# block 1

**Block 1: clock wires, drivers and flops**

Bar = 20 microns.
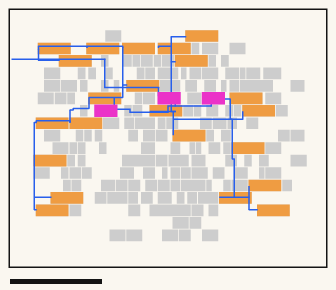

==> src/rtl/adder_pkg.sv <==
// Shared types and width helpers for the ripple adder and its accumulating consumer.
package adder_pkg;

   localparam int DEF_DATA_W = 4;

   typedef enum logic {
      COLLECT = 1'b0,
      EMIT    = 1'b1
   } acc_state_e;

   // Wide enough for COUNT maximal beats of DATA_W+1 bits, so the total never wraps.
   function automatic int acc_width(input int data_w, input int count);
      return data_w + 1 + $clog2(count);
   endfunction

   function automatic int cnt_width(input int count);
      return $clog2(count + 1);
   endfunction

endpackage

==> src/rtl/adder_accum_if.sv <==
// Input beat handshake, flush, and total/count output handshake of adder_accum.
interface adder_accum_if #(
   parameter int DATA_W = adder_pkg::DEF_DATA_W,
   parameter int COUNT  = 4
);
   import adder_pkg::*;

   localparam int ACC_W = acc_width(DATA_W, COUNT);
   localparam int CNT_W = cnt_width(COUNT);

   logic              in_valid;
   logic              in_ready;
   logic [DATA_W-1:0] in_sum;
   logic              in_cout;
   logic              flush;
   logic              out_valid;
   logic              out_ready;
   logic [ACC_W-1:0]  out_acc;
   logic [CNT_W-1:0]  out_cnt;
   logic              busy;

   modport master (
      output in_valid, in_sum, in_cout, flush, out_ready,
      input  in_ready, out_valid, out_acc, out_cnt, busy
   );

   modport slave (
      input  in_valid, in_sum, in_cout, flush, out_ready,
      output in_ready, out_valid, out_acc, out_cnt, busy
   );

endinterface

==> src/rtl/adder_accum.sv <==
// Sums COUNT adder results (or fewer on flush) and emits total+count 1 cycle after the last beat;
// total is held until out_ready, input is stalled while the total waits.
module adder_accum
   import adder_pkg::*;
#(
   parameter int DATA_W = DEF_DATA_W,
   parameter int COUNT  = 4
) (
   input  logic          clk,
   input  logic          rst,
   adder_accum_if.slave  bus
);

   localparam int ACC_W = acc_width(DATA_W, COUNT);
   localparam int CNT_W = cnt_width(COUNT);
   localparam int unsigned ACC_MAX = ((2 ** (DATA_W + 1)) - 1) * COUNT;

   acc_state_e         state_q, state_d;
   logic [ACC_W-1:0]   acc_q, acc_d;
   logic [CNT_W-1:0]   cnt_q, cnt_d;
   logic               out_vld_q, out_vld_d;
   logic [ACC_W-1:0]   out_acc_q, out_acc_d;
   logic [CNT_W-1:0]   out_cnt_q, out_cnt_d;

   logic               accept;
   logic [DATA_W:0]    beat_val;
   logic [ACC_W-1:0]   acc_sum;
   logic [CNT_W-1:0]   cnt_sum;
   logic               close_grp;

   assign bus.in_ready = (state_q == COLLECT) && !rst;
   assign accept       = bus.in_valid && bus.in_ready;

   // Gate the operand so idle-cycle garbage on the adder outputs never reaches acc.
   assign beat_val  = accept ? {bus.in_cout, bus.in_sum} : '0;
   assign acc_sum   = acc_q + ACC_W'(beat_val);
   assign cnt_sum   = cnt_q + CNT_W'(accept);
   assign close_grp = (accept && (cnt_q == CNT_W'(COUNT - 1)))
                   || (bus.flush && ((cnt_q != '0) || accept));

   always_comb begin
      state_d   = state_q;
      acc_d     = acc_q;
      cnt_d     = cnt_q;
      out_vld_d = out_vld_q;
      out_acc_d = out_acc_q;
      out_cnt_d = out_cnt_q;
      case (state_q)
         COLLECT: begin
            acc_d = acc_sum;
            cnt_d = cnt_sum;
            if (close_grp) begin
               state_d   = EMIT;
               out_vld_d = 1'b1;
               out_acc_d = acc_sum;
               out_cnt_d = cnt_sum;
            end
         end
         EMIT: begin
            if (bus.out_ready) begin
               state_d   = COLLECT;
               acc_d     = '0;
               cnt_d     = '0;
               out_vld_d = 1'b0;
            end
         end
      endcase
   end

   always_ff @(posedge clk) begin
      if (rst) begin
         state_q   <= COLLECT;
         acc_q     <= '0;
         cnt_q     <= '0;
         out_vld_q <= 1'b0;
         out_acc_q <= '0;
         out_cnt_q <= '0;
      end else begin
         state_q   <= state_d;
         acc_q     <= acc_d;
         cnt_q     <= cnt_d;
         out_vld_q <= out_vld_d;
         out_acc_q <= out_acc_d;
         out_cnt_q <= out_cnt_d;
      end
   end

   always_ff @(posedge clk) begin
      if (!rst) begin
         assert (32'(acc_q) <= ACC_MAX);
      end
   end

   assign bus.out_valid = out_vld_q;
   assign bus.out_acc   = out_acc_q;
   assign bus.out_cnt   = out_cnt_q;
   assign bus.busy      = (cnt_q != '0) || (state_q == EMIT);

endmodule

==> src/flat_wrapper.sv <==
// flat-port wrapper written by rule: the top's interface ports become plain ports
module adder_accum_flat import adder_pkg::*;
#(
   parameter int DATA_W = DEF_DATA_W,
   parameter int COUNT  = 4
)
  (clk, rst, bus_in_valid, bus_in_sum, bus_in_cout, bus_flush, bus_out_ready, bus_in_ready, bus_out_valid, bus_out_acc, bus_out_cnt, bus_busy);
  adder_accum_if #(.DATA_W(DATA_W), .COUNT(COUNT)) bus_i ();
  input  logic clk;
  input  logic rst;
  input wire logic [$bits(bus_i.in_valid)-1:0] bus_in_valid;
  input wire logic [$bits(bus_i.in_sum)-1:0] bus_in_sum;
  input wire logic [$bits(bus_i.in_cout)-1:0] bus_in_cout;
  input wire logic [$bits(bus_i.flush)-1:0] bus_flush;
  input wire logic [$bits(bus_i.out_ready)-1:0] bus_out_ready;
  output wire logic [$bits(bus_i.in_ready)-1:0] bus_in_ready;
  output wire logic [$bits(bus_i.out_valid)-1:0] bus_out_valid;
  output wire logic [$bits(bus_i.out_acc)-1:0] bus_out_acc;
  output wire logic [$bits(bus_i.out_cnt)-1:0] bus_out_cnt;
  output wire logic [$bits(bus_i.busy)-1:0] bus_busy;
  assign bus_i.in_valid = bus_in_valid;
  assign bus_i.in_sum = bus_in_sum;
  assign bus_i.in_cout = bus_in_cout;
  assign bus_i.flush = bus_flush;
  assign bus_i.out_ready = bus_out_ready;
  assign bus_in_ready = bus_i.in_ready;
  assign bus_out_valid = bus_i.out_valid;
  assign bus_out_acc = bus_i.out_acc;
  assign bus_out_cnt = bus_i.out_cnt;
  assign bus_busy = bus_i.busy;
  adder_accum #(.DATA_W(DATA_W), .COUNT(COUNT)) u_core (.clk(clk), .rst(rst), .bus(bus_i));
endmodule
==> config.mk <==
export PLATFORM = sky130hd
export DESIGN_NAME = adder_accum_flat
export DESIGN_NICKNAME = d
export VERILOG_FILES = /design/src/rtl/adder_pkg.sv /design/src/rtl/adder_accum_if.sv /design/src/rtl/adder_accum.sv /design/src/flat_wrapper.sv
export SDC_FILE = /design/constraint.sdc
export NUM_CORES = 1
export LEC_CHECK = 0
export CAP_MARGIN = 5
export CORE_AREA = 4 4 65 52
export DETAILED_ROUTE_END_ITERATION = 12
export DIE_AREA = 0 0 69 56
export GPL_ROUTABILITY_DRIVEN = 0
export PLACE_DENSITY = 0.72
export SLEW_MARGIN = 30
export SYNTH_ARGS = -nofsm -noshare
export SYNTH_HDL_FRONTEND = slang
export SYNTH_SLANG_ARGS = --single-unit
==> constraint.sdc <==
create_clock -name clk -period 2.7 [get_ports clk]
set_input_delay 0.54 -clock clk [delete_from_list [all_inputs] [get_ports clk]]
set_output_delay 0.54 -clock clk [all_outputs]
set_load 0.005 [all_outputs]
# block 2

--- src/rtl/tm1638_sched_pkg.sv ---
// tm1638_sched_pkg: scheduler state encoding, default timing and counter width helpers
package tm1638_sched_pkg;
    typedef enum logic [1:0] {IDLE, ACTIVE, BLANK} state_t;

    // clog2 that never returns 0, so a 1-entry range still gets a 1-bit register
    function automatic int clog2_min1(input int n);
        return (n > 1) ? $clog2(n) : 1;
    endfunction

    localparam int DEF_DWELL_CYCLES = 54_000_000;
    localparam int DEF_SCAN_CYCLES  = 27_000;
    localparam int DEF_BLANK_CYCLES = 16;
    localparam int DEF_DWELL_W      = clog2_min1(DEF_DWELL_CYCLES);
    localparam int DEF_SCAN_W       = clog2_min1(DEF_SCAN_CYCLES);
    localparam int DEF_BLANK_W      = clog2_min1(DEF_BLANK_CYCLES);
endpackage

--- src/rtl/tm1638_display_scheduler_rr_arbiter.sv ---
// rr_arbiter: combinational round-robin pick of the first requester at or after ptr
//   req   : request vector
//   ptr   : search start index (< N)
//   win   : one-hot winner, zero when no request
//   valid : any request present
module rr_arbiter
    import tm1638_sched_pkg::*;
#(
    parameter int N = 4
) (
    input  logic [N-1:0]                req,
    input  logic [clog2_min1(N)-1:0]    ptr,
    output logic [N-1:0]                win,
    output logic                        valid
);
    localparam int IW = clog2_min1(N);

    logic [IW-1:0] c;
    logic          found;

    always_comb begin
        win   = '0;
        found = 1'b0;
        c     = ptr;
        for (int i = 0; i < N; i++) begin
            if (!found && req[c]) begin
                win[c] = 1'b1;
                found  = 1'b1;
            end
            c = (c == IW'(N - 1)) ? '0 : c + 1'b1;
        end
    end

    assign valid = |req;
endmodule

--- src/rtl/tm1638_display_scheduler.sv ---
// tm1638_display_scheduler: round-robin owner of the TM1638 board with dwell, blank gap and digit scan
//   req/frame_seg/frame_led : per-client request level and live frame
//   grant                   : one-hot owner
//   hgfedcba/digit/led      : registered scan outputs of the owner frame, zero when no owner
//   keys/key_evt            : key levels in, owner-only press pulses out
module tm1638_display_scheduler
    import tm1638_sched_pkg::*;
#(
    parameter int N_CLIENTS    = 4,
    parameter int W_DIGIT      = 8,
    parameter int W_LED        = 8,
    parameter int W_KEY        = 8,
    parameter int DWELL_CYCLES = DEF_DWELL_CYCLES,
    parameter int SCAN_CYCLES  = DEF_SCAN_CYCLES,
    parameter int BLANK_CYCLES = DEF_BLANK_CYCLES
) (
    input  logic                           clk,
    input  logic                           rst_n,
    input  logic [N_CLIENTS-1:0]           req,
    input  logic [N_CLIENTS*W_DIGIT*8-1:0] frame_seg,
    input  logic [N_CLIENTS*W_LED-1:0]     frame_led,
    output logic [N_CLIENTS-1:0]           grant,
    output logic [7:0]                     hgfedcba,
    output logic [W_DIGIT-1:0]             digit,
    output logic [W_LED-1:0]               led,
    input  logic [W_KEY-1:0]               keys,
    output logic [N_CLIENTS*W_KEY-1:0]     key_evt
);
    localparam int IW = clog2_min1(N_CLIENTS);
    localparam int DW = clog2_min1(DWELL_CYCLES);
    localparam int SW = clog2_min1(SCAN_CYCLES);
    localparam int BW = clog2_min1(BLANK_CYCLES);
    localparam int XW = clog2_min1(W_DIGIT);

    state_t               state_q, state_d;
    logic [IW-1:0]        ptr_q, own_q, own_d, win_idx;
    logic [N_CLIENTS-1:0] win, own_oh;
    logic                 win_ok, act;
    logic [DW-1:0]        dwell_q;
    logic [BW-1:0]        blank_q;
    logic [SW-1:0]        slot_q;
    logic [XW-1:0]        idx_q;
    logic [W_KEY-1:0]     key_prev;

    rr_arbiter #(.N(N_CLIENTS)) u_arb (
        .req   (req),
        .ptr   (ptr_q),
        .win   (win),
        .valid (win_ok)
    );

    always_comb begin
        win_idx = '0;
        for (int i = 0; i < N_CLIENTS; i++)
            if (win[i]) win_idx = IW'(i);
    end

    assign own_oh = N_CLIENTS'(1) << own_q;

    always_comb begin
        state_d = state_q;
        own_d   = own_q;
        case (state_q)
            IDLE: if (win_ok) begin
                state_d = ACTIVE;
                own_d   = win_idx;
            end
            // owner drop preempts at once; dwell expiry only yields to a waiting client
            ACTIVE: if (!req[own_q] || (dwell_q == '0 && |(req & ~own_oh))) state_d = BLANK;
            BLANK:  if (blank_q == '0) state_d = IDLE;
            default: state_d = IDLE;
        endcase
    end

    // outputs follow the next state so grant and the first scanned digit appear together
    assign act = (state_d == ACTIVE);

    always_ff @(posedge clk or negedge rst_n) begin
        if (!rst_n) begin
            state_q  <= IDLE;
            own_q    <= '0;
            ptr_q    <= '0;
            dwell_q  <= '0;
            blank_q  <= '0;
            slot_q   <= '0;
            idx_q    <= '0;
            key_prev <= '0;
            grant    <= '0;
            hgfedcba <= '0;
            digit    <= '0;
            led      <= '0;
            key_evt  <= '0;
        end else begin
            state_q  <= state_d;
            own_q    <= own_d;
            key_prev <= keys;
            slot_q   <= (slot_q == SW'(SCAN_CYCLES - 1)) ? '0 : slot_q + 1'b1;
            if (slot_q == SW'(SCAN_CYCLES - 1))
                idx_q <= (idx_q == XW'(W_DIGIT - 1)) ? '0 : idx_q + 1'b1;
            if (state_q == IDLE && win_ok) begin
                dwell_q <= DW'(DWELL_CYCLES - 1);
                ptr_q   <= (win_idx == IW'(N_CLIENTS - 1)) ? '0 : win_idx + 1'b1;
            end else if (state_q == ACTIVE && dwell_q != '0)
                dwell_q <= dwell_q - 1'b1;
            if (state_q == ACTIVE && state_d == BLANK)
                blank_q <= BW'(BLANK_CYCLES - 1);
            else if (state_q == BLANK && blank_q != '0)
                blank_q <= blank_q - 1'b1;
            grant    <= act ? N_CLIENTS'(1) << own_d : '0;
            digit    <= act ? W_DIGIT'(1) << idx_q : '0;
            hgfedcba <= act ? frame_seg[(int'(own_d) * W_DIGIT + int'(idx_q)) * 8 +: 8] : '0;
            led      <= act ? frame_led[int'(own_d) * W_LED +: W_LED] : '0;
            key_evt  <= '0;
            if (state_q == ACTIVE)
                key_evt[int'(own_q) * W_KEY +: W_KEY] <= keys & ~key_prev;
        end
    end
endmodule
--- config.mk ---
export PLATFORM = sky130hd
export DESIGN_NAME = tm1638_display_scheduler
export DESIGN_NICKNAME = d
export VERILOG_FILES = /design/src/rtl/tm1638_sched_pkg.sv /design/src/rtl/tm1638_display_scheduler_rr_arbiter.sv /design/src/rtl/tm1638_display_scheduler.sv
export SDC_FILE = /design/constraint.sdc
export NUM_CORES = 1
export LEC_CHECK = 0
export CORE_AREA = 2 2 141 143
export DETAILED_ROUTE_END_ITERATION = 16
export DIE_AREA = 0 0 143 145
export PLACE_DENSITY = 0.84
export SYNTH_ARGS = -nofsm -noshare
export SYNTH_HDL_FRONTEND = slang
export SYNTH_SLANG_ARGS = --single-unit
--- constraint.sdc ---
create_clock -name clk -period 5.2 [get_ports clk]
set_input_delay 0.52 -clock clk [delete_from_list [all_inputs] [get_ports clk]]
set_output_delay 0.52 -clock clk [all_outputs]
set_load 0.01 [all_outputs]
**Block 2: layout detail**

Region (92, 21) to (122, 51) microns. Cells in gray, sequential cells in the stronger gray; small squares are vias.
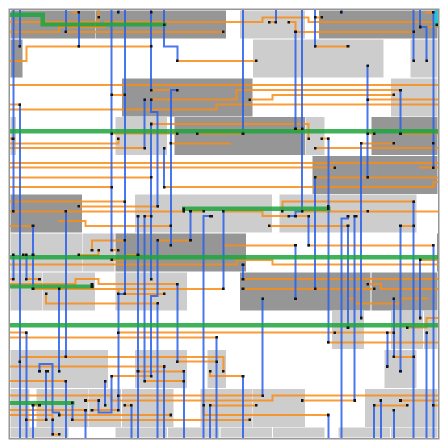
| color | layer |
|---|---|
| green | M3 |
| cyan | M4 |
| blue | M2 |
| orange | M1 |
cells with their middle in the window: 36
most frequent: dfrtp_1 (11), clkdlybuf4s50_1 (9), and2_1 (5)
netlist names of flops here include: led (4), dwell_q (2), grant (2)
sequential cells in the window: 11

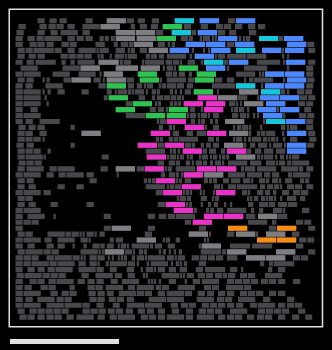
**Above:** block 2 (sequential cells grouped by signal name).
Bar = 50 microns. Other sequential cells in the stronger gray, the rest of the logic in the fainter gray.
| color | name in the netlist | flops |
|---|---|---|
| cyan | key_prev | 8 |
| orange | grant | 4 |
| magenta | dwell_q | 26 |
| green | slot_q | 15 |
| blue | key_evt | 32 |

==> notes.md, block 2 <==
yosys + openroad results -> fin. max-slew vios 0, Syn Std Cell Area approximately 7600 sq um, initial antenna violation count 8, cell internal pwr 2800 uW, crit end category register, Placer Congestion 0.958, Dominant flop cell dfrtp_1, Place WS 0.837 ns, Clock power frac 0.278, Multiplexer share 0.256, Die Y ~150 microns, postcts setup bufs 0, grt ovf 0, Area Overhead vs Synth 59.0%, max reg flops 32, CP Data Required Time 5.49 ns, RSZ-0062 raised after global routing no, CTS Hold Bufs 0, Synth Area in Simple Gates 0.161, total iterations of the first detailed-routing run 5, H-tree level count 4, end of the worst register-to-register path hgfedcba[1], max cap viols 0, Cell Type Count 54, CP Cell Sequence inv_1 > ha_1 > mux2i_1 > mux2i_1 > nor2b_1 > nor3_1 > o22ai_4 > mux2i_4 > inv_4 > mux4_2 > mux2i_1 > nor2_1, end of the critical path hgfedcba[1], pwr dens 367 nW/um^2, WHS ~0.32 ns, clk sinks 122, status finished clean, met3 Use GR 0.119, sequential power 1160 uW, CTS tree yes, Sum Neg Setup Slack 0 ns, Switching Fraction 0.366, largest registers key_evt (32), dwell_q (26), slot_q (15), Leakage Power approximately 0.0047 uW, Final nets 1329
-- block 2: metrics by stage --
stage	utilization	instance area, sq um
4_1_cts	0.625	12000
2_1_floorplan	-	7560
5_1_grt	0.625	12000
3_5_place_dp	0.593	11400
3_3_place_gp	0.593	11400
6_report	0.626	12000
-- block 2: layout make-up --
type	count	share of cell area
clock buffers	18	0.0357
multi-input cells	471	0.354
clock inverters	14	0.0155
inverters	20	0.00645
flip-flops and latches	122	0.254
repair buffers	370	0.306
well taps	265	0.0276
diodes	4	0.000833
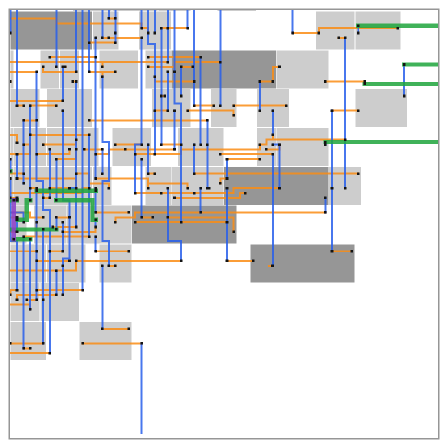
**Above:** block 1 (layout detail).
Region (37, 0) to (67, 30) microns. Cells in gray, sequential cells in the stronger gray; small squares are vias.
| color | layer |
|---|---|
| purple | M4 |
| blue | M2 |
| orange | M1 |
| green | M3 |
netlist names of flops here include: u_core.acc_q (3), u_core.bus.out_acc (2)
most frequent: dfxtp_1 (5), clkdlybuf4s50_1 (4), buf_4 (4)
cells with their middle in the window: 39
sequential cells in the window: 5

Notes on 'clock wires, drivers and flops' of block 1 above:
[blue] clock wires | length: 253 microns
[orange] flip-flops | count: 22
[magenta] clock-net drivers | count: 3
routed clock nets: 4

==> notes.md, block 1 <==
yosys + openroad results -> FILL cells 263, met3 Use GR 0.0614, routed wire length per instance 14.6 microns, PortBufs 22, diode count 0, Final nets about 190, most common logic cells in the final layout dfxtp_1 (22), clkdlybuf4s50_1 (20), a21oi_1 (18), clk sinks 22, status finished clean, routed via count 1147, Cells after Synth 136, fin. max-slew vios 0, worst ir drop on vdd 0.339 mV, P_comb 178 uW, Critical Path Source Type input pin, Die Wd 69 microns, count of cells resized by post-cts repair 7, violation tally from detailed-route iteration zero 52, area share, top type 0.362, metal3 WL 219 microns, n_taps 38, Worst R2R Setup Slack 0.34 ns, routed wire length 3000 microns
-- block 1: stage by stage --
stage | instances | util | instance area [sq um]
floorplan | 136 | - | 1220
global placement | 201 | 0.547 | 1540
detailed placement | 201 | 0.547 | 1540
CTS | 205 | 0.572 | 1610
global route | 205 | 0.572 | 1610
finish | 205 | 0.572 | 1610
-- block 1: cells by family (layout without fill, tap and decap cells) --
family	Yosys count	in the layout	synth area share
fa+ha+maj	8	8	0.0885
compound gates	45	45	0.245
flops	22	22	0.362
xor+xnor	4	4	0.0288
buf+inv	10	41	0.0411
simple gates	47	47	0.235

# block 3

**Block 3: layout detail**

Region (49, 6) to (79, 36) microns. Cells in gray, sequential cells in the stronger gray; small squares are vias.
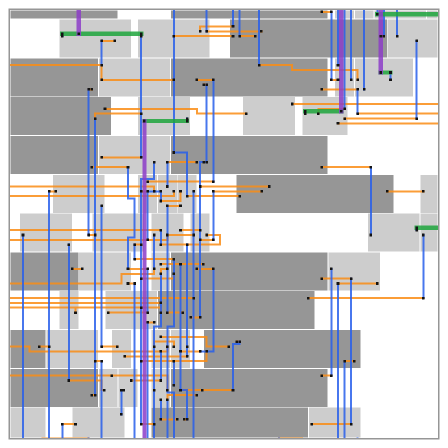

**src/rtl/radix4fft_stream_ctrl.sv**
```systemverilog
// Streaming controller for a shared combinational radix-4 FFT core.
// Gathers four time-domain samples, lets the core settle for one cycle,
// captures all eight core results, then drains the four bins downstream
// under a valid/ready handshake. The controller does no arithmetic on data.
module radix4fft_stream_ctrl #(
  parameter int DW = 4
) (
  input  logic          clk,
  input  logic          rst,
  input  logic          in_valid,
  input  logic [DW-1:0] in_data,
  output logic          in_ready,
  output logic [DW-1:0] core_x_0,
  output logic [DW-1:0] core_x_1,
  output logic [DW-1:0] core_x_2,
  output logic [DW-1:0] core_x_3,
  input  logic [DW-1:0] core_X_real_0,
  input  logic [DW-1:0] core_X_real_1,
  input  logic [DW-1:0] core_X_real_2,
  input  logic [DW-1:0] core_X_real_3,
  input  logic [DW-1:0] core_X_imag_0,
  input  logic [DW-1:0] core_X_imag_1,
  input  logic [DW-1:0] core_X_imag_2,
  input  logic [DW-1:0] core_X_imag_3,
  output logic          out_valid,
  input  logic          out_ready,
  output logic [DW-1:0] out_real,
  output logic [DW-1:0] out_imag,
  output logic [1:0]    out_index,
  output logic          out_last,
  output logic          busy,
  output logic [7:0]    frame_count
);

  typedef enum logic [1:0] {
    LOAD    = 2'd0,
    COMPUTE = 2'd1,
    DRAIN   = 2'd2
  } state_t;

  state_t        state_reg, state_next;
  logic [1:0]    load_cnt_reg;
  logic [1:0]    idx_reg;
  logic [7:0]    frame_count_reg;
  logic [DW-1:0] sample_reg   [4];
  logic [DW-1:0] res_real_reg [4];
  logic [DW-1:0] res_imag_reg [4];
  logic [DW-1:0] core_real    [4];
  logic [DW-1:0] core_imag    [4];
  logic          in_fire;
  logic          out_fire;

  // Gather the core result ports into arrays so capture can be a loop.
  assign core_real[0] = core_X_real_0;
  assign core_real[1] = core_X_real_1;
  assign core_real[2] = core_X_real_2;
  assign core_real[3] = core_X_real_3;
  assign core_imag[0] = core_X_imag_0;
  assign core_imag[1] = core_X_imag_1;
  assign core_imag[2] = core_X_imag_2;
  assign core_imag[3] = core_X_imag_3;

  // The core sees the sample registers directly, all the time.
  assign core_x_0 = sample_reg[0];
  assign core_x_1 = sample_reg[1];
  assign core_x_2 = sample_reg[2];
  assign core_x_3 = sample_reg[3];

  assign in_fire     = in_valid && in_ready;
  assign out_fire    = out_valid && out_ready;
  assign out_index   = idx_reg;
  assign frame_count = frame_count_reg;

  // State register; reset always returns to LOAD.
  always_ff @(posedge clk) begin
    if (rst) begin
      state_reg <= LOAD;
    end else begin
      state_reg <= state_next;
    end
  end

  // Next-state and handshake/output decode. in_ready is masked by rst so
  // no sample is offered as accepted while reset is held.
  always_comb begin
    state_next = state_reg;
    in_ready   = 1'b0;
    out_valid  = 1'b0;
    out_last   = 1'b0;
    out_real   = '0;
    out_imag   = '0;
    busy       = 1'b0;
    case (state_reg)
      LOAD: begin
        in_ready = !rst;
        if (in_valid && !rst && load_cnt_reg == 2'd3) begin
          state_next = COMPUTE;
        end
      end
      COMPUTE: begin
        busy       = 1'b1;
        state_next = DRAIN;
      end
      DRAIN: begin
        busy      = 1'b1;
        out_valid = 1'b1;
        out_real  = res_real_reg[idx_reg];
        out_imag  = res_imag_reg[idx_reg];
        out_last  = (idx_reg == 2'd3);
        if (out_ready && idx_reg == 2'd3) begin
          state_next = LOAD;
        end
      end
      default: begin
        state_next = LOAD;
      end
    endcase
  end

  // Sample slots: each accepted transfer fills the slot at load_cnt; the
  // 2-bit counter wraps to 0 on the fourth transfer, clearing it for the
  // next frame.
  always_ff @(posedge clk) begin
    if (rst) begin
      load_cnt_reg <= 2'd0;
      for (int i = 0; i < 4; i++) begin
        sample_reg[i] <= '0;
      end
    end else if (in_fire) begin
      sample_reg[load_cnt_reg] <= in_data;
      load_cnt_reg             <= load_cnt_reg + 2'd1;
    end
  end

  // Snapshot all eight core outputs at the end of the single COMPUTE cycle.
  always_ff @(posedge clk) begin
    if (rst) begin
      for (int i = 0; i < 4; i++) begin
        res_real_reg[i] <= '0;
        res_imag_reg[i] <= '0;
      end
    end else if (state_reg == COMPUTE) begin
      for (int i = 0; i < 4; i++) begin
        res_real_reg[i] <= core_real[i];
        res_imag_reg[i] <= core_imag[i];
      end
    end
  end

  // Bin index advances per accepted bin; the last bin closes the frame.
  always_ff @(posedge clk) begin
    if (rst) begin
      idx_reg         <= 2'd0;
      frame_count_reg <= 8'd0;
    end else if (out_fire) begin
      idx_reg <= idx_reg + 2'd1;
      if (idx_reg == 2'd3) begin
        frame_count_reg <= frame_count_reg + 8'd1;
      end
    end
  end

endmodule
```
**config.mk**
```make
export PLATFORM = sky130hd
export DESIGN_NAME = radix4fft_stream_ctrl
export DESIGN_NICKNAME = d
export VERILOG_FILES = /design/src/rtl/radix4fft_stream_ctrl.sv
export SDC_FILE = /design/constraint.sdc
export NUM_CORES = 1
export LEC_CHECK = 0
export ABC_AREA = 1
export CAP_MARGIN = 20
export CORE_MARGIN = 2
export CORE_UTILIZATION = 44
export DETAILED_ROUTE_END_ITERATION = 16
export GPL_TIMING_DRIVEN = 0
export PLACE_DENSITY = 0.81
export SLEW_MARGIN = 20
export SYNTH_ARGS = -nofsm -noshare
export SYNTH_HDL_FRONTEND = slang
export SYNTH_SLANG_ARGS = --single-unit
```
**constraint.sdc**
```tcl
create_clock -name clk -period 1.8 [get_ports clk]
set_clock_uncertainty 0.15 [all_clocks]
set_input_delay 0.18 -clock clk [delete_from_list [all_inputs] [get_ports clk]]
set_output_delay 0.18 -clock clk [all_outputs]
set_load 0.005 [all_outputs]
```
# block 4

$ cat src/rtl/pulse_train_gen_if.sv
//------------------------------------------------------------------------------
// pulse_train_gen_if : control and status bundle for pulse_train_gen. Rev 1.0
//------------------------------------------------------------------------------
`default_nettype none

interface pulse_train_gen_if #(
  parameter int CHANNELS = 2,
  parameter int CNT_W    = 8,
  parameter int TALLY_W  = 16
);
  logic [CHANNELS-1:0]         start;
  logic [CHANNELS-1:0]         stop;
  logic [CHANNELS-1:0]         mode;
  logic [CHANNELS*CNT_W-1:0]   high_len;
  logic [CHANNELS*CNT_W-1:0]   low_len;
  logic [CHANNELS-1:0]         signal;
  logic [CHANNELS-1:0]         busy;
  logic [CHANNELS-1:0]         done;
  logic [CHANNELS*TALLY_W-1:0] tally;

  modport master (
    output start, stop, mode, high_len, low_len,
    input  signal, busy, done, tally
  );

  modport slave (
    input  start, stop, mode, high_len, low_len,
    output signal, busy, done, tally
  );
endinterface

`default_nettype wire

$ cat src/rtl/pulse_train_gen.sv
//------------------------------------------------------------------------------
// pulse_train_gen : multi-channel one-shot / periodic pulse generator. Rev 1.0
// Define PULSE_TALLY_EN to add per-channel completed-pulse counters.
//------------------------------------------------------------------------------
`default_nettype none

module pulse_train_gen #(
  parameter int CHANNELS = 2,
  parameter int CNT_W    = 8,
  parameter int TALLY_W  = 16
) (
  input  logic              clock,
  input  logic              reset,
  pulse_train_gen_if.slave  bus
);

  typedef enum logic [1:0] {
    S_IDLE = 2'd0,
    S_HIGH = 2'd1,
    S_LOW  = 2'd2
  } state_t;

  // Counters hold length-1 so a zero-length field behaves as one cycle.
  function automatic logic [CNT_W-1:0] len_m1(input logic [CNT_W-1:0] len);
    return (len == '0) ? '0 : len - 1'b1;
  endfunction

  logic [CHANNELS-1:0]         w_signal;
  logic [CHANNELS-1:0]         w_busy;
  logic [CHANNELS-1:0]         w_done;
`ifdef PULSE_TALLY_EN
  logic [CHANNELS*TALLY_W-1:0] w_tally;
`endif

  for (genvar c = 0; c < CHANNELS; c++) begin : g_ch
    state_t            r_state, w_state_nxt;
    logic [CNT_W-1:0]  r_cnt, w_cnt_nxt;
    logic [CNT_W-1:0]  r_high_m1, w_high_m1_nxt;
    logic [CNT_W-1:0]  r_low_m1, w_low_m1_nxt;
    logic              r_mode, w_mode_nxt;
    logic              r_done, w_done_nxt;

    always_comb begin
      w_state_nxt   = r_state;
      w_cnt_nxt     = r_cnt;
      w_high_m1_nxt = r_high_m1;
      w_low_m1_nxt  = r_low_m1;
      w_mode_nxt    = r_mode;
      w_done_nxt    = 1'b0;
      case (r_state)
        S_IDLE: begin
          if (bus.start[c] && !bus.stop[c]) begin
            w_state_nxt   = S_HIGH;
            w_mode_nxt    = bus.mode[c];
            w_high_m1_nxt = len_m1(bus.high_len[c*CNT_W +: CNT_W]);
            w_low_m1_nxt  = len_m1(bus.low_len[c*CNT_W +: CNT_W]);
            w_cnt_nxt     = len_m1(bus.high_len[c*CNT_W +: CNT_W]);
          end
        end
        S_HIGH: begin
          if (bus.stop[c]) begin
            w_state_nxt = S_IDLE;
          end else if (r_cnt == '0) begin
            w_done_nxt = 1'b1;
            if (r_mode) begin
              w_state_nxt = S_LOW;
              w_cnt_nxt   = r_low_m1;
            end else begin
              w_state_nxt = S_IDLE;
            end
          end else begin
            w_cnt_nxt = r_cnt - 1'b1;
          end
        end
        S_LOW: begin
          if (bus.stop[c]) begin
            w_state_nxt = S_IDLE;
          end else if (r_cnt == '0) begin
            w_state_nxt = S_HIGH;
            w_cnt_nxt   = r_high_m1;
          end else begin
            w_cnt_nxt = r_cnt - 1'b1;
          end
        end
        default: w_state_nxt = S_IDLE;
      endcase
    end

    always_ff @(posedge clock) begin
      if (reset) begin
        r_state   <= S_IDLE;
        r_cnt     <= '0;
        r_high_m1 <= '0;
        r_low_m1  <= '0;
        r_mode    <= 1'b0;
        r_done    <= 1'b0;
      end else begin
        r_state   <= w_state_nxt;
        r_cnt     <= w_cnt_nxt;
        r_high_m1 <= w_high_m1_nxt;
        r_low_m1  <= w_low_m1_nxt;
        r_mode    <= w_mode_nxt;
        r_done    <= w_done_nxt;
      end
    end

    assign w_signal[c] = (r_state == S_HIGH);
    assign w_busy[c]   = (r_state != S_IDLE);
    assign w_done[c]   = r_done;

`ifdef PULSE_TALLY_EN
    logic [TALLY_W-1:0] r_tally;

    always_ff @(posedge clock) begin
      if (reset) begin
        r_tally <= '0;
      end else if (w_done_nxt) begin
        r_tally <= r_tally + 1'b1;
      end
    end

    assign w_tally[c*TALLY_W +: TALLY_W] = r_tally;
`endif
  end

  assign bus.signal = w_signal;
  assign bus.busy   = w_busy;
  assign bus.done   = w_done;
`ifdef PULSE_TALLY_EN
  assign bus.tally  = w_tally;
`else
  assign bus.tally  = {CHANNELS*TALLY_W{1'b0}};
`endif

endmodule

`default_nettype wire
$ cat src/flat_wrapper.sv
// flat-port wrapper written by rule: the top's interface ports become plain ports
module pulse_train_gen_flat 
#(
  parameter int CHANNELS = 2,
  parameter int CNT_W    = 8,
  parameter int TALLY_W  = 16
)
  (clock, reset, bus_start, bus_stop, bus_mode, bus_high_len, bus_low_len, bus_signal, bus_busy, bus_done, bus_tally);
  pulse_train_gen_if #(.CHANNELS(CHANNELS), .CNT_W(CNT_W), .TALLY_W(TALLY_W)) bus_i ();
  input  logic clock;
  input  logic reset;
  input wire logic [$bits(bus_i.start)-1:0] bus_start;
  input wire logic [$bits(bus_i.stop)-1:0] bus_stop;
  input wire logic [$bits(bus_i.mode)-1:0] bus_mode;
  input wire logic [$bits(bus_i.high_len)-1:0] bus_high_len;
  input wire logic [$bits(bus_i.low_len)-1:0] bus_low_len;
  output wire logic [$bits(bus_i.signal)-1:0] bus_signal;
  output wire logic [$bits(bus_i.busy)-1:0] bus_busy;
  output wire logic [$bits(bus_i.done)-1:0] bus_done;
  output wire logic [$bits(bus_i.tally)-1:0] bus_tally;
  assign bus_i.start = bus_start;
  assign bus_i.stop = bus_stop;
  assign bus_i.mode = bus_mode;
  assign bus_i.high_len = bus_high_len;
  assign bus_i.low_len = bus_low_len;
  assign bus_signal = bus_i.signal;
  assign bus_busy = bus_i.busy;
  assign bus_done = bus_i.done;
  assign bus_tally = bus_i.tally;
  pulse_train_gen #(.CHANNELS(CHANNELS), .CNT_W(CNT_W), .TALLY_W(TALLY_W)) u_core (.clock(clock), .reset(reset), .bus(bus_i));
endmodule
$ cat config.mk
export PLATFORM = sky130hd
export DESIGN_NAME = pulse_train_gen_flat
export DESIGN_NICKNAME = d
export VERILOG_FILES = /design/src/rtl/pulse_train_gen_if.sv /design/src/rtl/pulse_train_gen.sv /design/src/flat_wrapper.sv
export SDC_FILE = /design/constraint.sdc
export NUM_CORES = 1
export LEC_CHECK = 0
export ABC_AREA = 1
export CORE_UTILIZATION = 48
export DETAILED_ROUTE_END_ITERATION = 12
export GPL_TIMING_DRIVEN = 0
export PLACE_DENSITY = 0.77
export SKIP_CTS_REPAIR_TIMING = 1
export SLEW_MARGIN = 20
export SYNTH_ARGS = -nofsm -noshare
export SYNTH_HDL_FRONTEND = slang
export SYNTH_SLANG_ARGS = --single-unit
$ cat constraint.sdc
create_clock -name clock -period 1.6 [get_ports clock]
set_input_delay 0.4 -clock clock [delete_from_list [all_inputs] [get_ports clock]]
set_output_delay 0.4 -clock clock [all_outputs]
set_load 0.05 [all_outputs]
**Block 4: layout detail**

Region (56, 9) to (86, 39) microns. Cells in gray, sequential cells in the stronger gray; small squares are vias.
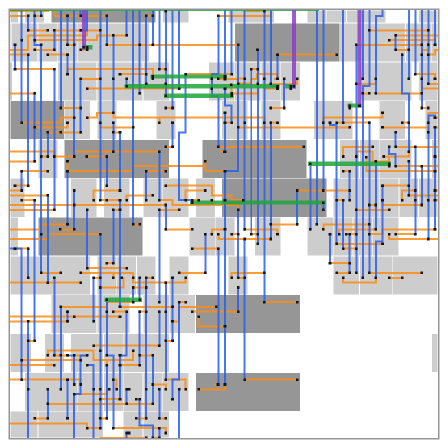
| color | layer |
|---|---|
| blue | M2 |
| orange | M1 |
| green | M3 |
| purple | M4 |
cells with their middle in the window: 79
netlist names of flops here include: u_core.g_ch.r_low_m1 (6), u_core.g_ch.r_high_m1 (2)
sequential cells in the window: 8
most frequent: nand2_1 (19), a21oi_1 (8), dfxtp_1 (8)

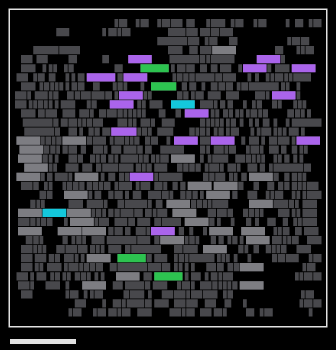
**Above:** block 4 (sequential cells grouped by signal name).
Bar = 20 microns. Other sequential cells in the stronger gray, the rest of the logic in the fainter gray.
| color | name in the netlist | flops |
|---|---|---|
| green | u_core.g_ch.r_state | 4 |
| purple | u_core.g_ch.r_cnt | 16 |
| cyan | u_core.g_ch.r_mode | 2 |
not colored: 34

==> notes.md, block 4 <==
yosys + openroad results -> diode count 0, R2R depth 9, Hold Path Sink u_core.g_ch[1].r_low_m1[3], final setup violation count 9, aoi share 0.176, critical path peak fanout 3, CTS tree yes, number of signal-net inverters in the final layout 76, flop share of the area 0.201, Sum Neg Setup Slack -0.224 ns, PortBufs 45, register clock-pin slew on the reported worst setup and hold paths 0.11 ns, H-tree level count 2, Final nets 802, yosys cell count 632, Critical Path Source Type register, grt ovf 0, GRT Total Usage 0.237, crit-path leading delay family buffers and inverters, failing checks setup timing, post-synthesis xor/xnor area fraction 0.0211, dominant kind of cell combinational gates, crit path setup slack, layout -0.0561 ns, tool warnings 40, status finished, violations left, dpl cells between 800 and 900, register share after synthesis 0.270, CP Cell Sequence inv_4 > ha_4 > clkinvlp_4 > buf_8, CP max stage cell dfxtp_4, worst ir drop on vdd 0.790 mV, Signal buffers 121, Setup crit start u_core.g_ch[1].r_state[0], slew margin rel. 0.560, syn_area_per_cell ~6.6 sq um, Adder Area Share 0.0602, kind of critical path reg2out, area share, top type 0.270, Multiplexer share 0, pwr dens 1600 nW/um^2, drt drc 0, end of the critical path bus_busy[1], Die Wd 95.0 microns, Placer Congestion 0.915, chip area in the Yosys report 4160 sq um, fp util 0.501
[block 4: per-layer routing]
layer	global-route usage	part of all wire
met5	0	0
met4	0.0631	0.030
met3	0.0263	0.057
met2	0.463	0.52
met1	0.268	0.39
[block 4: where the power goes]
group | switching (uW) | internal, uW | total, uW | leakage, uW
Sequential | 266 | 1740 | 2010 | 0.000463
Clock | 494 | 313 | 807 | 0.0000414
Combinational | 3740 | 2520 | 6260 | 0.00221
[block 4: worst register-to-register path: cells and delay by family (launching register included)]
kind,cells,cell delay [ns]
simple gates,4,0.43
buf+inv,3,0.39
flops,1,0.36
compound gates,1,0.17
fa+ha+maj,1,0.21
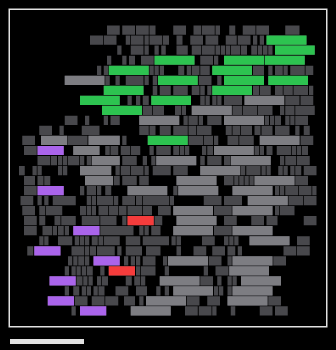
**Above:** block 3 (sequential cells grouped by signal name).
Bar = 20 microns. Other sequential cells in the stronger gray, the rest of the logic in the fainter gray.
| color | name in the netlist | flops |
|---|---|---|
| purple | frame_count | 8 |
| red | load_cnt_reg | 2 |
| green | res_imag_reg | 16 |
not colored: 38
Register Area: 1770 sq um
sequential power: 2000 uW
post-layout util: 0.684

Notes on 'layout detail' of block 3 above:
| color | layer |
|---|---|
| purple | M4 |
| blue | M2 |
| green | M3 |
| orange | M1 |
sequential cells in the window: 13
most frequent: clkdlybuf4s50_1 (13), edfxtp_1 (13), nor2_1 (8)
cells with their middle in the window: 47
netlist names of flops here include: sample_reg (12), res_real_reg (1)

==> notes.md, block 3 <==
yosys + openroad results -> status finished, violations left, failing checks setup timing, Worst Tran Pin Value approximately 0.34 ns, met2 Usage GRT 0.322, final setup violation count 8, worst ir drop on vdd 0.700 mV, Critical Path Source Type register, area leader, netlist edfxtp_1, number of cells on the worst hold path 3, Cell area leaders edfxtp_1 (49%), nor2_1 (12%), dfxtp_1 (11%), Die Wd 85.7 microns, routed via count 2473, clock-cell share of area 0.0381, Sum Neg Setup Slack -0.612 ns, FILL cells around 470, Die Y 85.7 microns, grt ovf 0, first-pass GRT wire length roughly 11000 microns, register clock-pin slew on the reported worst setup and hold paths 0.07 ns, end of the critical path out_real[3], Final Non-Filler Cells roughly 510, ys async rst share 0, met3 Use GR 0.0433, post-synthesis xor/xnor area fraction 0.00298, routed wire length 6980 microns, Tmin final approximately 1.9 ns, Multiplexer share 0, fp util 0.460, CP Data Required Time 1.47 ns, register share after synthesis 0.600, crit path setup slack, layout -0.110 ns, count of state elements after synthesis 64
block 3: power groups by stage:
stage | combinational [uW] | sequential [uW] | clock (uW)
after floorplan | 601 | 1980 | 0
after global placement | 1030 | 1980 | 0
after detailed placement | 1070 | 1990 | 0
after CTS | 1430 | 1980 | 1070
after global routing | 1670 | 2010 | 1130
final | 1530 | 2000 | 1050
block 3: routing by layer:
layer / part of all wire / up-vias
met5: 0 / -
met4: 0.035 / 0
met3: 0.062 / 23
met2: 0.50 / 82
met1: 0.40 / 1139
li1: - / 1229

# block 5

**config.mk**
```make
export PLATFORM = sky130hd
export DESIGN_NAME = text_console_ctrl_flat
export DESIGN_NICKNAME = d
export VERILOG_FILES = /design/src/rtl/text_console_ctrl_if.sv /design/src/rtl/text_console_ctrl.sv /design/src/flat_wrapper.sv
export SDC_FILE = /design/constraint.sdc
export NUM_CORES = 1
export LEC_CHECK = 0
export CAP_MARGIN = 15
export CORE_MARGIN = 2
export CORE_UTILIZATION = 60
export DETAILED_ROUTE_END_ITERATION = 7
export HOLD_SLACK_MARGIN = 0.1
export MAX_ROUTING_LAYER = met4
export PLACE_DENSITY_LB_ADDON = 0.25
export SLEW_MARGIN = 20
export SYNTH_ARGS = -nofsm -noshare
export SYNTH_HDL_FRONTEND = slang
export SYNTH_SLANG_ARGS = --single-unit
```
**constraint.sdc**
```tcl
create_clock -name clk -period 16.7 [get_ports clk]
set_input_delay 4.175 -clock clk [delete_from_list [all_inputs] [get_ports clk]]
set_output_delay 4.175 -clock clk [all_outputs]
set_load 0.05 [all_outputs]
```
**src/rtl/text_console_ctrl_if.sv**
```systemverilog
// Bundle of keyboard, text-RAM and font-ROM signals around text_console_ctrl.
// master = the console controller, slave = the surrounding keyboard/RAM/VGA environment.
interface text_console_ctrl_if;
    logic       key_valid;
    logic [7:0] key_ascii;
    logic       key_ready;
    logic [9:0] h_addr;
    logic [9:0] v_addr;
    logic       buf_we;
    logic [11:0] buf_waddr;
    logic [7:0] buf_wdata;
    logic [11:0] buf_raddr;
    logic [7:0] buf_rdata;
    logic [7:0] glyph_ascii;
    logic [3:0] glyph_row;
    logic [3:0] glyph_col;

    modport master (
        input  key_valid, key_ascii, h_addr, v_addr, buf_rdata,
        output key_ready, buf_we, buf_waddr, buf_wdata, buf_raddr,
               glyph_ascii, glyph_row, glyph_col
    );

    modport slave (
        output key_valid, key_ascii, h_addr, v_addr, buf_rdata,
        input  key_ready, buf_we, buf_waddr, buf_wdata, buf_raddr,
               glyph_ascii, glyph_row, glyph_col
    );
endinterface

```
**src/rtl/text_console_ctrl.sv**
```systemverilog
// Text-mode console: keyboard-driven write/scroll/clear engine plus pixel-to-cell read pipeline.
// Optional cursor rendering is enabled by defining CURSOR_BLINK_EN.
module text_console_ctrl #(
    parameter int COLS    = 70,
    parameter int ROWS    = 30,
    parameter int CHAR_W  = 9,
    parameter int BLINK_P = 25000000
) (
    input  logic             clk,
    input  logic             reset,
    text_console_ctrl_if.master bus
);
    localparam int CELLS = COLS * ROWS;
    localparam int COL_W = $clog2(COLS);
    localparam int ROW_W = $clog2(ROWS);
    localparam logic [COL_W-1:0] LAST_COL = COL_W'(COLS - 1);
    localparam logic [ROW_W-1:0] LAST_ROW = ROW_W'(ROWS - 1);

    if (CELLS > 4096 || CHAR_W > 16 || BLINK_P < 2) begin : g_param_check
        $error("text_console_ctrl: unsupported parameter combination");
    end

    typedef enum logic [2:0] {CLR_ALL, IDLE, WRITE, ADVANCE, CLR_LINE} state_t;

    state_t           state;
    logic [COL_W-1:0] cur_col;
    logic [ROW_W-1:0] cur_lrow;
    logic [ROW_W-1:0] top_row;
    logic [11:0]      clr_cnt;
    logic [7:0]       key_q;
    logic             key_ready;
    logic             buf_we;
    logic [11:0]      buf_waddr;
    logic [7:0]       buf_wdata;

    // Screen line `row` lives in physical row (top + row) mod ROWS.
    function automatic logic [11:0] cell_addr(input logic [11:0] top,
                                              input logic [11:0] row,
                                              input logic [11:0] col);
        logic [11:0] phys;
        phys = top + row;
        if (phys >= 12'(ROWS)) phys = phys - 12'(ROWS);
        return phys * 12'(COLS) + col;
    endfunction

    always_ff @(posedge clk or posedge reset) begin
        if (reset) begin
            state     <= CLR_ALL;
            cur_col   <= '0;
            cur_lrow  <= '0;
            top_row   <= '0;
            clr_cnt   <= '0;
            key_q     <= '0;
            key_ready <= 1'b0;
            buf_we    <= 1'b0;
            buf_waddr <= '0;
            buf_wdata <= '0;
        end else begin
            // NOTE: default-low pulse; any branch below that writes overrides it in the same edge.
            buf_we <= 1'b0;
            case (state)
                CLR_ALL: begin
                    buf_we    <= 1'b1;
                    buf_waddr <= clr_cnt;
                    buf_wdata <= 8'h20;
                    if (clr_cnt == 12'(CELLS - 1)) begin
                        clr_cnt <= '0;
                        state   <= IDLE;
                    end else begin
                        clr_cnt <= clr_cnt + 12'd1;
                    end
                end
                IDLE: begin
                    if (key_ready && bus.key_valid) begin
                        key_ready <= 1'b0;
                        key_q     <= bus.key_ascii;
                        state     <= WRITE;
                    end else begin
                        key_ready <= 1'b1;
                    end
                end
                WRITE: begin
                    state <= IDLE;
                    if (key_q >= 8'h20 && key_q <= 8'h7E) begin
                        buf_we    <= 1'b1;
                        buf_waddr <= cell_addr(12'(top_row), 12'(cur_lrow), 12'(cur_col));
                        buf_wdata <= key_q;
                        if (cur_col == LAST_COL) begin
                            cur_col <= '0;
                            state   <= ADVANCE;
                        end else begin
                            cur_col <= cur_col + COL_W'(1);
                        end
                    end else if (key_q == 8'h0A) begin
                        cur_col <= '0;
                        state   <= ADVANCE;
                    end else if (key_q == 8'h08 && cur_col != '0) begin
                        cur_col   <= cur_col - COL_W'(1);
                        buf_we    <= 1'b1;
                        buf_waddr <= cell_addr(12'(top_row), 12'(cur_lrow), 12'(cur_col) - 12'd1);
                        buf_wdata <= 8'h20;
                    end
                end
                ADVANCE: begin
                    if (cur_lrow != LAST_ROW) begin
                        cur_lrow <= cur_lrow + ROW_W'(1);
                        state    <= IDLE;
                    end else begin
                        // Scroll: the old top line becomes the new bottom line and is blanked.
                        top_row <= (top_row == LAST_ROW) ? '0 : top_row + ROW_W'(1);
                        clr_cnt <= '0;
                        state   <= CLR_LINE;
                    end
                end
                CLR_LINE: begin
                    buf_we    <= 1'b1;
                    buf_waddr <= cell_addr(12'(top_row), 12'(ROWS - 1), clr_cnt);
                    buf_wdata <= 8'h20;
                    if (clr_cnt == 12'(COLS - 1)) begin
                        clr_cnt <= '0;
                        state   <= IDLE;
                    end else begin
                        clr_cnt <= clr_cnt + 12'd1;
                    end
                end
                default: state <= CLR_ALL;
            endcase
        end
    end

    assign bus.key_ready = key_ready;
    assign bus.buf_we    = buf_we;
    assign bus.buf_waddr = buf_waddr;
    assign bus.buf_wdata = buf_wdata;

    logic [9:0] cell_col;
    logic [9:0] cell_row;
    logic [3:0] glyph_row_q;
    logic [3:0] glyph_col_q;
    logic       blank_q;

    assign cell_col      = bus.h_addr / 10'(CHAR_W);
    assign cell_row      = {4'd0, bus.v_addr[9:4]};
    assign bus.buf_raddr = cell_addr(12'(top_row), 12'(cell_row), 12'(cell_col));

    // Glyph coordinates are delayed one cycle to line up with the synchronous RAM data.
    always_ff @(posedge clk or posedge reset) begin
        if (reset) begin
            glyph_row_q <= '0;
            glyph_col_q <= '0;
            blank_q     <= 1'b1;
        end else begin
            glyph_row_q <= bus.v_addr[3:0];
            glyph_col_q <= 4'(bus.h_addr % 10'(CHAR_W));
            blank_q     <= (cell_col >= 10'(COLS)) || (cell_row >= 10'(ROWS));
        end
    end

    assign bus.glyph_row = glyph_row_q;
    assign bus.glyph_col = glyph_col_q;

`ifdef CURSOR_BLINK_EN
    localparam int BLINK_W = $clog2(BLINK_P + 1);

    logic [BLINK_W-1:0] blink_cnt;
    logic               blink_on;
    logic               cursor_q;

    always_ff @(posedge clk or posedge reset) begin
        if (reset) begin
            blink_cnt <= '0;
            blink_on  <= 1'b1;
            cursor_q  <= 1'b0;
        end else begin
            if (blink_cnt == BLINK_W'(BLINK_P - 1)) begin
                blink_cnt <= '0;
                blink_on  <= ~blink_on;
            end else begin
                blink_cnt <= blink_cnt + BLINK_W'(1);
            end
            cursor_q <= blink_on && (cell_row == 10'(cur_lrow)) && (cell_col == 10'(cur_col));
        end
    end

    assign bus.glyph_ascii = blank_q ? 8'h00 : (cursor_q ? 8'h5F : bus.buf_rdata);
`else
    assign bus.glyph_ascii = blank_q ? 8'h00 : bus.buf_rdata;
`endif

endmodule

```
**src/flat_wrapper.sv**
```systemverilog
// flat-port wrapper written by rule: the top's interface ports become plain ports
module text_console_ctrl_flat 
#(
    parameter int COLS    = 70,
    parameter int ROWS    = 30,
    parameter int CHAR_W  = 9,
    parameter int BLINK_P = 25000000
)
  (clk, reset, bus_key_valid, bus_key_ascii, bus_h_addr, bus_v_addr, bus_buf_rdata, bus_key_ready, bus_buf_we, bus_buf_waddr, bus_buf_wdata, bus_buf_raddr, bus_glyph_ascii, bus_glyph_row, bus_glyph_col);
  text_console_ctrl_if bus_i ();
  input  logic clk;
  input  logic reset;
  input wire logic [$bits(bus_i.key_valid)-1:0] bus_key_valid;
  input wire logic [$bits(bus_i.key_ascii)-1:0] bus_key_ascii;
  input wire logic [$bits(bus_i.h_addr)-1:0] bus_h_addr;
  input wire logic [$bits(bus_i.v_addr)-1:0] bus_v_addr;
  input wire logic [$bits(bus_i.buf_rdata)-1:0] bus_buf_rdata;
  output wire logic [$bits(bus_i.key_ready)-1:0] bus_key_ready;
  output wire logic [$bits(bus_i.buf_we)-1:0] bus_buf_we;
  output wire logic [$bits(bus_i.buf_waddr)-1:0] bus_buf_waddr;
  output wire logic [$bits(bus_i.buf_wdata)-1:0] bus_buf_wdata;
  output wire logic [$bits(bus_i.buf_raddr)-1:0] bus_buf_raddr;
  output wire logic [$bits(bus_i.glyph_ascii)-1:0] bus_glyph_ascii;
  output wire logic [$bits(bus_i.glyph_row)-1:0] bus_glyph_row;
  output wire logic [$bits(bus_i.glyph_col)-1:0] bus_glyph_col;
  assign bus_i.key_valid = bus_key_valid;
  assign bus_i.key_ascii = bus_key_ascii;
  assign bus_i.h_addr = bus_h_addr;
  assign bus_i.v_addr = bus_v_addr;
  assign bus_i.buf_rdata = bus_buf_rdata;
  assign bus_key_ready = bus_i.key_ready;
  assign bus_buf_we = bus_i.buf_we;
  assign bus_buf_waddr = bus_i.buf_waddr;
  assign bus_buf_wdata = bus_i.buf_wdata;
  assign bus_buf_raddr = bus_i.buf_raddr;
  assign bus_glyph_ascii = bus_i.glyph_ascii;
  assign bus_glyph_row = bus_i.glyph_row;
  assign bus_glyph_col = bus_i.glyph_col;
  text_console_ctrl #(.COLS(COLS), .ROWS(ROWS), .CHAR_W(CHAR_W), .BLINK_P(BLINK_P)) u_core (.clk(clk), .reset(reset), .bus(bus_i));
endmodule
```
# block 6

### config.mk
export PLATFORM = sky130hd
export DESIGN_NAME = cache_ctrl
export DESIGN_NICKNAME = d
export VERILOG_FILES = /design/src/rtl/cache_pkg.sv /design/src/rtl/cache_ctrl_mem_lat_cnt.sv /design/src/rtl/cache_ctrl.sv
export SDC_FILE = /design/constraint.sdc
export NUM_CORES = 1
export LEC_CHECK = 0
export ABC_CLOCK_PERIOD_IN_PS = 1350
export CAP_MARGIN = 10
export CORE_UTILIZATION = 30
export CTS_CLUSTER_DIAMETER = 150
export CTS_CLUSTER_SIZE = 16
export DETAILED_ROUTE_END_ITERATION = 12
export GPL_TIMING_DRIVEN = 0
export MAX_ROUTING_LAYER = met4
export PLACE_DENSITY_LB_ADDON = 0.05
export REMOVE_ABC_BUFFERS = 1
export SKIP_CTS_REPAIR_TIMING = 1
export SLEW_MARGIN = 5
export SYNTH_ARGS = -nofsm -noshare
export SYNTH_HDL_FRONTEND = slang
export SYNTH_SLANG_ARGS = --single-unit
### constraint.sdc
create_clock -name clk -period 1.35 [get_ports clk]
set_input_delay 0.27 -clock clk [delete_from_list [all_inputs] [get_ports clk]]
set_output_delay 0.27 -clock clk [all_outputs]
set_load 0.05 [all_outputs]
### src/rtl/cache_pkg.sv
// cache_pkg: shared widths, controller state encoding and block-align helper for the cache controller.
package cache_pkg;
    localparam int PA_WIDTH = 32;
    localparam int OFFSET_WIDTH = 4;
    localparam int BLK_WIDTH = PA_WIDTH - OFFSET_WIDTH;
    localparam int LAT_WIDTH = 4;

    typedef enum logic [2:0] {IDLE, COMPARE, WRITEBACK, ALLOCATE, FILL, RESP} cache_state_t;

    function automatic logic [PA_WIDTH-1:0] blk_align(input logic [PA_WIDTH-1:0] a);
        return a & {{BLK_WIDTH{1'b1}}, {OFFSET_WIDTH{1'b0}}};
    endfunction
endpackage

### src/rtl/cache_ctrl_mem_lat_cnt.sv
// mem_lat_cnt: loadable down-counter with zero flag, timing both memory phases.
module mem_lat_cnt
    import cache_pkg::*;
(
    input  logic                 clk,
    input  logic                 rst,
    input  logic                 load,
    input  logic [LAT_WIDTH-1:0] load_val,
    output logic                 zero
);
    logic [LAT_WIDTH-1:0] cnt;

    always_ff @(posedge clk) begin
        if (rst) cnt <= '0;
        else if (load) cnt <= load_val;
        else if (!zero) cnt <= cnt - LAT_WIDTH'(1);
    end

    assign zero = cnt == '0;
endmodule

### src/rtl/cache_ctrl.sv
// cache_ctrl: sequencing FSM for a direct-mapped write-back write-allocate cache.
// Define CACHE_STATS_EN to add saturating hit/miss/writeback counters.
module cache_ctrl
    import cache_pkg::*;
#(
    parameter int MEM_LAT = 4
`ifdef CACHE_STATS_EN
    ,
    parameter int CNT_WIDTH = 16
`endif
) (
    input  logic                clk,
    input  logic                rst,
    input  logic                cpu_req_valid,
    input  logic                cpu_req_rw,
    input  logic [PA_WIDTH-1:0] cpu_req_addr,
    output logic                cpu_req_ready,
    output logic                cpu_resp_valid,
    output logic [PA_WIDTH-1:0] arr_addr,
    output logic                arr_lookup,
    input  logic                tag_hit,
    input  logic                victim_dirty,
    input  logic [PA_WIDTH-1:0] victim_tag_addr,
    output logic                arr_rd_en,
    output logic                arr_wr_en,
    output logic                arr_fill_en,
    output logic [PA_WIDTH-1:0] mem_addr,
    output logic                mem_rd_en,
    output logic                mem_wr_en,
    output logic                busy
`ifdef CACHE_STATS_EN
    ,
    output logic [CNT_WIDTH-1:0] stat_hits,
    output logic [CNT_WIDTH-1:0] stat_misses,
    output logic [CNT_WIDTH-1:0] stat_writebacks
`endif
);
    cache_state_t state, next_state;
    logic [PA_WIDTH-1:0] addr_q;
    logic rw_q, lat_zero, lat_load;

    always_ff @(posedge clk) begin
        if (rst) begin
            state <= IDLE;
            addr_q <= '0;
            rw_q <= 1'b0;
        end else begin
            state <= next_state;
            if (state == IDLE && cpu_req_valid) begin
                addr_q <= cpu_req_addr;
                rw_q <= cpu_req_rw;
            end
        end
    end

    always_comb begin
        next_state = state;
        unique case (state)
            IDLE:      next_state = cpu_req_valid ? COMPARE : IDLE;
            COMPARE:   next_state = tag_hit ? RESP : victim_dirty ? WRITEBACK : ALLOCATE;
            WRITEBACK: next_state = lat_zero ? ALLOCATE : WRITEBACK;
            ALLOCATE:  next_state = lat_zero ? FILL : ALLOCATE;
            FILL:      next_state = COMPARE;
            RESP:      next_state = IDLE;
            default:   next_state = IDLE;
        endcase
    end

    // Reload on entry to either memory phase so each lasts exactly MEM_LAT cycles.
    assign lat_load = next_state != state && (next_state == WRITEBACK || next_state == ALLOCATE);

    mem_lat_cnt u_lat (
        .clk(clk),
        .rst(rst),
        .load(lat_load),
        .load_val(LAT_WIDTH'(MEM_LAT - 1)),
        .zero(lat_zero)
    );

    assign cpu_req_ready = state == IDLE;
    assign cpu_resp_valid = state == RESP;
    assign busy = state != IDLE;
    assign arr_addr = addr_q;
    assign arr_lookup = state == COMPARE;
    assign arr_rd_en = state == COMPARE && tag_hit && !rw_q;
    assign arr_wr_en = state == COMPARE && tag_hit && rw_q;
    assign arr_fill_en = state == FILL;
    assign mem_wr_en = state == WRITEBACK;
    assign mem_rd_en = state == ALLOCATE;
    assign mem_addr = state == WRITEBACK ? blk_align(victim_tag_addr) :
                      state == ALLOCATE  ? blk_align(addr_q) : '0;

`ifdef CACHE_STATS_EN
    logic refill_q, first_cmp;

    // The COMPARE after a fill always hits and belongs to the same request.
    assign first_cmp = state == COMPARE && !refill_q;

    always_ff @(posedge clk) begin
        if (rst) begin
            refill_q <= 1'b0;
            stat_hits <= '0;
            stat_misses <= '0;
            stat_writebacks <= '0;
        end else begin
            if (state == FILL) refill_q <= 1'b1;
            else if (state == IDLE) refill_q <= 1'b0;
            if (first_cmp && tag_hit && !(&stat_hits)) stat_hits <= stat_hits + CNT_WIDTH'(1);
            if (first_cmp && !tag_hit && !(&stat_misses)) stat_misses <= stat_misses + CNT_WIDTH'(1);
            if (first_cmp && !tag_hit && victim_dirty && !(&stat_writebacks))
                stat_writebacks <= stat_writebacks + CNT_WIDTH'(1);
        end
    end
`endif
endmodule

# block 7

### src/rtl/icache_refill_pkg.sv
// Shared types and defaults for the instruction-cache refill unit:
// the 128-bit line type and the default-width tag/response entries.
package icache_refill_pkg;

  localparam int unsigned DEFAULT_DEPTH      = 4;
  localparam int unsigned DEFAULT_ADDR_WIDTH = 16;
  localparam int unsigned DEFAULT_ID_WIDTH   = 4;
  localparam int unsigned WORDS_PER_LINE     = 4;

  typedef logic [WORDS_PER_LINE-1:0][31:0] line_t;

  typedef struct packed {
    logic [DEFAULT_ID_WIDTH-1:0]   id;
    logic [DEFAULT_ADDR_WIDTH-1:0] addr;
  } tag_entry_t;

  typedef struct packed {
    logic [DEFAULT_ID_WIDTH-1:0]   id;
    logic [DEFAULT_ADDR_WIDTH-1:0] addr;
    line_t                         data;
  } resp_entry_t;

endpackage

### src/rtl/icache_refill_fifo.sv
// Synchronous FIFO with a registered head entry, so the head output is
// flop-driven and reads back as zero after reset or when drained.
module icache_refill_fifo #(
  parameter int unsigned DEPTH = 4,
  parameter type         T     = logic
) (
  input  logic clk,
  input  logic rst,
  input  logic push_i,
  input  T     data_i,
  input  logic pop_i,
  output T     head_o,
  output logic full_o,
  output logic empty_o
);

  localparam int unsigned PW = (DEPTH > 1) ? $clog2(DEPTH) : 1;
  localparam int unsigned CW = $clog2(DEPTH + 1);

  T              mem_q [DEPTH];
  T              head_q;
  logic [PW-1:0] wr_ptr_q;
  logic [PW-1:0] rd_ptr_q;
  logic [PW-1:0] rd_next;
  logic [CW-1:0] count_q;
  logic          do_push;
  logic          do_pop;

  assign empty_o = (count_q == '0);
  assign full_o  = (count_q == CW'(DEPTH));
  assign do_pop  = pop_i && !empty_o;
  assign do_push = push_i && (!full_o || do_pop);
  // DEPTH is a power of two, so the pointers wrap naturally.
  assign rd_next = rd_ptr_q + 1'b1;
  assign head_o  = head_q;

  always_ff @(posedge clk) begin
    if (rst) begin
      wr_ptr_q <= '0;
      rd_ptr_q <= '0;
      count_q  <= '0;
      head_q   <= '0;
    end else begin
      if (do_push) begin
        mem_q[wr_ptr_q] <= data_i;
        wr_ptr_q        <= wr_ptr_q + 1'b1;
      end
      if (do_pop) begin
        rd_ptr_q <= rd_next;
      end
      if (do_push && !do_pop) begin
        count_q <= count_q + 1'b1;
      end else if (!do_push && do_pop) begin
        count_q <= count_q - 1'b1;
      end
      // The next head is either the stored successor or the word being pushed.
      if (do_pop) begin
        if (count_q > CW'(1)) begin
          head_q <= mem_q[rd_next];
        end else if (do_push) begin
          head_q <= data_i;
        end else begin
          head_q <= '0;
        end
      end else if (empty_o && do_push) begin
        head_q <= data_i;
      end
    end
  end

endmodule

### src/rtl/icache_refill_unit.sv
// Turns cache misses into L2 line reads, tags each read in issue order and
// buffers returned lines until the cache accepts them, under a credit limit.
module icache_refill_unit
  import icache_refill_pkg::*;
#(
  parameter int unsigned ADDR_WIDTH = 16,
  parameter int unsigned ID_WIDTH   = 4,
  parameter int unsigned DEPTH      = DEFAULT_DEPTH
) (
  input  logic                  clk,
  input  logic                  rst,
  input  logic                  miss_req_i,
  output logic                  miss_gnt_o,
  input  logic [ADDR_WIDTH-1:0] miss_addr_i,
  input  logic [ID_WIDTH-1:0]   miss_id_i,
  output logic                  refill_valid_o,
  input  logic                  refill_ready_i,
  output logic [ID_WIDTH-1:0]   refill_id_o,
  output logic [ADDR_WIDTH-1:0] refill_addr_o,
  output line_t                 refill_data_o,
  output logic                  lint_req_o,
  input  logic                  lint_grant_i,
  output logic [ADDR_WIDTH-1:0] lint_addr_o,
  input  line_t                 lint_r_rdata_i,
  input  logic                  lint_r_valid_i,
  output logic                  busy_o,
  output logic                  err_o
);

  localparam int unsigned CW = $clog2(DEPTH + 1);

  typedef struct packed {
    logic [ID_WIDTH-1:0]   id;
    logic [ADDR_WIDTH-1:0] addr;
  } tag_t;

  typedef struct packed {
    logic [ID_WIDTH-1:0]   id;
    logic [ADDR_WIDTH-1:0] addr;
    line_t                 data;
  } resp_t;

  logic [CW-1:0] inflight_q;
  logic [CW-1:0] inflight_d;
  logic          err_q;
  logic          err_d;
  logic          credit;
  logic          issue;
  logic          tag_pop;
  logic          tag_full;
  logic          tag_empty;
  logic          resp_full;
  logic          resp_empty;
  logic          refill_pop;
  tag_t          tag_in;
  tag_t          tag_head;
  resp_t         resp_in;
  resp_t         resp_head;

  // Credit counts lines issued but not yet handed to the cache, so the
  // response FIFO can never overflow; a same-cycle pop is deliberately not seen.
  assign credit     = (inflight_q < CW'(DEPTH));
  assign lint_req_o = !rst && miss_req_i && credit;
  assign lint_addr_o = miss_addr_i;
  assign miss_gnt_o = lint_req_o && lint_grant_i;
  assign issue      = miss_gnt_o;

  assign tag_pop        = lint_r_valid_i && !tag_empty;
  assign refill_valid_o = !resp_empty;
  assign refill_pop     = refill_valid_o && refill_ready_i;

  assign tag_in.id    = miss_id_i;
  assign tag_in.addr  = miss_addr_i;
  assign resp_in.id   = tag_head.id;
  assign resp_in.addr = tag_head.addr;
  assign resp_in.data = lint_r_rdata_i;

  icache_refill_fifo #(
    .DEPTH (DEPTH),
    .T     (tag_t)
  ) u_tag_fifo (
    .clk     (clk),
    .rst     (rst),
    .push_i  (issue),
    .data_i  (tag_in),
    .pop_i   (tag_pop),
    .head_o  (tag_head),
    .full_o  (tag_full),
    .empty_o (tag_empty)
  );

  icache_refill_fifo #(
    .DEPTH (DEPTH),
    .T     (resp_t)
  ) u_resp_fifo (
    .clk     (clk),
    .rst     (rst),
    .push_i  (tag_pop),
    .data_i  (resp_in),
    .pop_i   (refill_pop),
    .head_o  (resp_head),
    .full_o  (resp_full),
    .empty_o (resp_empty)
  );

  assign refill_id_o   = resp_head.id;
  assign refill_addr_o = resp_head.addr;
  assign refill_data_o = resp_head.data;

  always_comb begin
    inflight_d = inflight_q;
    if (issue && !refill_pop) begin
      inflight_d = inflight_q + 1'b1;
    end else if (!issue && refill_pop) begin
      inflight_d = inflight_q - 1'b1;
    end
    err_d = err_q || (lint_r_valid_i && tag_empty);
  end

  always_ff @(posedge clk) begin
    if (rst) begin
      inflight_q <= '0;
      err_q      <= 1'b0;
    end else begin
      inflight_q <= inflight_d;
      err_q      <= err_d;
    end
  end

  assign busy_o = (inflight_q != '0);
  assign err_o  = err_q;

  // The credit limit makes pushing into a full queue impossible.
  assert property (@(posedge clk) disable iff (rst) !(issue && tag_full && !tag_pop));
  assert property (@(posedge clk) disable iff (rst) !(tag_pop && resp_full && !refill_pop));

endmodule
### config.mk
export PLATFORM = sky130hd
export DESIGN_NAME = icache_refill_unit
export DESIGN_NICKNAME = d
export VERILOG_FILES = /design/src/rtl/icache_refill_pkg.sv /design/src/rtl/icache_refill_fifo.sv /design/src/rtl/icache_refill_unit.sv
export SDC_FILE = /design/constraint.sdc
export NUM_CORES = 1
export LEC_CHECK = 0
export CELL_PAD_IN_SITES_DETAIL_PLACEMENT = 1
export CELL_PAD_IN_SITES_GLOBAL_PLACEMENT = 2
export CORE_UTILIZATION = 42
export DETAILED_ROUTE_END_ITERATION = 16
export PLACE_DENSITY_LB_ADDON = 0.1
export SLEW_MARGIN = 20
export SYNTH_ARGS = -nofsm -noshare
export SYNTH_HDL_FRONTEND = slang
export SYNTH_SLANG_ARGS = --single-unit
### constraint.sdc
create_clock -name clk -period 6.58 [get_ports clk]
set_input_delay 0.658 -clock clk [delete_from_list [all_inputs] [get_ports clk]]
set_output_delay 0.658 -clock clk [all_outputs]
set_load 0.03 [all_outputs]
# block 8

`src/rtl/fetch_buffer.sv`:
```
// ============================================================================
// fetch_buffer : dual-issue circular instruction queue between fetch and decode
// Revision     : 1.0
// ============================================================================
`default_nettype none

module fetch_buffer #(
  parameter  int WIDTH = 32,
  parameter  int DEPTH = 8,
  localparam int CNT_W = $clog2(DEPTH) + 1
) (
  input  logic             clk,
  input  logic             rst,
  input  logic             flush,
  input  logic             in_valid_0,
  input  logic             in_valid_1,
  input  logic [WIDTH-1:0] in_inst_0,
  input  logic [WIDTH-1:0] in_inst_1,
  input  logic [WIDTH-1:0] in_pc,
  output logic             in_ready,
  output logic             out_valid_0,
  output logic             out_valid_1,
  output logic [WIDTH-1:0] inst_0,
  output logic [WIDTH-1:0] inst_1,
  output logic [WIDTH-1:0] pc_0,
  output logic [WIDTH-1:0] pc_1,
  input  logic [1:0]       out_take,
  output logic [CNT_W-1:0] count
);

  localparam int               PTR_W     = $clog2(DEPTH);
  localparam logic [PTR_W-1:0] PTR_ONE   = PTR_W'(1);
  localparam logic [CNT_W-1:0] READY_MAX = CNT_W'(DEPTH - 2);
  localparam logic [WIDTH-1:0] PC_STEP   = WIDTH'(4);

  logic [WIDTH-1:0] r_inst_mem [DEPTH];
  logic [WIDTH-1:0] r_pc_mem   [DEPTH];
  logic [PTR_W-1:0] r_head;
  logic [PTR_W-1:0] r_tail;
  logic [CNT_W-1:0] r_count;

  logic [PTR_W-1:0] w_head_1;
  logic [PTR_W-1:0] w_tail_1;
  logic [1:0]       w_push_n;
  logic [1:0]       w_take;
  logic [1:0]       w_pop_n;
  logic [WIDTH-1:0] w_pc_1;

  assign w_head_1 = r_head + PTR_ONE;
  assign w_tail_1 = r_tail + PTR_ONE;
  assign w_pc_1   = in_pc + PC_STEP;

  // Readiness looks only at current occupancy; a same-cycle pop never frees room.
  assign in_ready = (r_count <= READY_MAX);

  always_comb begin
    w_push_n = 2'd0;
    if (in_ready && in_valid_0) begin
      w_push_n = in_valid_1 ? 2'd2 : 2'd1;
    end
  end

  // A take of 3 behaves as 2, and the pop never exceeds what is stored.
  assign w_take  = (out_take == 2'd3) ? 2'd2 : out_take;
  assign w_pop_n = (CNT_W'(w_take) > r_count) ? r_count[1:0] : w_take;

  always_ff @(posedge clk) begin
    if (rst || flush) begin
      r_head  <= '0;
      r_tail  <= '0;
      r_count <= '0;
    end else begin
      r_head  <= r_head + PTR_W'(w_pop_n);
      r_tail  <= r_tail + PTR_W'(w_push_n);
      r_count <= r_count + CNT_W'(w_push_n) - CNT_W'(w_pop_n);
    end
  end

  always_ff @(posedge clk) begin
    if (!rst && !flush) begin
      if (w_push_n != 2'd0) begin
        r_inst_mem[r_tail] <= in_inst_0;
        r_pc_mem[r_tail]   <= in_pc;
      end
      if (w_push_n == 2'd2) begin
        r_inst_mem[w_tail_1] <= in_inst_1;
        r_pc_mem[w_tail_1]   <= w_pc_1;
      end
    end
  end

  // Invalid slots drive zero so the decoder sees its invalid encoding.
  assign out_valid_0 = (r_count >= CNT_W'(1));
  assign out_valid_1 = (r_count >= CNT_W'(2));
  assign inst_0      = out_valid_0 ? r_inst_mem[r_head]   : '0;
  assign pc_0        = out_valid_0 ? r_pc_mem[r_head]     : '0;
  assign inst_1      = out_valid_1 ? r_inst_mem[w_head_1] : '0;
  assign pc_1        = out_valid_1 ? r_pc_mem[w_head_1]   : '0;
  assign count       = r_count;

endmodule

`default_nettype wire

```
`config.mk`:
```
export PLATFORM = sky130hd
export DESIGN_NAME = fetch_buffer
export DESIGN_NICKNAME = d
export VERILOG_FILES = /design/src/rtl/fetch_buffer.sv
export SDC_FILE = /design/constraint.sdc
export NUM_CORES = 1
export LEC_CHECK = 0
export CAP_MARGIN = 20
export CORE_MARGIN = 2
export CORE_UTILIZATION = 56
export DETAILED_ROUTE_END_ITERATION = 16
export DONT_BUFFER_PORTS = 1
export GPL_TIMING_DRIVEN = 0
export HOLD_SLACK_MARGIN = 0.06
export MAX_ROUTING_LAYER = met4
export PLACE_DENSITY = 0.68
export SETUP_SLACK_MARGIN = 0.3
export SLEW_MARGIN = 10
export SYNTH_ARGS = -nofsm -noshare
export SYNTH_HDL_FRONTEND = slang
export SYNTH_SLANG_ARGS = --single-unit
export TNS_END_PERCENT = 1
```
`constraint.sdc`:
```
create_clock -name clk -period 6.2 [get_ports clk]
set_input_delay 0.62 -clock clk [delete_from_list [all_inputs] [get_ports clk]]
set_output_delay 0.62 -clock clk [all_outputs]
set_load 0.02 [all_outputs]
```
**Block 6: clock routing**

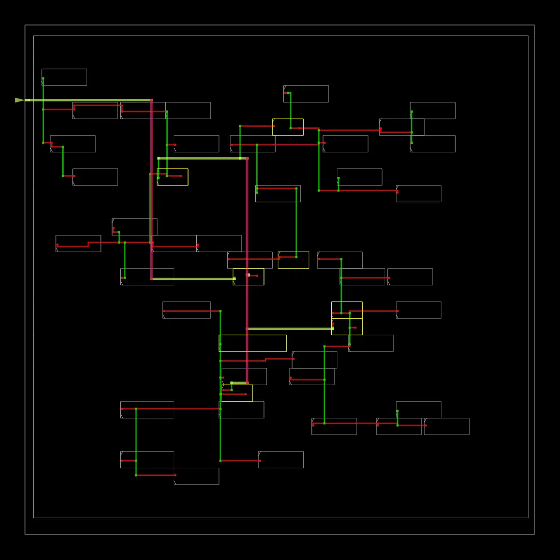
CTS buffer count: 5
clk sinks: 40
clkbuf count: 7
FFs & Latches: 40
Worst-Skew Late Latency: 0.30 ns

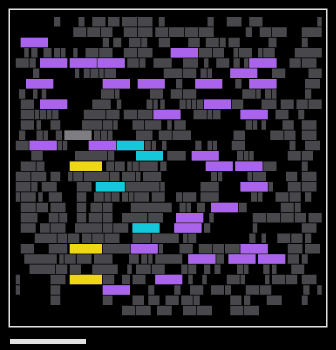
**Above:** block 6 (sequential cells grouped by signal name).
Bar = 20 microns. Other sequential cells in the stronger gray, the rest of the logic in the fainter gray.
| color | name in the netlist | flops |
|---|---|---|
| purple | arr_addr | 32 |
| yellow | state | 3 |
| cyan | u_lat.cnt | 4 |
not colored: 1

==> notes.md, block 6 <==
yosys + openroad results -> status finished, violations left, failing checks setup timing, Place WS -1.90 ns, placeable core area 6390 sq um, final setup violation count 74, H-tree level count 2, Post-DP HPWL 4290 microns, slew margin rel. 0.451, Top logic family AND-OR/OR-AND gates, number of enable flip-flop cells 0, Worst Tran Pin Value 0.824 ns, area share, top type 0.403, reg2reg start state[0], CP Cell Sequence nor2b_4 > and2_4 > a22o_1 > buf_6, critical path peak fanout 8, Die Area 6950 sq um, register share after synthesis 0.403, aoi share 0.239, CP max stage cell dfxtp_4, routed wire length 7880 microns, dpl cells ~430, crit end category output pin, met1 usage 0.243, Synth Area in Simple Gates 0.232, yosys cell count approximately 240, PortBufs ~130, vias in the first global route 1993, Final Hold Viols 0, num rows 29, violation tally from detailed-route iteration zero 100, met3 Use GR 0.0408, most frequent cells after synthesis nand2_1 (68), dfxtp_1 (40), a21oi_1 (33), a22o_1 (28), buf_6 (7), post-layout util 0.602, clk buf depth 2, crit path setup slack, layout -0.428 ns, Final Non-Filler Cells around 480, final instance area 3850 sq um, Adder Area Share 0.00630, WHS 0.458 ns, cycle use final 1.32, I/O Pins around 140, max cap viols 0, ys async rst share 0, end of the worst register-to-register path arr_addr[13], Post-Route Skew 0.00750 ns, Cell area leaders dfxtp_1 (40%), nand2_1 (13%), a22o_1 (12%), fp util 0.311, first-pass GRT wire length 10300 microns, Die Y about 83 microns, fin. max-slew vios 0, Die Wd roughly 83 microns, most common logic cells in the final layout clkdlybuf4s50_1 (63), nand2_1 (57), buf_6 (43), tool warnings 30, GRT Total Usage 0.186, drt drc 0, syn_area_per_cell ~8.3 sq um
## block 6: area by class of cell
type	instances	area [sq um]	area share
inverter	3	11.3	0.00293
sequential	40	813	0.211
clock inverter	1	30.0	0.00781
timing repair buffer	165	1560	0.406
clock buffer	7	96.3	0.0250
multi-input combinational	182	1240	0.321
tap	77	96.3	0.0250
## block 6: sequential cells by signal (all words and copies together), names as in the netlist
name,flops
arr_addr,32
rw_q,1
state,3
u_lat.cnt,4
## block 6: report_power, final
group / switching, uW / internal, uW
combinational: 1690 / 1270
clock: 429 / 653
sequential: 177 / 1360
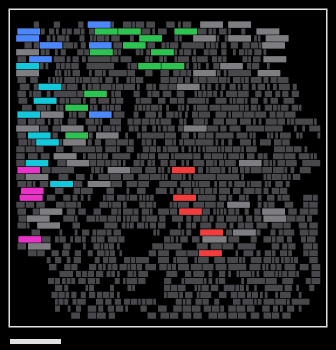
**Above:** block 5 (sequential cells grouped by signal name).
Bar = 20 microns. Other sequential cells in the stronger gray, the rest of the logic in the fainter gray.
| color | name in the netlist | flops |
|---|---|---|
| cyan | u_core.key_q | 8 |
| green | u_core.bus.buf_waddr | 12 |
| blue | u_core.cur_col | 7 |
| magenta | u_core.bus.glyph_row | 4 |
| red | u_core.cur_lrow | 5 |
not colored: 35

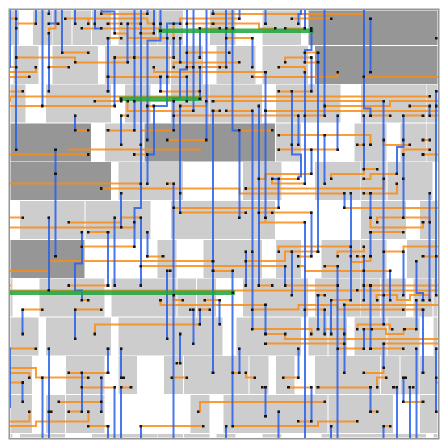
**Above:** block 5 (layout detail).
Region (78, 16) to (108, 46) microns. Cells in gray, sequential cells in the stronger gray; small squares are vias.
| color | layer |
|---|---|
| green | M3 |
| orange | M1 |
| blue | M2 |
cells with their middle in the window: 79
netlist names of flops here include: u_core.top_row (3), u_core.cur_lrow (2)
sequential cells in the window: 6
most frequent: ha_1 (15), inv_1 (12)

==> notes.md, block 5 <==
yosys + openroad results -> met2 Usage GRT 0.430, routed via count 7595, Adder Area Share 0.237, Cell Type Count 82, max cap viols 0, Post-DP HPWL 15300 microns, register share after synthesis 0.206, status finished clean, Worst path most repeated cell xnor2_1, placeable core area 14000 sq um, grt ovf 0, Yosys warning total 0, area leader, netlist dfrtp_1, register clock-pin slew on the reported worst setup and hold paths 0.06 ns, routed wire length 19800 microns, Top logic family adder cells, area share, top type 0.203, most common logic cells in the final layout ha_1 (131), inv_1 (118), clkdlybuf4s50_1 (88), Fmax 66.6 MHz, most used routing layer met2, Clock power frac 0.276, kind of critical path in2out, Critical Path Source Type input pin, cell internal pwr 416 uW, largest net degree at the start of global routing 72, RSZ-0062 raised after global routing no, CP Data Required Time 12.52 ns, fin. max-slew vios 0, end of the critical path bus_buf_raddr[11], worst ir drop on vdd 0.126 mV, CTS Root Cell clkbuf_16, end of the worst register-to-register path u_core.bus.buf_waddr[9], Worst-Skew Late Latency around 0.34 ns, CTS tree yes, most used logic cell in the final layout ha_1, largest registers u_core.bus.buf_waddr (12), u_core.clr_cnt (12), aoi share 0.214, pwr dens roughly 71 nW/um^2, top layer reached by signal wires met4, Setup crit start bus_h_addr[9], most common cell in the netlist ha_1, Cell area leaders dfrtp_1 (20%), ha_1 (19%), xnor2_1 (6.6%), Syn Std Cell Area 8650 sq um
## block 5: metrics by stage
step           utilization  power (uW)  hold slack [ns]
6_report             0.708         705            0.484
4_1_cts              0.708         709            0.489
2_1_floorplan            -         423            0.471
5_1_grt              0.708         739            0.510
3_3_place_gp         0.687         511            0.463
3_5_place_dp         0.687         513            0.476
## block 5: cell type report
cell class	count	share of cell area
Tap cell	180	0.0227
Multi-Input combinational cell	805	0.632
Sequential cell	71	0.179
Clock buffer	10	0.0231
Clock inverter	6	0.00695
Inverter	121	0.0459
Timing Repair Buffer	89	0.0897
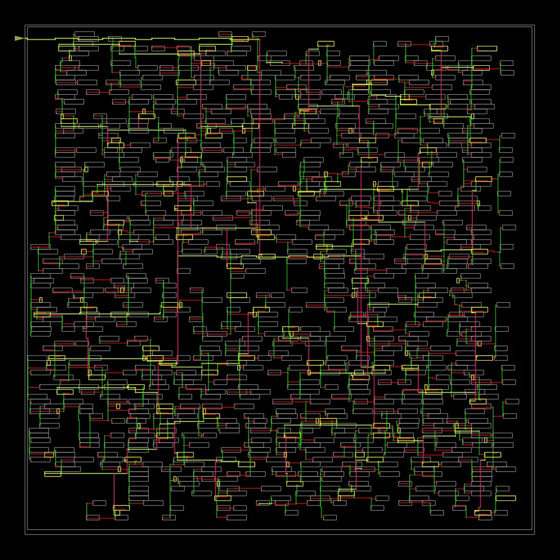
**Above:** block 7 (clock routing).
clk sinks: 858
FFs & Latches: 858
P_clk: 5070 uW
Post-Route Skew: 0.0151 ns

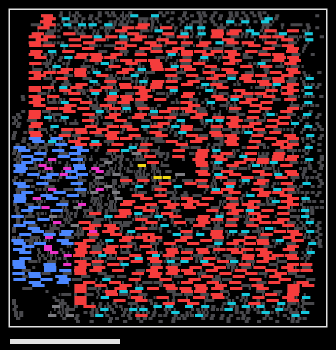
**Above:** block 7 (sequential cells grouped by signal name).
Bar = 100 microns. Other sequential cells in the stronger gray, the rest of the logic in the fainter gray.
| color | name in the netlist | flops |
|---|---|---|
| yellow | u_resp_fifo.count_q | 3 |
| red | u_resp_fifo.mem_q | 592 |
| cyan | u_resp_fifo.head_o | 148 |
| blue | u_tag_fifo.mem_q | 80 |
| magenta | u_tag_fifo.head_o | 20 |
not colored: 15
flop share of the area: 0.584
Register Area: 23900 sq um
sequential power: 7320 uW
post-layout util: 0.510

==> notes.md, block 7 <==
yosys + openroad results -> CTS buffer count 90, layout cell share with drive strength beyond 1 0.154, most used routing layer met2, Cells after Synth a little over 2000, metal2 WL 48200 microns, Worst path most repeated cell buf_4, total iterations of the first detailed-routing run 5, Hold Path Class in2reg, Worst Tran Pin Value 1.19 ns, final instance area 41000 sq um, clock-cell share of area 0.0722, initial antenna violation count 6, Adder Area Share 0.00757, crit path setup slack, layout 2.96 ns, final setup violation count 0, Reg power frac 0.406, PortBufs 322, top layer reached by signal wires met5, kind of critical path in2reg, routed wire length per instance 27.9 microns, routed wire length 95100 microns, post-synthesis xor/xnor area fraction 0.00309, end of the critical path u_resp_fifo.mem_q[2][3], final antenna-violating net count 0, Signal buffers 363, metal3 WL 4530 microns, crit-path leading delay family buffers and inverters, Overall Power ~18000 uW, Sum Neg Setup Slack 0 ns, max reg flops roughly 600, P_comb roughly 5600 uW, num rows 104, register share after synthesis 0.702, dominant kind of cell registers, Dominant flop cell edfxtp_1, diode count 5, CP Depth 7, met1 usage 0.305, DRT met1 WL 40200 microns, combinational share of cell area 0.220, yosys cell count 2033, Multiplexer share 0.113, clkbuf count 135, status finished clean
block 7: cells in the final DEF (no fill, tap or decap), drive strengths merged, types with 19 or more instances in the layout:
cell           synthesis  layout
o211ai               169     169
clkbuf                80     135
clkdlybuf4s50          0     320
nor3                 149     149
nor2                  40      40
a311oi               168     168
nand3                170     170
buf                  140      43
ha                    19      19
edfxtp               672     672
dfxtp                186     186
mux4                 168     168
clkinv                 0      24
block 7: through the flow:
stage | util | cells
floorplan | - | 2033
global placement | 0.472 | 3233
detailed placement | 0.473 | 3236
CTS | 0.510 | 3404
global route | 0.510 | 3409
finish | 0.510 | 3409
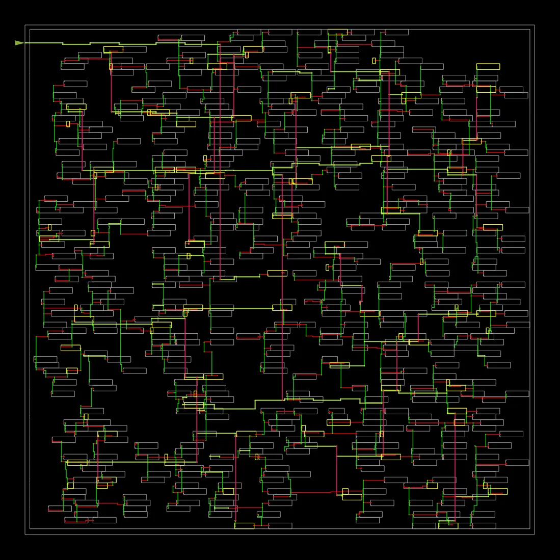
**Above:** block 8 (clock routing).
clkbuf count: 81
clk sinks: 522

==> notes.md, block 8 <==
yosys + openroad results -> status finished clean, final setup violation count 0, Critical Path Source Type register, most common logic cells in the final layout edfxtp_1 (512), mux2_2 (272), mux4_2 (256), Comb gates 1466, H-tree level count 2, metal2 WL 50000 microns, DRT met1 WL 37400 microns, Place WS just over 2 ns, part of the power in combinational logic 0.322, hold path startpoint in_pc[0], reg2reg start r_tail[0], final instance area 35200 sq um, Hold Path Sink r_pc_mem[3][0], pwr dens 302 nW/um^2, initial antenna violation count 1, slew margin rel. 0.219, cycle use final 0.767, Cell area leaders edfxtp_1 (49%), mux4_2 (18%), mux2_2 (9.7%), Cell Area, Placed 33400 sq um, Worst R2R Setup Slack 1.97 ns, Die Wd 241 microns, Overall Power 10600 uW, Final Hold Viols 0, CTS buffer count between 50 and 60, Fmax approximately 210 MHz, P_clk 3230 uW, met2 Usage GRT 0.577, routed wire length per instance 32.8 microns, Setup crit start r_head[0], CTS tree yes, vias in the first global route 22200, count of state elements after synthesis 522, cell internal pwr 6810 uW, flop share of the area 0.442, Worst-Skew Late Latency approximately 0.62 ns, register clock-pin slew on the reported worst setup and hold paths 0.06 ns, crit end category output pin, most common cell in the netlist edfxtp_1, end of the worst register-to-register path r_inst_mem[1][19], routed wire length just over 100000 microns, diode count 2, Switching Fraction 0.360, postcts setup bufs 0, I/O Pins between 200 and 250, Leakage Power around 0.011 uW, Worst path most repeated cell clkbuf_1, P_comb 3420 uW, Die Area around 58000 sq um, register share after synthesis 0.494, Yosys warning total 0, clock-cell share of area 0.0484, PortBufs 0, Crit path buffers/inverters 4, dominant kind of cell registers, CP Depth 7
-- block 8: cells by family (layout without fill, tap and decap cells) --
family | after synthesis | count (layout) | share of synthesized area
adder cells (fa/ha/maj) | 18 | 18 | 0.00809
multiplexers | 596 | 596 | 0.301
AND-OR/OR-AND | 76 | 76 | 0.0123
other | 0 | 2 | 0
XOR/XNOR | 233 | 233 | 0.0647
AND/OR/NAND/NOR | 543 | 543 | 0.0883
flip-flops | 522 | 522 | 0.494
buffers and inverters | 245 | 390 | 0.0318

==> notes/layouts.md <==
Pictures saved along the way, in no particular order.

Cells by drive strength.
picture 1
Bar = 100 microns.
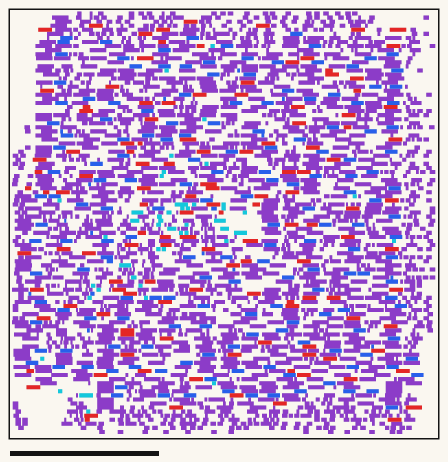
picture 2
Bar = 20 microns.
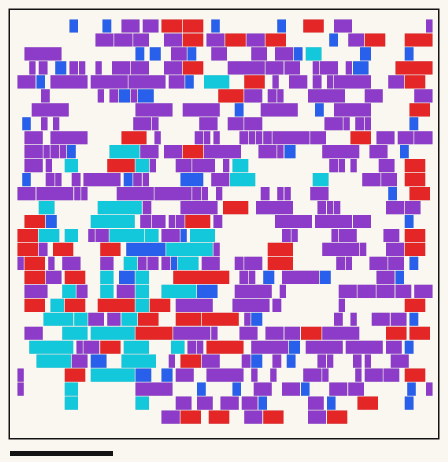
picture 3
Bar = 50 microns.
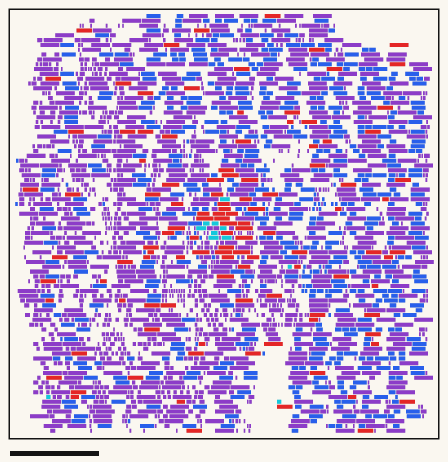
picture 4
Bar = 20 microns.
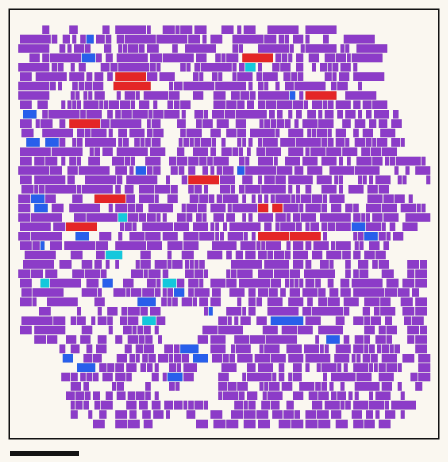
- largest die: picture 1
- fewest cells: picture 2
Picture 4 comes from block 5.
Picture 2 comes from block 6.
Picture 3 comes from block 8.
Picture 1 comes from block 7.

Key to picture 3:
| color | size | cells | share |
|---|---|---|---|
| cyan | x3 and x4 | 11 | 0.46% |
| red | x6 and larger | 112 | 4.7% |
| purple | x1 and smaller | 1659 | 70% |
| blue | x2 | 596 | 25% |


# block 9

**Block 9: clock routing**

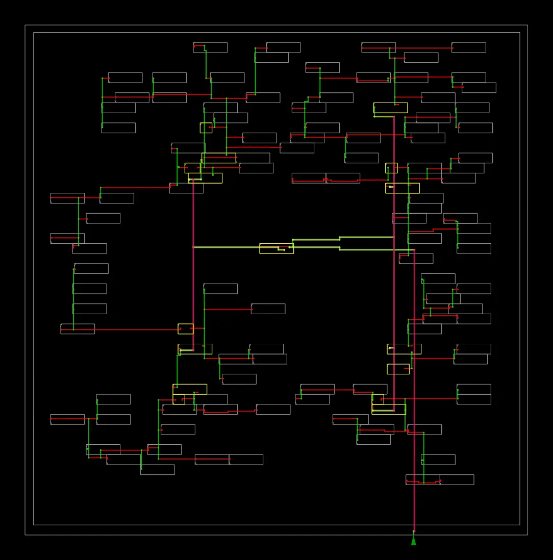

<file path="config.mk">
export PLATFORM = sky130hd
export DESIGN_NAME = nv_nvdla_cacc_reg_pingpong
export DESIGN_NICKNAME = d
export VERILOG_FILES = /design/src/rtl/nv_nvdla_cacc_reg_pkg.sv /design/src/rtl/nv_nvdla_cacc_grp_ctrl.sv /design/src/rtl/nv_nvdla_cacc_reg_pingpong.sv
export SDC_FILE = /design/constraint.sdc
export NUM_CORES = 1
export LEC_CHECK = 0
export CORE_AREA = 2 2 134 136
export DETAILED_ROUTE_END_ITERATION = 8
export DIE_AREA = 0 0 136 138
export PLACE_DENSITY = 0.66
export SLEW_MARGIN = 15
export SYNTH_ARGS = -nofsm -noshare
export SYNTH_HDL_FRONTEND = slang
export SYNTH_SLANG_ARGS = --single-unit
</file>
<file path="constraint.sdc">
create_clock -name nvdla_core_clk -period 6.4 [get_ports nvdla_core_clk]
set_clock_uncertainty 0.2 [all_clocks]
set_input_delay 0.96 -clock nvdla_core_clk [delete_from_list [all_inputs] [get_ports nvdla_core_clk]]
set_output_delay 0.96 -clock nvdla_core_clk [all_outputs]
set_load 0.01 [all_outputs]
</file>
<file path="src/rtl/nv_nvdla_cacc_reg_pkg.sv">
// rtl/nv_nvdla_cacc_reg_pkg.sv - CACC register map constants and group status encodings
package nv_nvdla_cacc_reg_pkg;

    localparam logic [11:0] ADDR_STATUS    = 12'h000;
    localparam logic [11:0] ADDR_POINTER   = 12'h004;
    localparam logic [11:0] ADDR_OP_ENABLE = 12'h008;
    localparam logic [11:0] ADDR_GRP_LO    = 12'h008;
    localparam logic [11:0] ADDR_GRP_HI    = 12'h034;

    typedef enum logic [1:0] {
        ST_IDLE    = 2'd0,
        ST_RUNNING = 2'd1,
        ST_PENDING = 2'd2
    } grp_status_e;

    function automatic grp_status_e grp_status(input logic op_en, input logic is_consumer);
        if (!op_en) begin
            return ST_IDLE;
        end
        return is_consumer ? ST_RUNNING : ST_PENDING;
    endfunction

    function automatic logic in_grp_window(input logic [11:0] addr);
        return (addr >= ADDR_GRP_LO) && (addr <= ADDR_GRP_HI);
    endfunction

endpackage

</file>
<file path="src/rtl/nv_nvdla_cacc_grp_ctrl.sv">
// rtl/nv_nvdla_cacc_grp_ctrl.sv - per-group op_en and saturation count tracking
module nv_nvdla_cacc_grp_ctrl (
    input  logic        clk,
    input  logic        rst_n,
    input  logic        op_set,
    input  logic        op_clr,
    input  logic [31:0] sat_in,
    output logic        op_en,
    output logic        op_en_nxt,
    output logic [31:0] sat_count
);

    logic        op_en_q;
    logic        op_en_d;
    logic [31:0] sat_count_q;
    logic [31:0] sat_count_d;

    // A software enable landing in the same cycle as layer-done wins over the clear.
    always_comb begin
        op_en_d     = op_en_q;
        sat_count_d = sat_count_q;
        if (op_clr) begin
            op_en_d     = 1'b0;
            sat_count_d = sat_in;
        end
        if (op_set) begin
            op_en_d = 1'b1;
        end
    end

    always_ff @(posedge clk or negedge rst_n) begin
        if (!rst_n) begin
            op_en_q     <= 1'b0;
            sat_count_q <= 32'd0;
        end else begin
            op_en_q     <= op_en_d;
            sat_count_q <= sat_count_d;
        end
    end

    assign op_en     = op_en_q;
    assign op_en_nxt = op_en_d;
    assign sat_count = sat_count_q;

endmodule

</file>
<file path="src/rtl/nv_nvdla_cacc_reg_pingpong.sv">
// rtl/nv_nvdla_cacc_reg_pingpong.sv - CACC ping-pong register group controller
module nv_nvdla_cacc_reg_pingpong
    import nv_nvdla_cacc_reg_pkg::*;
(
    input  logic        nvdla_core_clk,
    input  logic        nvdla_core_rstn,
    input  logic        req_pvld,
    output logic        req_prdy,
    input  logic [11:0] req_addr,
    input  logic [31:0] req_wdat,
    input  logic        req_write,
    output logic        rsp_valid,
    output logic        rsp_is_wr,
    output logic [31:0] rsp_rdat,
    output logic [11:0] d0_reg_offset,
    output logic [31:0] d0_reg_wr_data,
    output logic        d0_reg_wr_en,
    input  logic [31:0] d0_reg_rd_data,
    input  logic        d0_op_en_trigger,
    output logic        d0_op_en,
    output logic [31:0] d0_sat_count,
    output logic [11:0] d1_reg_offset,
    output logic [31:0] d1_reg_wr_data,
    output logic        d1_reg_wr_en,
    input  logic [31:0] d1_reg_rd_data,
    input  logic        d1_op_en_trigger,
    output logic        d1_op_en,
    output logic [31:0] d1_sat_count,
    input  logic        dp2reg_done,
    input  logic [31:0] dp2reg_sat_count,
    output logic        reg2dp_op_en,
    output logic        reg2dp_group
);

    logic        producer_q, producer_d;
    logic        consumer_q, consumer_d;
    logic        rsp_valid_q, rsp_valid_d;
    logic        rsp_is_wr_q, rsp_is_wr_d;
    logic [31:0] rsp_rdat_q, rsp_rdat_d;
    logic        reg2dp_op_en_q, reg2dp_op_en_d;
    logic        reg2dp_group_q, reg2dp_group_d;

    logic [1:0]  op_en;
    logic [1:0]  op_en_nxt;
    logic [1:0]  op_set;
    logic [1:0]  op_clr;
    logic        is_status;
    logic        is_pointer;
    logic        in_window;
    logic        grp_wr;
    logic        done_fire;
    logic [1:0]  st0;
    logic [1:0]  st1;
    logic [31:0] bank_rd_data;

    assign req_prdy = 1'b1;
    assign op_en    = {d1_op_en, d0_op_en};

    // Writes into a running group are dropped, except the op-enable register itself.
    always_comb begin
        is_status    = (req_addr == ADDR_STATUS);
        is_pointer   = (req_addr == ADDR_POINTER);
        in_window    = in_grp_window(req_addr);
        grp_wr       = req_pvld && req_write && in_window &&
                       (!op_en[producer_q] || (req_addr == ADDR_OP_ENABLE));
        bank_rd_data = producer_q ? d1_reg_rd_data : d0_reg_rd_data;
        done_fire    = dp2reg_done && op_en[consumer_q];
        st0          = grp_status(op_en[0], consumer_q == 1'b0);
        st1          = grp_status(op_en[1], consumer_q == 1'b1);
    end

    assign d0_reg_offset  = req_addr;
    assign d1_reg_offset  = req_addr;
    assign d0_reg_wr_data = req_wdat;
    assign d1_reg_wr_data = req_wdat;
    assign d0_reg_wr_en   = grp_wr && !producer_q && nvdla_core_rstn;
    assign d1_reg_wr_en   = grp_wr &&  producer_q && nvdla_core_rstn;

    always_comb begin
        op_set[0] = d0_op_en_trigger && req_wdat[0];
        op_set[1] = d1_op_en_trigger && req_wdat[0];
        op_clr[0] = done_fire && (consumer_q == 1'b0);
        op_clr[1] = done_fire && (consumer_q == 1'b1);
    end

    always_comb begin
        producer_d  = producer_q;
        consumer_d  = consumer_q ^ done_fire;
        rsp_valid_d = req_pvld;
        rsp_is_wr_d = req_pvld && req_write;
        rsp_rdat_d  = 32'd0;
        if (req_pvld && req_write && is_pointer) begin
            producer_d = req_wdat[0];
        end
        if (req_pvld && !req_write) begin
            if (is_status) begin
                rsp_rdat_d = {14'd0, st1, 14'd0, st0};
            end else if (is_pointer) begin
                rsp_rdat_d = {15'd0, consumer_q, 15'd0, producer_q};
            end else if (in_window) begin
                rsp_rdat_d = bank_rd_data;
            end
        end
        reg2dp_op_en_d = op_en_nxt[consumer_d];
        reg2dp_group_d = consumer_d;
    end

    always_ff @(posedge nvdla_core_clk or negedge nvdla_core_rstn) begin
        if (!nvdla_core_rstn) begin
            producer_q     <= 1'b0;
            consumer_q     <= 1'b0;
            rsp_valid_q    <= 1'b0;
            rsp_is_wr_q    <= 1'b0;
            rsp_rdat_q     <= 32'd0;
            reg2dp_op_en_q <= 1'b0;
            reg2dp_group_q <= 1'b0;
        end else begin
            producer_q     <= producer_d;
            consumer_q     <= consumer_d;
            rsp_valid_q    <= rsp_valid_d;
            rsp_is_wr_q    <= rsp_is_wr_d;
            rsp_rdat_q     <= rsp_rdat_d;
            reg2dp_op_en_q <= reg2dp_op_en_d;
            reg2dp_group_q <= reg2dp_group_d;
        end
    end

    assign rsp_valid    = rsp_valid_q;
    assign rsp_is_wr    = rsp_is_wr_q;
    assign rsp_rdat     = rsp_rdat_q;
    assign reg2dp_op_en = reg2dp_op_en_q;
    assign reg2dp_group = reg2dp_group_q;

    nv_nvdla_cacc_grp_ctrl u_grp0 (
        .clk       (nvdla_core_clk),
        .rst_n     (nvdla_core_rstn),
        .op_set    (op_set[0]),
        .op_clr    (op_clr[0]),
        .sat_in    (dp2reg_sat_count),
        .op_en     (d0_op_en),
        .op_en_nxt (op_en_nxt[0]),
        .sat_count (d0_sat_count)
    );

    nv_nvdla_cacc_grp_ctrl u_grp1 (
        .clk       (nvdla_core_clk),
        .rst_n     (nvdla_core_rstn),
        .op_set    (op_set[1]),
        .op_clr    (op_clr[1]),
        .sat_in    (dp2reg_sat_count),
        .op_en     (d1_op_en),
        .op_en_nxt (op_en_nxt[1]),
        .sat_count (d1_sat_count)
    );

endmodule

</file>
# block 10

==> config.mk <==
export PLATFORM = sky130hd
export DESIGN_NAME = minibus_timer
export DESIGN_NICKNAME = d
export VERILOG_FILES = /design/src/rtl/minibus_timer_pkg.sv /design/src/rtl/minibus_timer_prescaler.sv /design/src/rtl/minibus_timer.sv
export SDC_FILE = /design/constraint.sdc
export NUM_CORES = 1
export LEC_CHECK = 0
export ABC_AREA = 0
export CORE_UTILIZATION = 55
export CTS_CLUSTER_SIZE = 16
export DETAILED_ROUTE_END_ITERATION = 8
export PLACE_DENSITY = 0.81
export SKIP_LAST_GASP = 1
export SLEW_MARGIN = 30
export SYNTH_ARGS = -nofsm -noshare
export SYNTH_HDL_FRONTEND = slang
export SYNTH_SLANG_ARGS = --single-unit
==> constraint.sdc <==
create_clock -name clk -period 7.7 [get_ports clk]
set_clock_uncertainty 0.1 [all_clocks]
set_input_delay 2.31 -clock clk [delete_from_list [all_inputs] [get_ports clk]]
set_output_delay 2.31 -clock clk [all_outputs]
set_load 0.03 [all_outputs]
==> src/rtl/minibus_timer_pkg.sv <==
// -----------------------------------------------------------------------------
// minibus_timer_pkg
// Shared definitions for the minibus machine timer: register byte offsets
// inside the timer window, the handshake FSM state type and the 64-bit word
// type used for mtime / mtimecmp.
// -----------------------------------------------------------------------------
package minibus_timer_pkg;

    // Register byte offsets (word aligned). 0x0C is intentionally unmapped.
    localparam logic [7:0] TMR_MSIP        = 8'h00;
    localparam logic [7:0] TMR_CTRL        = 8'h04;
    localparam logic [7:0] TMR_PRESCALE    = 8'h08;
    localparam logic [7:0] TMR_MTIME_LO    = 8'h10;
    localparam logic [7:0] TMR_MTIME_HI    = 8'h14;
    localparam logic [7:0] TMR_MTIMECMP_LO = 8'h18;
    localparam logic [7:0] TMR_MTIMECMP_HI = 8'h1C;

    typedef logic [63:0] word64_t;

    // Compare value out of reset: the largest value, so no interrupt fires
    // until software programs a real deadline.
    localparam word64_t MTIMECMP_RST = 64'hFFFF_FFFF_FFFF_FFFF;

    typedef enum logic [0:0] {
        IDLE = 1'b0,
        RESP = 1'b1
    } tmr_state_t;

endpackage

==> src/rtl/minibus_timer_prescaler.sv <==
// -----------------------------------------------------------------------------
// timer_prescaler
// Enable-gated 16-bit prescale counter. While enabled the counter advances
// every cycle; when it equals the programmed prescale value it wraps to 0 and
// the tick strobe is high for that cycle, so the tick period is prescale+1.
// Ports:
//   clk, nrst  : clock, asynchronous active-low reset
//   enable     : counting enable (CTRL.enable)
//   clear      : restart the count (PRESCALE register written)
//   prescale   : terminal count
//   tick       : one-cycle strobe, mtime advances on the edge it is high
// -----------------------------------------------------------------------------
module timer_prescaler (
    input  logic        clk,
    input  logic        nrst,
    input  logic        enable,
    input  logic        clear,
    input  logic [15:0] prescale,
    output logic        tick
);

    logic [15:0] count_r;
    logic        hit_s;

    // Terminal-count detect; decoded from the count register so the tick
    // lines up with the edge on which the count wraps.
    always_comb begin
        if (enable && (count_r == prescale)) begin
            hit_s = 1'b1;
        end else begin
            hit_s = 1'b0;
        end
    end

    // Prescale counter: restarts on a PRESCALE write or while disabled.
    always_ff @(posedge clk or negedge nrst) begin
        if (!nrst) begin
            count_r <= 16'd0;
        end else if (clear || !enable) begin
            count_r <= 16'd0;
        end else if (hit_s) begin
            count_r <= 16'd0;
        end else begin
            count_r <= count_r + 16'd1;
        end
    end

    assign tick = hit_s;

endmodule

==> src/rtl/minibus_timer.sv <==
// -----------------------------------------------------------------------------
// minibus_timer
// CLINT-style machine timer on the minibus. Holds a free-running 64-bit mtime,
// a 64-bit mtimecmp, a prescaler and a software-interrupt bit, and drives
// registered timer / software interrupt levels.
// Ports:
//   clk, nrst            : clock, asynchronous active-low reset
//   req_addr             : byte offset inside the timer window
//   req_wdata            : write data
//   req_ren, req_wen     : read / write request (held until res_ready)
//   res_rdata, res_err   : response data / error, valid while res_ready=1
//   res_ready            : one-cycle response strobe, 1 cycle after request
//   timer_irq, soft_irq  : level interrupts
// -----------------------------------------------------------------------------
module minibus_timer
    import minibus_timer_pkg::*;
#(
    parameter int unsigned ADDR_W       = 5,
    parameter logic [15:0] PRESCALE_RST = 16'd0
) (
    input  logic              clk,
    input  logic              nrst,
    input  logic [ADDR_W-1:0] req_addr,
    input  logic [31:0]       req_wdata,
    input  logic              req_ren,
    input  logic              req_wen,
    output logic [31:0]       res_rdata,
    output logic              res_ready,
    output logic              res_err,
    output logic              timer_irq,
    output logic              soft_irq
);

    tmr_state_t  state_r;
    logic [31:0] res_rdata_r;
    logic        res_ready_r;
    logic        res_err_r;
    logic        timer_irq_r;
    logic        soft_irq_r;

    logic        msip_r;
    logic        ctrl_en_r;
    logic [15:0] prescale_r;
    word64_t     mtime_r;
    word64_t     mtimecmp_r;
    logic [31:0] shadow_r;

    logic [7:0]  off_s;
    logic        hi_ok_s;
    logic        mapped_s;
    logic [31:0] rdata_s;
    logic        err_s;
    logic        go_s;
    logic        rd_ok_s;
    logic        wr_ok_s;
    logic        wr_prescale_s;
    logic        tick_s;

    // Address decode, read mux and error classification of the current request.
    always_comb begin
        off_s    = 8'(req_addr);
        // Offset bits above the 8-bit map (if ADDR_W is ever widened) must be 0.
        hi_ok_s  = ((req_addr >> 4'd8) == {ADDR_W{1'b0}});
        mapped_s = 1'b1;
        rdata_s  = 32'h0000_0000;
        case (off_s)
            TMR_MSIP:        rdata_s = {31'h0000_0000, msip_r};
            TMR_CTRL:        rdata_s = {31'h0000_0000, ctrl_en_r};
            TMR_PRESCALE:    rdata_s = {16'h0000, prescale_r};
            TMR_MTIME_LO:    rdata_s = mtime_r[31:0];
            TMR_MTIME_HI:    rdata_s = shadow_r;
            TMR_MTIMECMP_LO: rdata_s = mtimecmp_r[31:0];
            TMR_MTIMECMP_HI: rdata_s = mtimecmp_r[63:32];
            default: begin
                mapped_s = 1'b0;
                rdata_s  = 32'h0000_0000;
            end
        endcase
        err_s   = !mapped_s || !hi_ok_s || (req_addr[1:0] != 2'b00) ||
                  (req_ren && req_wen);
        // Requests are only sampled in IDLE; RESP ignores the inputs.
        go_s    = (state_r == IDLE) && (req_ren || req_wen);
        rd_ok_s = go_s && req_ren && !err_s;
        wr_ok_s = go_s && req_wen && !err_s;
        wr_prescale_s = wr_ok_s && (off_s == TMR_PRESCALE);
    end

    timer_prescaler u_prescaler (
        .clk      (clk),
        .nrst     (nrst),
        .enable   (ctrl_en_r),
        .clear    (wr_prescale_s),
        .prescale (prescale_r),
        .tick     (tick_s)
    );

    // Handshake FSM with registered response: one response cycle per request.
    always_ff @(posedge clk or negedge nrst) begin
        if (!nrst) begin
            state_r     <= IDLE;
            res_ready_r <= 1'b0;
            res_err_r   <= 1'b0;
            res_rdata_r <= 32'h0000_0000;
        end else begin
            case (state_r)
                IDLE: begin
                    if (go_s) begin
                        state_r     <= RESP;
                        res_ready_r <= 1'b1;
                        res_err_r   <= err_s;
                        res_rdata_r <= rd_ok_s ? rdata_s : 32'h0000_0000;
                    end else begin
                        state_r     <= IDLE;
                        res_ready_r <= 1'b0;
                        res_err_r   <= 1'b0;
                        res_rdata_r <= 32'h0000_0000;
                    end
                end
                RESP: begin
                    state_r     <= IDLE;
                    res_ready_r <= 1'b0;
                    res_err_r   <= 1'b0;
                    res_rdata_r <= 32'h0000_0000;
                end
                default: begin
                    state_r     <= IDLE;
                    res_ready_r <= 1'b0;
                    res_err_r   <= 1'b0;
                    res_rdata_r <= 32'h0000_0000;
                end
            endcase
        end
    end

    // Control registers and compare value, written on the accepting edge.
    always_ff @(posedge clk or negedge nrst) begin
        if (!nrst) begin
            msip_r     <= 1'b0;
            ctrl_en_r  <= 1'b0;
            prescale_r <= PRESCALE_RST;
            mtimecmp_r <= MTIMECMP_RST;
        end else if (wr_ok_s) begin
            case (off_s)
                TMR_MSIP:        msip_r             <= req_wdata[0];
                TMR_CTRL:        ctrl_en_r          <= req_wdata[0];
                TMR_PRESCALE:    prescale_r         <= req_wdata[15:0];
                TMR_MTIMECMP_LO: mtimecmp_r[31:0]   <= req_wdata;
                TMR_MTIMECMP_HI: mtimecmp_r[63:32]  <= req_wdata;
                default:         msip_r             <= msip_r;
            endcase
        end else begin
            msip_r <= msip_r;
        end
    end

    // mtime and its high-half shadow. A software write to either half wins
    // over a tick on the same edge; reading LO snapshots HI so a following
    // HI read is coherent with the LO value even across a carry.
    always_ff @(posedge clk or negedge nrst) begin
        if (!nrst) begin
            mtime_r  <= 64'h0000_0000_0000_0000;
            shadow_r <= 32'h0000_0000;
        end else begin
            if (rd_ok_s && (off_s == TMR_MTIME_LO)) begin
                shadow_r <= mtime_r[63:32];
            end else begin
                shadow_r <= shadow_r;
            end
            if (wr_ok_s && (off_s == TMR_MTIME_LO)) begin
                mtime_r[31:0] <= req_wdata;
            end else if (wr_ok_s && (off_s == TMR_MTIME_HI)) begin
                mtime_r[63:32] <= req_wdata;
            end else if (tick_s) begin
                mtime_r <= mtime_r + 64'd1;
            end else begin
                mtime_r <= mtime_r;
            end
        end
    end

    // Interrupt levels, registered from the current register values.
    always_ff @(posedge clk or negedge nrst) begin
        if (!nrst) begin
            timer_irq_r <= 1'b0;
            soft_irq_r  <= 1'b0;
        end else begin
            timer_irq_r <= ctrl_en_r && (mtime_r >= mtimecmp_r);
            soft_irq_r  <= msip_r;
        end
    end

    assign res_rdata = res_rdata_r;
    assign res_ready = res_ready_r;
    assign res_err   = res_err_r;
    assign timer_irq = timer_irq_r;
    assign soft_irq  = soft_irq_r;

endmodule


==> gallery <==
Cells by drive strength.
Bar = 50 microns.
image #1
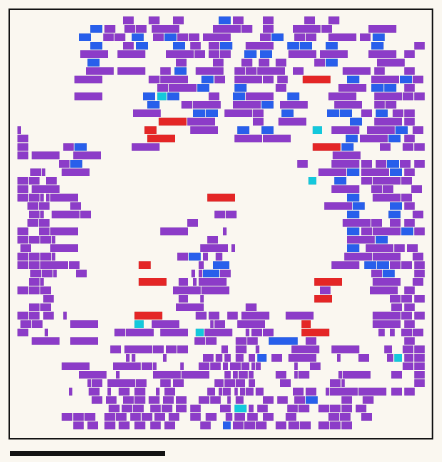
image #2
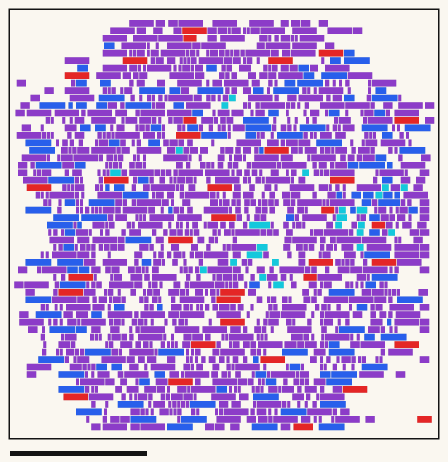
- most cells: image #2
image #1: block 9
image #2: block 10

**Block 10: clock routing**

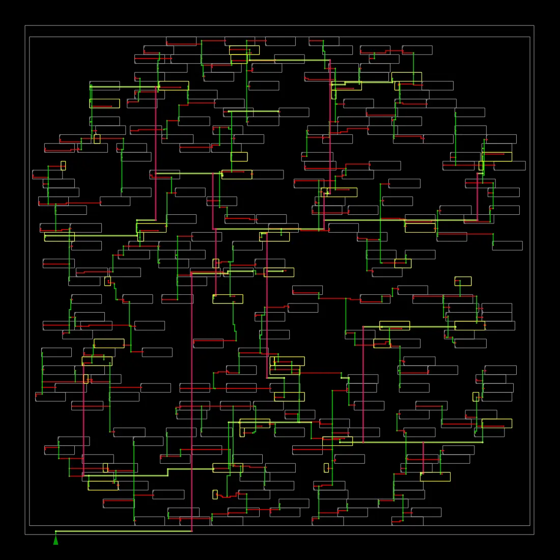
Worst-Skew Late Latency: 0.54 ns
FFs & Latches: 230
CTS buffer count: 26
P_clk: 1190 uW
clkbuf count: 42

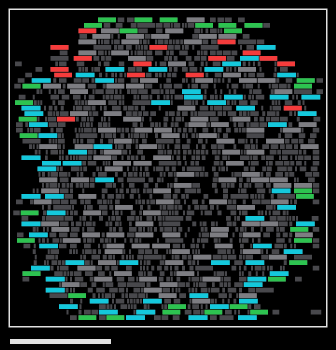
**Above:** block 10 (sequential cells grouped by signal name).
Bar = 50 microns. Other sequential cells in the stronger gray, the rest of the logic in the fainter gray.
| color | name in the netlist | flops |
|---|---|---|
| red | prescale_r | 16 |
| cyan | mtimecmp_r | 64 |
| green | res_rdata | 32 |
not colored: 118

==> notes.md, block 10 <==
yosys + openroad results -> Adder Area Share 0.0635, Cell Area, Placed ~14000 sq um, syn_area_per_cell 9.31 sq um, final setup violation count 0, Post-DP HPWL 26500 microns, tool warnings 28, worst ir drop on vdd 0.203 mV, num rows between 50 and 60, Signal buffers 94, Clock power frac 0.432, count of cells resized by post-cts repair 0, Fmax about 190 MHz, most used logic cell in the final layout nand2_1, pwr dens 186 nW/um^2, Cell Type Count 73, Multiplexer share 0.0558, postcts setup bufs 0, status finished clean, syn_nets 1505, Final Hold Viols 0, initial antenna violation count 0, diode count 0, cycle use final 0.675, ys async rst share 1.00, CTS Hold Bufs 0, clk sinks ~230, count of state elements after synthesis 230, Place WS 2.10 ns, RSZ-0062 raised after global routing no, total iterations of the first detailed-routing run 7, CTS Root Cell clkbuf_16, Die Wd 156 microns, DRT met1 WL 16100 microns, vias per cell 6.55, Cell area leaders dfrtp_1 (32%), dfstp_2 (13%), nand2_1 (6.6%), cell internal pwr 2050 uW, H-tree level count 1, kind of critical path in2reg, Critical Path Source Type input pin, most common cell in the netlist nand2_1, combinational share of cell area 0.446
[block 10: power by group through the flow]
stage               clock (uW)  combinational (uW)  sequential [uW]
global route              1260                 280             1320
global placement             0                 240             1330
floorplan                    0                 131             1320
finish                    1190                 254             1310
CTS                       1200                 251             1310
detailed placement           0                 248             1330
[block 10: path summary, 6_finish.rpt]
path                                                 to  depth (start not counted)
max in group asynchronous       u_prescaler.count_r[13]                          2
worst min register to register                 soft_irq                          0
min in group asynchronous                 res_rdata[27]                          1
worst max register to register              mtime_r[59]                          6
worst min-delay path                           soft_irq                          0
worst max-delay path                        mtime_r[50]                          8
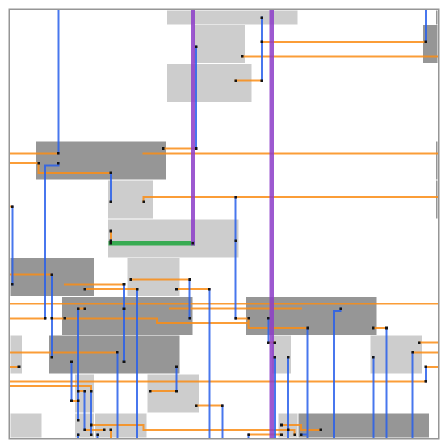
**Above:** block 9 (layout detail).
Region (87, 20) to (117, 50) microns. Cells in gray, sequential cells in the stronger gray; small squares are vias.
| color | layer |
|---|---|
| purple | M4 |
| green | M3 |
| orange | M1 |
| blue | M2 |
most frequent: clkdlybuf4s50_1 (5), dfrtp_1 (5), nor2_1 (4)
cells with their middle in the window: 19
sequential cells in the window: 6
netlist names of flops here include: rsp_rdat (5), producer_q (1)

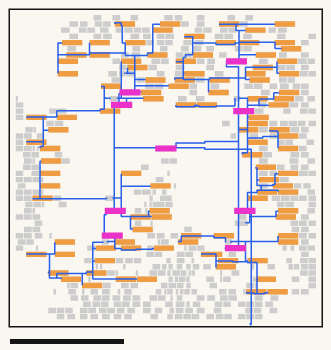
**Above:** block 9 (clock wires, drivers and flops).
Bar = 50 microns.
[magenta] clock-net drivers | count: 9
[orange] flip-flops | count: 103
[blue] clock wires | length: 1320 microns
routed clock nets: 10
Clock power frac: 0.206
P_clk: 540 uW
Worst-Skew Late Latency: 0.34 ns

About 'clock routing' of block 9:
CTS buffer count: 9
clk sinks: 103

==> notes.md, block 9 <==
yosys + openroad results -> status finished clean, most common cell in the netlist dfrtp_1, kind of critical path in2out, R2R depth 5, area share, top type 0.537, post-layout util 0.406, Synth Area in Simple Gates 0.0548, non-clk buf share 0.346, routed via count 3401, CTS Root Cell clkbuf_16, cell internal pwr about 1800 uW, GRT Total Usage 0.141, I/O Pins 340, Cell area leaders dfrtp_1 (54%), mux2_2 (15%), buf_4 (14%), Final nets between 600 and 700, critical path peak fanout 10, Setup crit start req_addr[4], area leader, netlist dfrtp_1, top layer reached by signal wires met4, CTS tree yes, clk buf depth 2, Logic area 1470 sq um, Signal buffers 247, Overall Power 2620 uW, cycle use final 0.709, Syn Std Cell Area roughly 4800 sq um, ys async rst share 1.00, combinational share of cell area 0.207, Die Y 138 microns, count of state elements after synthesis between 100 and 150, met2 Usage GRT 0.236, number of enable flip-flop cells 0
==> block 9: metrics by stage <==
| stage | hold slack (ns) | std cells | instance area, sq um | setup slack (ns) |
|---|---|---|---|---|
| floorplan | 0.351 | 384 | 4800 | 2.97 |
| global placement | 0.288 | 755 | 6820 | 1.95 |
| detailed placement | 0.295 | 755 | 6820 | 1.85 |
| CTS | 0.311 | 771 | 7120 | 1.84 |
| global route | 0.322 | 772 | 7120 | 1.73 |
| finish | 0.307 | 772 | 7120 | 1.86 |


==> screenshots <==
Cells by drive strength.
panel A
Bar = 20 microns.
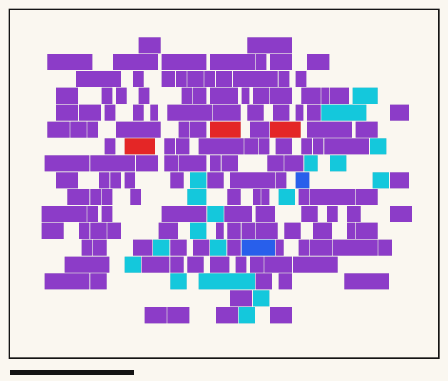
panel B
Bar = 20 microns.
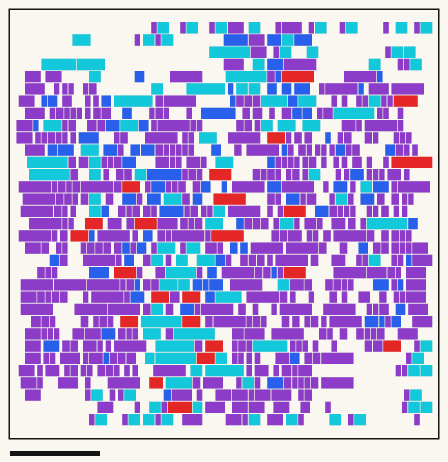
panel C
Bar = 50 microns.
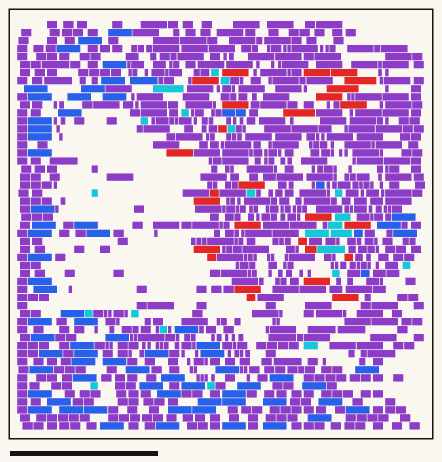
panel D
Bar = 20 microns.
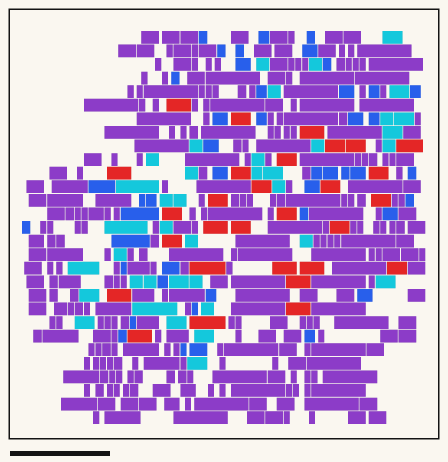
- panel C = block 2
- panel D = block 3
- panel A = block 1
- panel B = block 4

Key to panel C:
| color | size | cells | share |
|---|---|---|---|
| blue | x2 | 76 | 7.5% |
| red | x6 and larger | 27 | 2.7% |
| cyan | x3 and x4 | 22 | 2.2% |
| purple | x1 and smaller | 890 | 88% |


==> gallery <==
Clock wires, drivers and flops.
(a)
Bar = 20 microns.
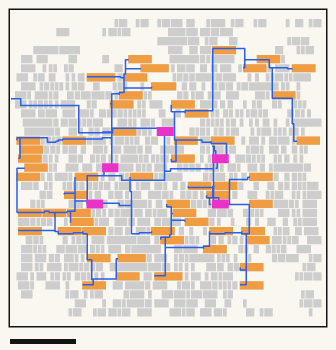
(b)
Bar = 20 microns.
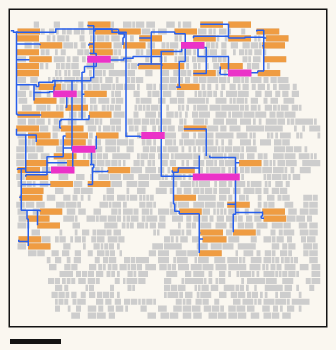
(c)
Bar = 50 microns.
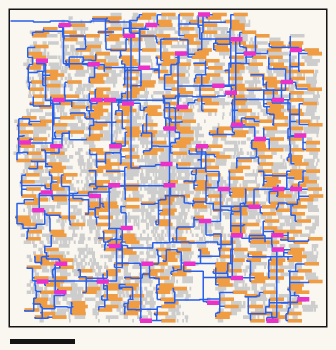
(d)
Bar = 20 microns.
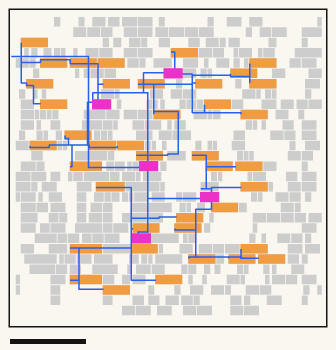
(e)
Bar = 100 microns.
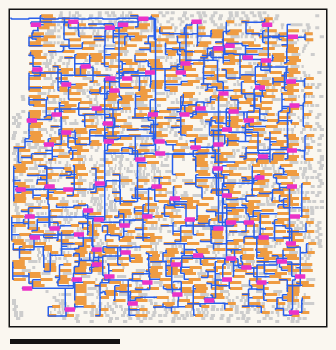
(f)
Bar = 50 microns.
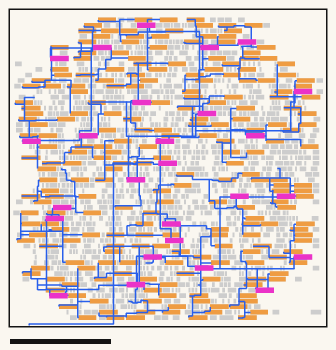
- smallest die: (d)
block 8: (c)
block 6: (d)
block 4: (a)
block 10: (f)
block 5: (b)
block 7: (e)

Key to (e):
[orange] flip-flops | count: 858
[blue] clock wires | length: 10400 microns
[magenta] clock-net drivers | count: 90
flops lie: spread over the die

Power is estimated from default activity; no workload was simulated.
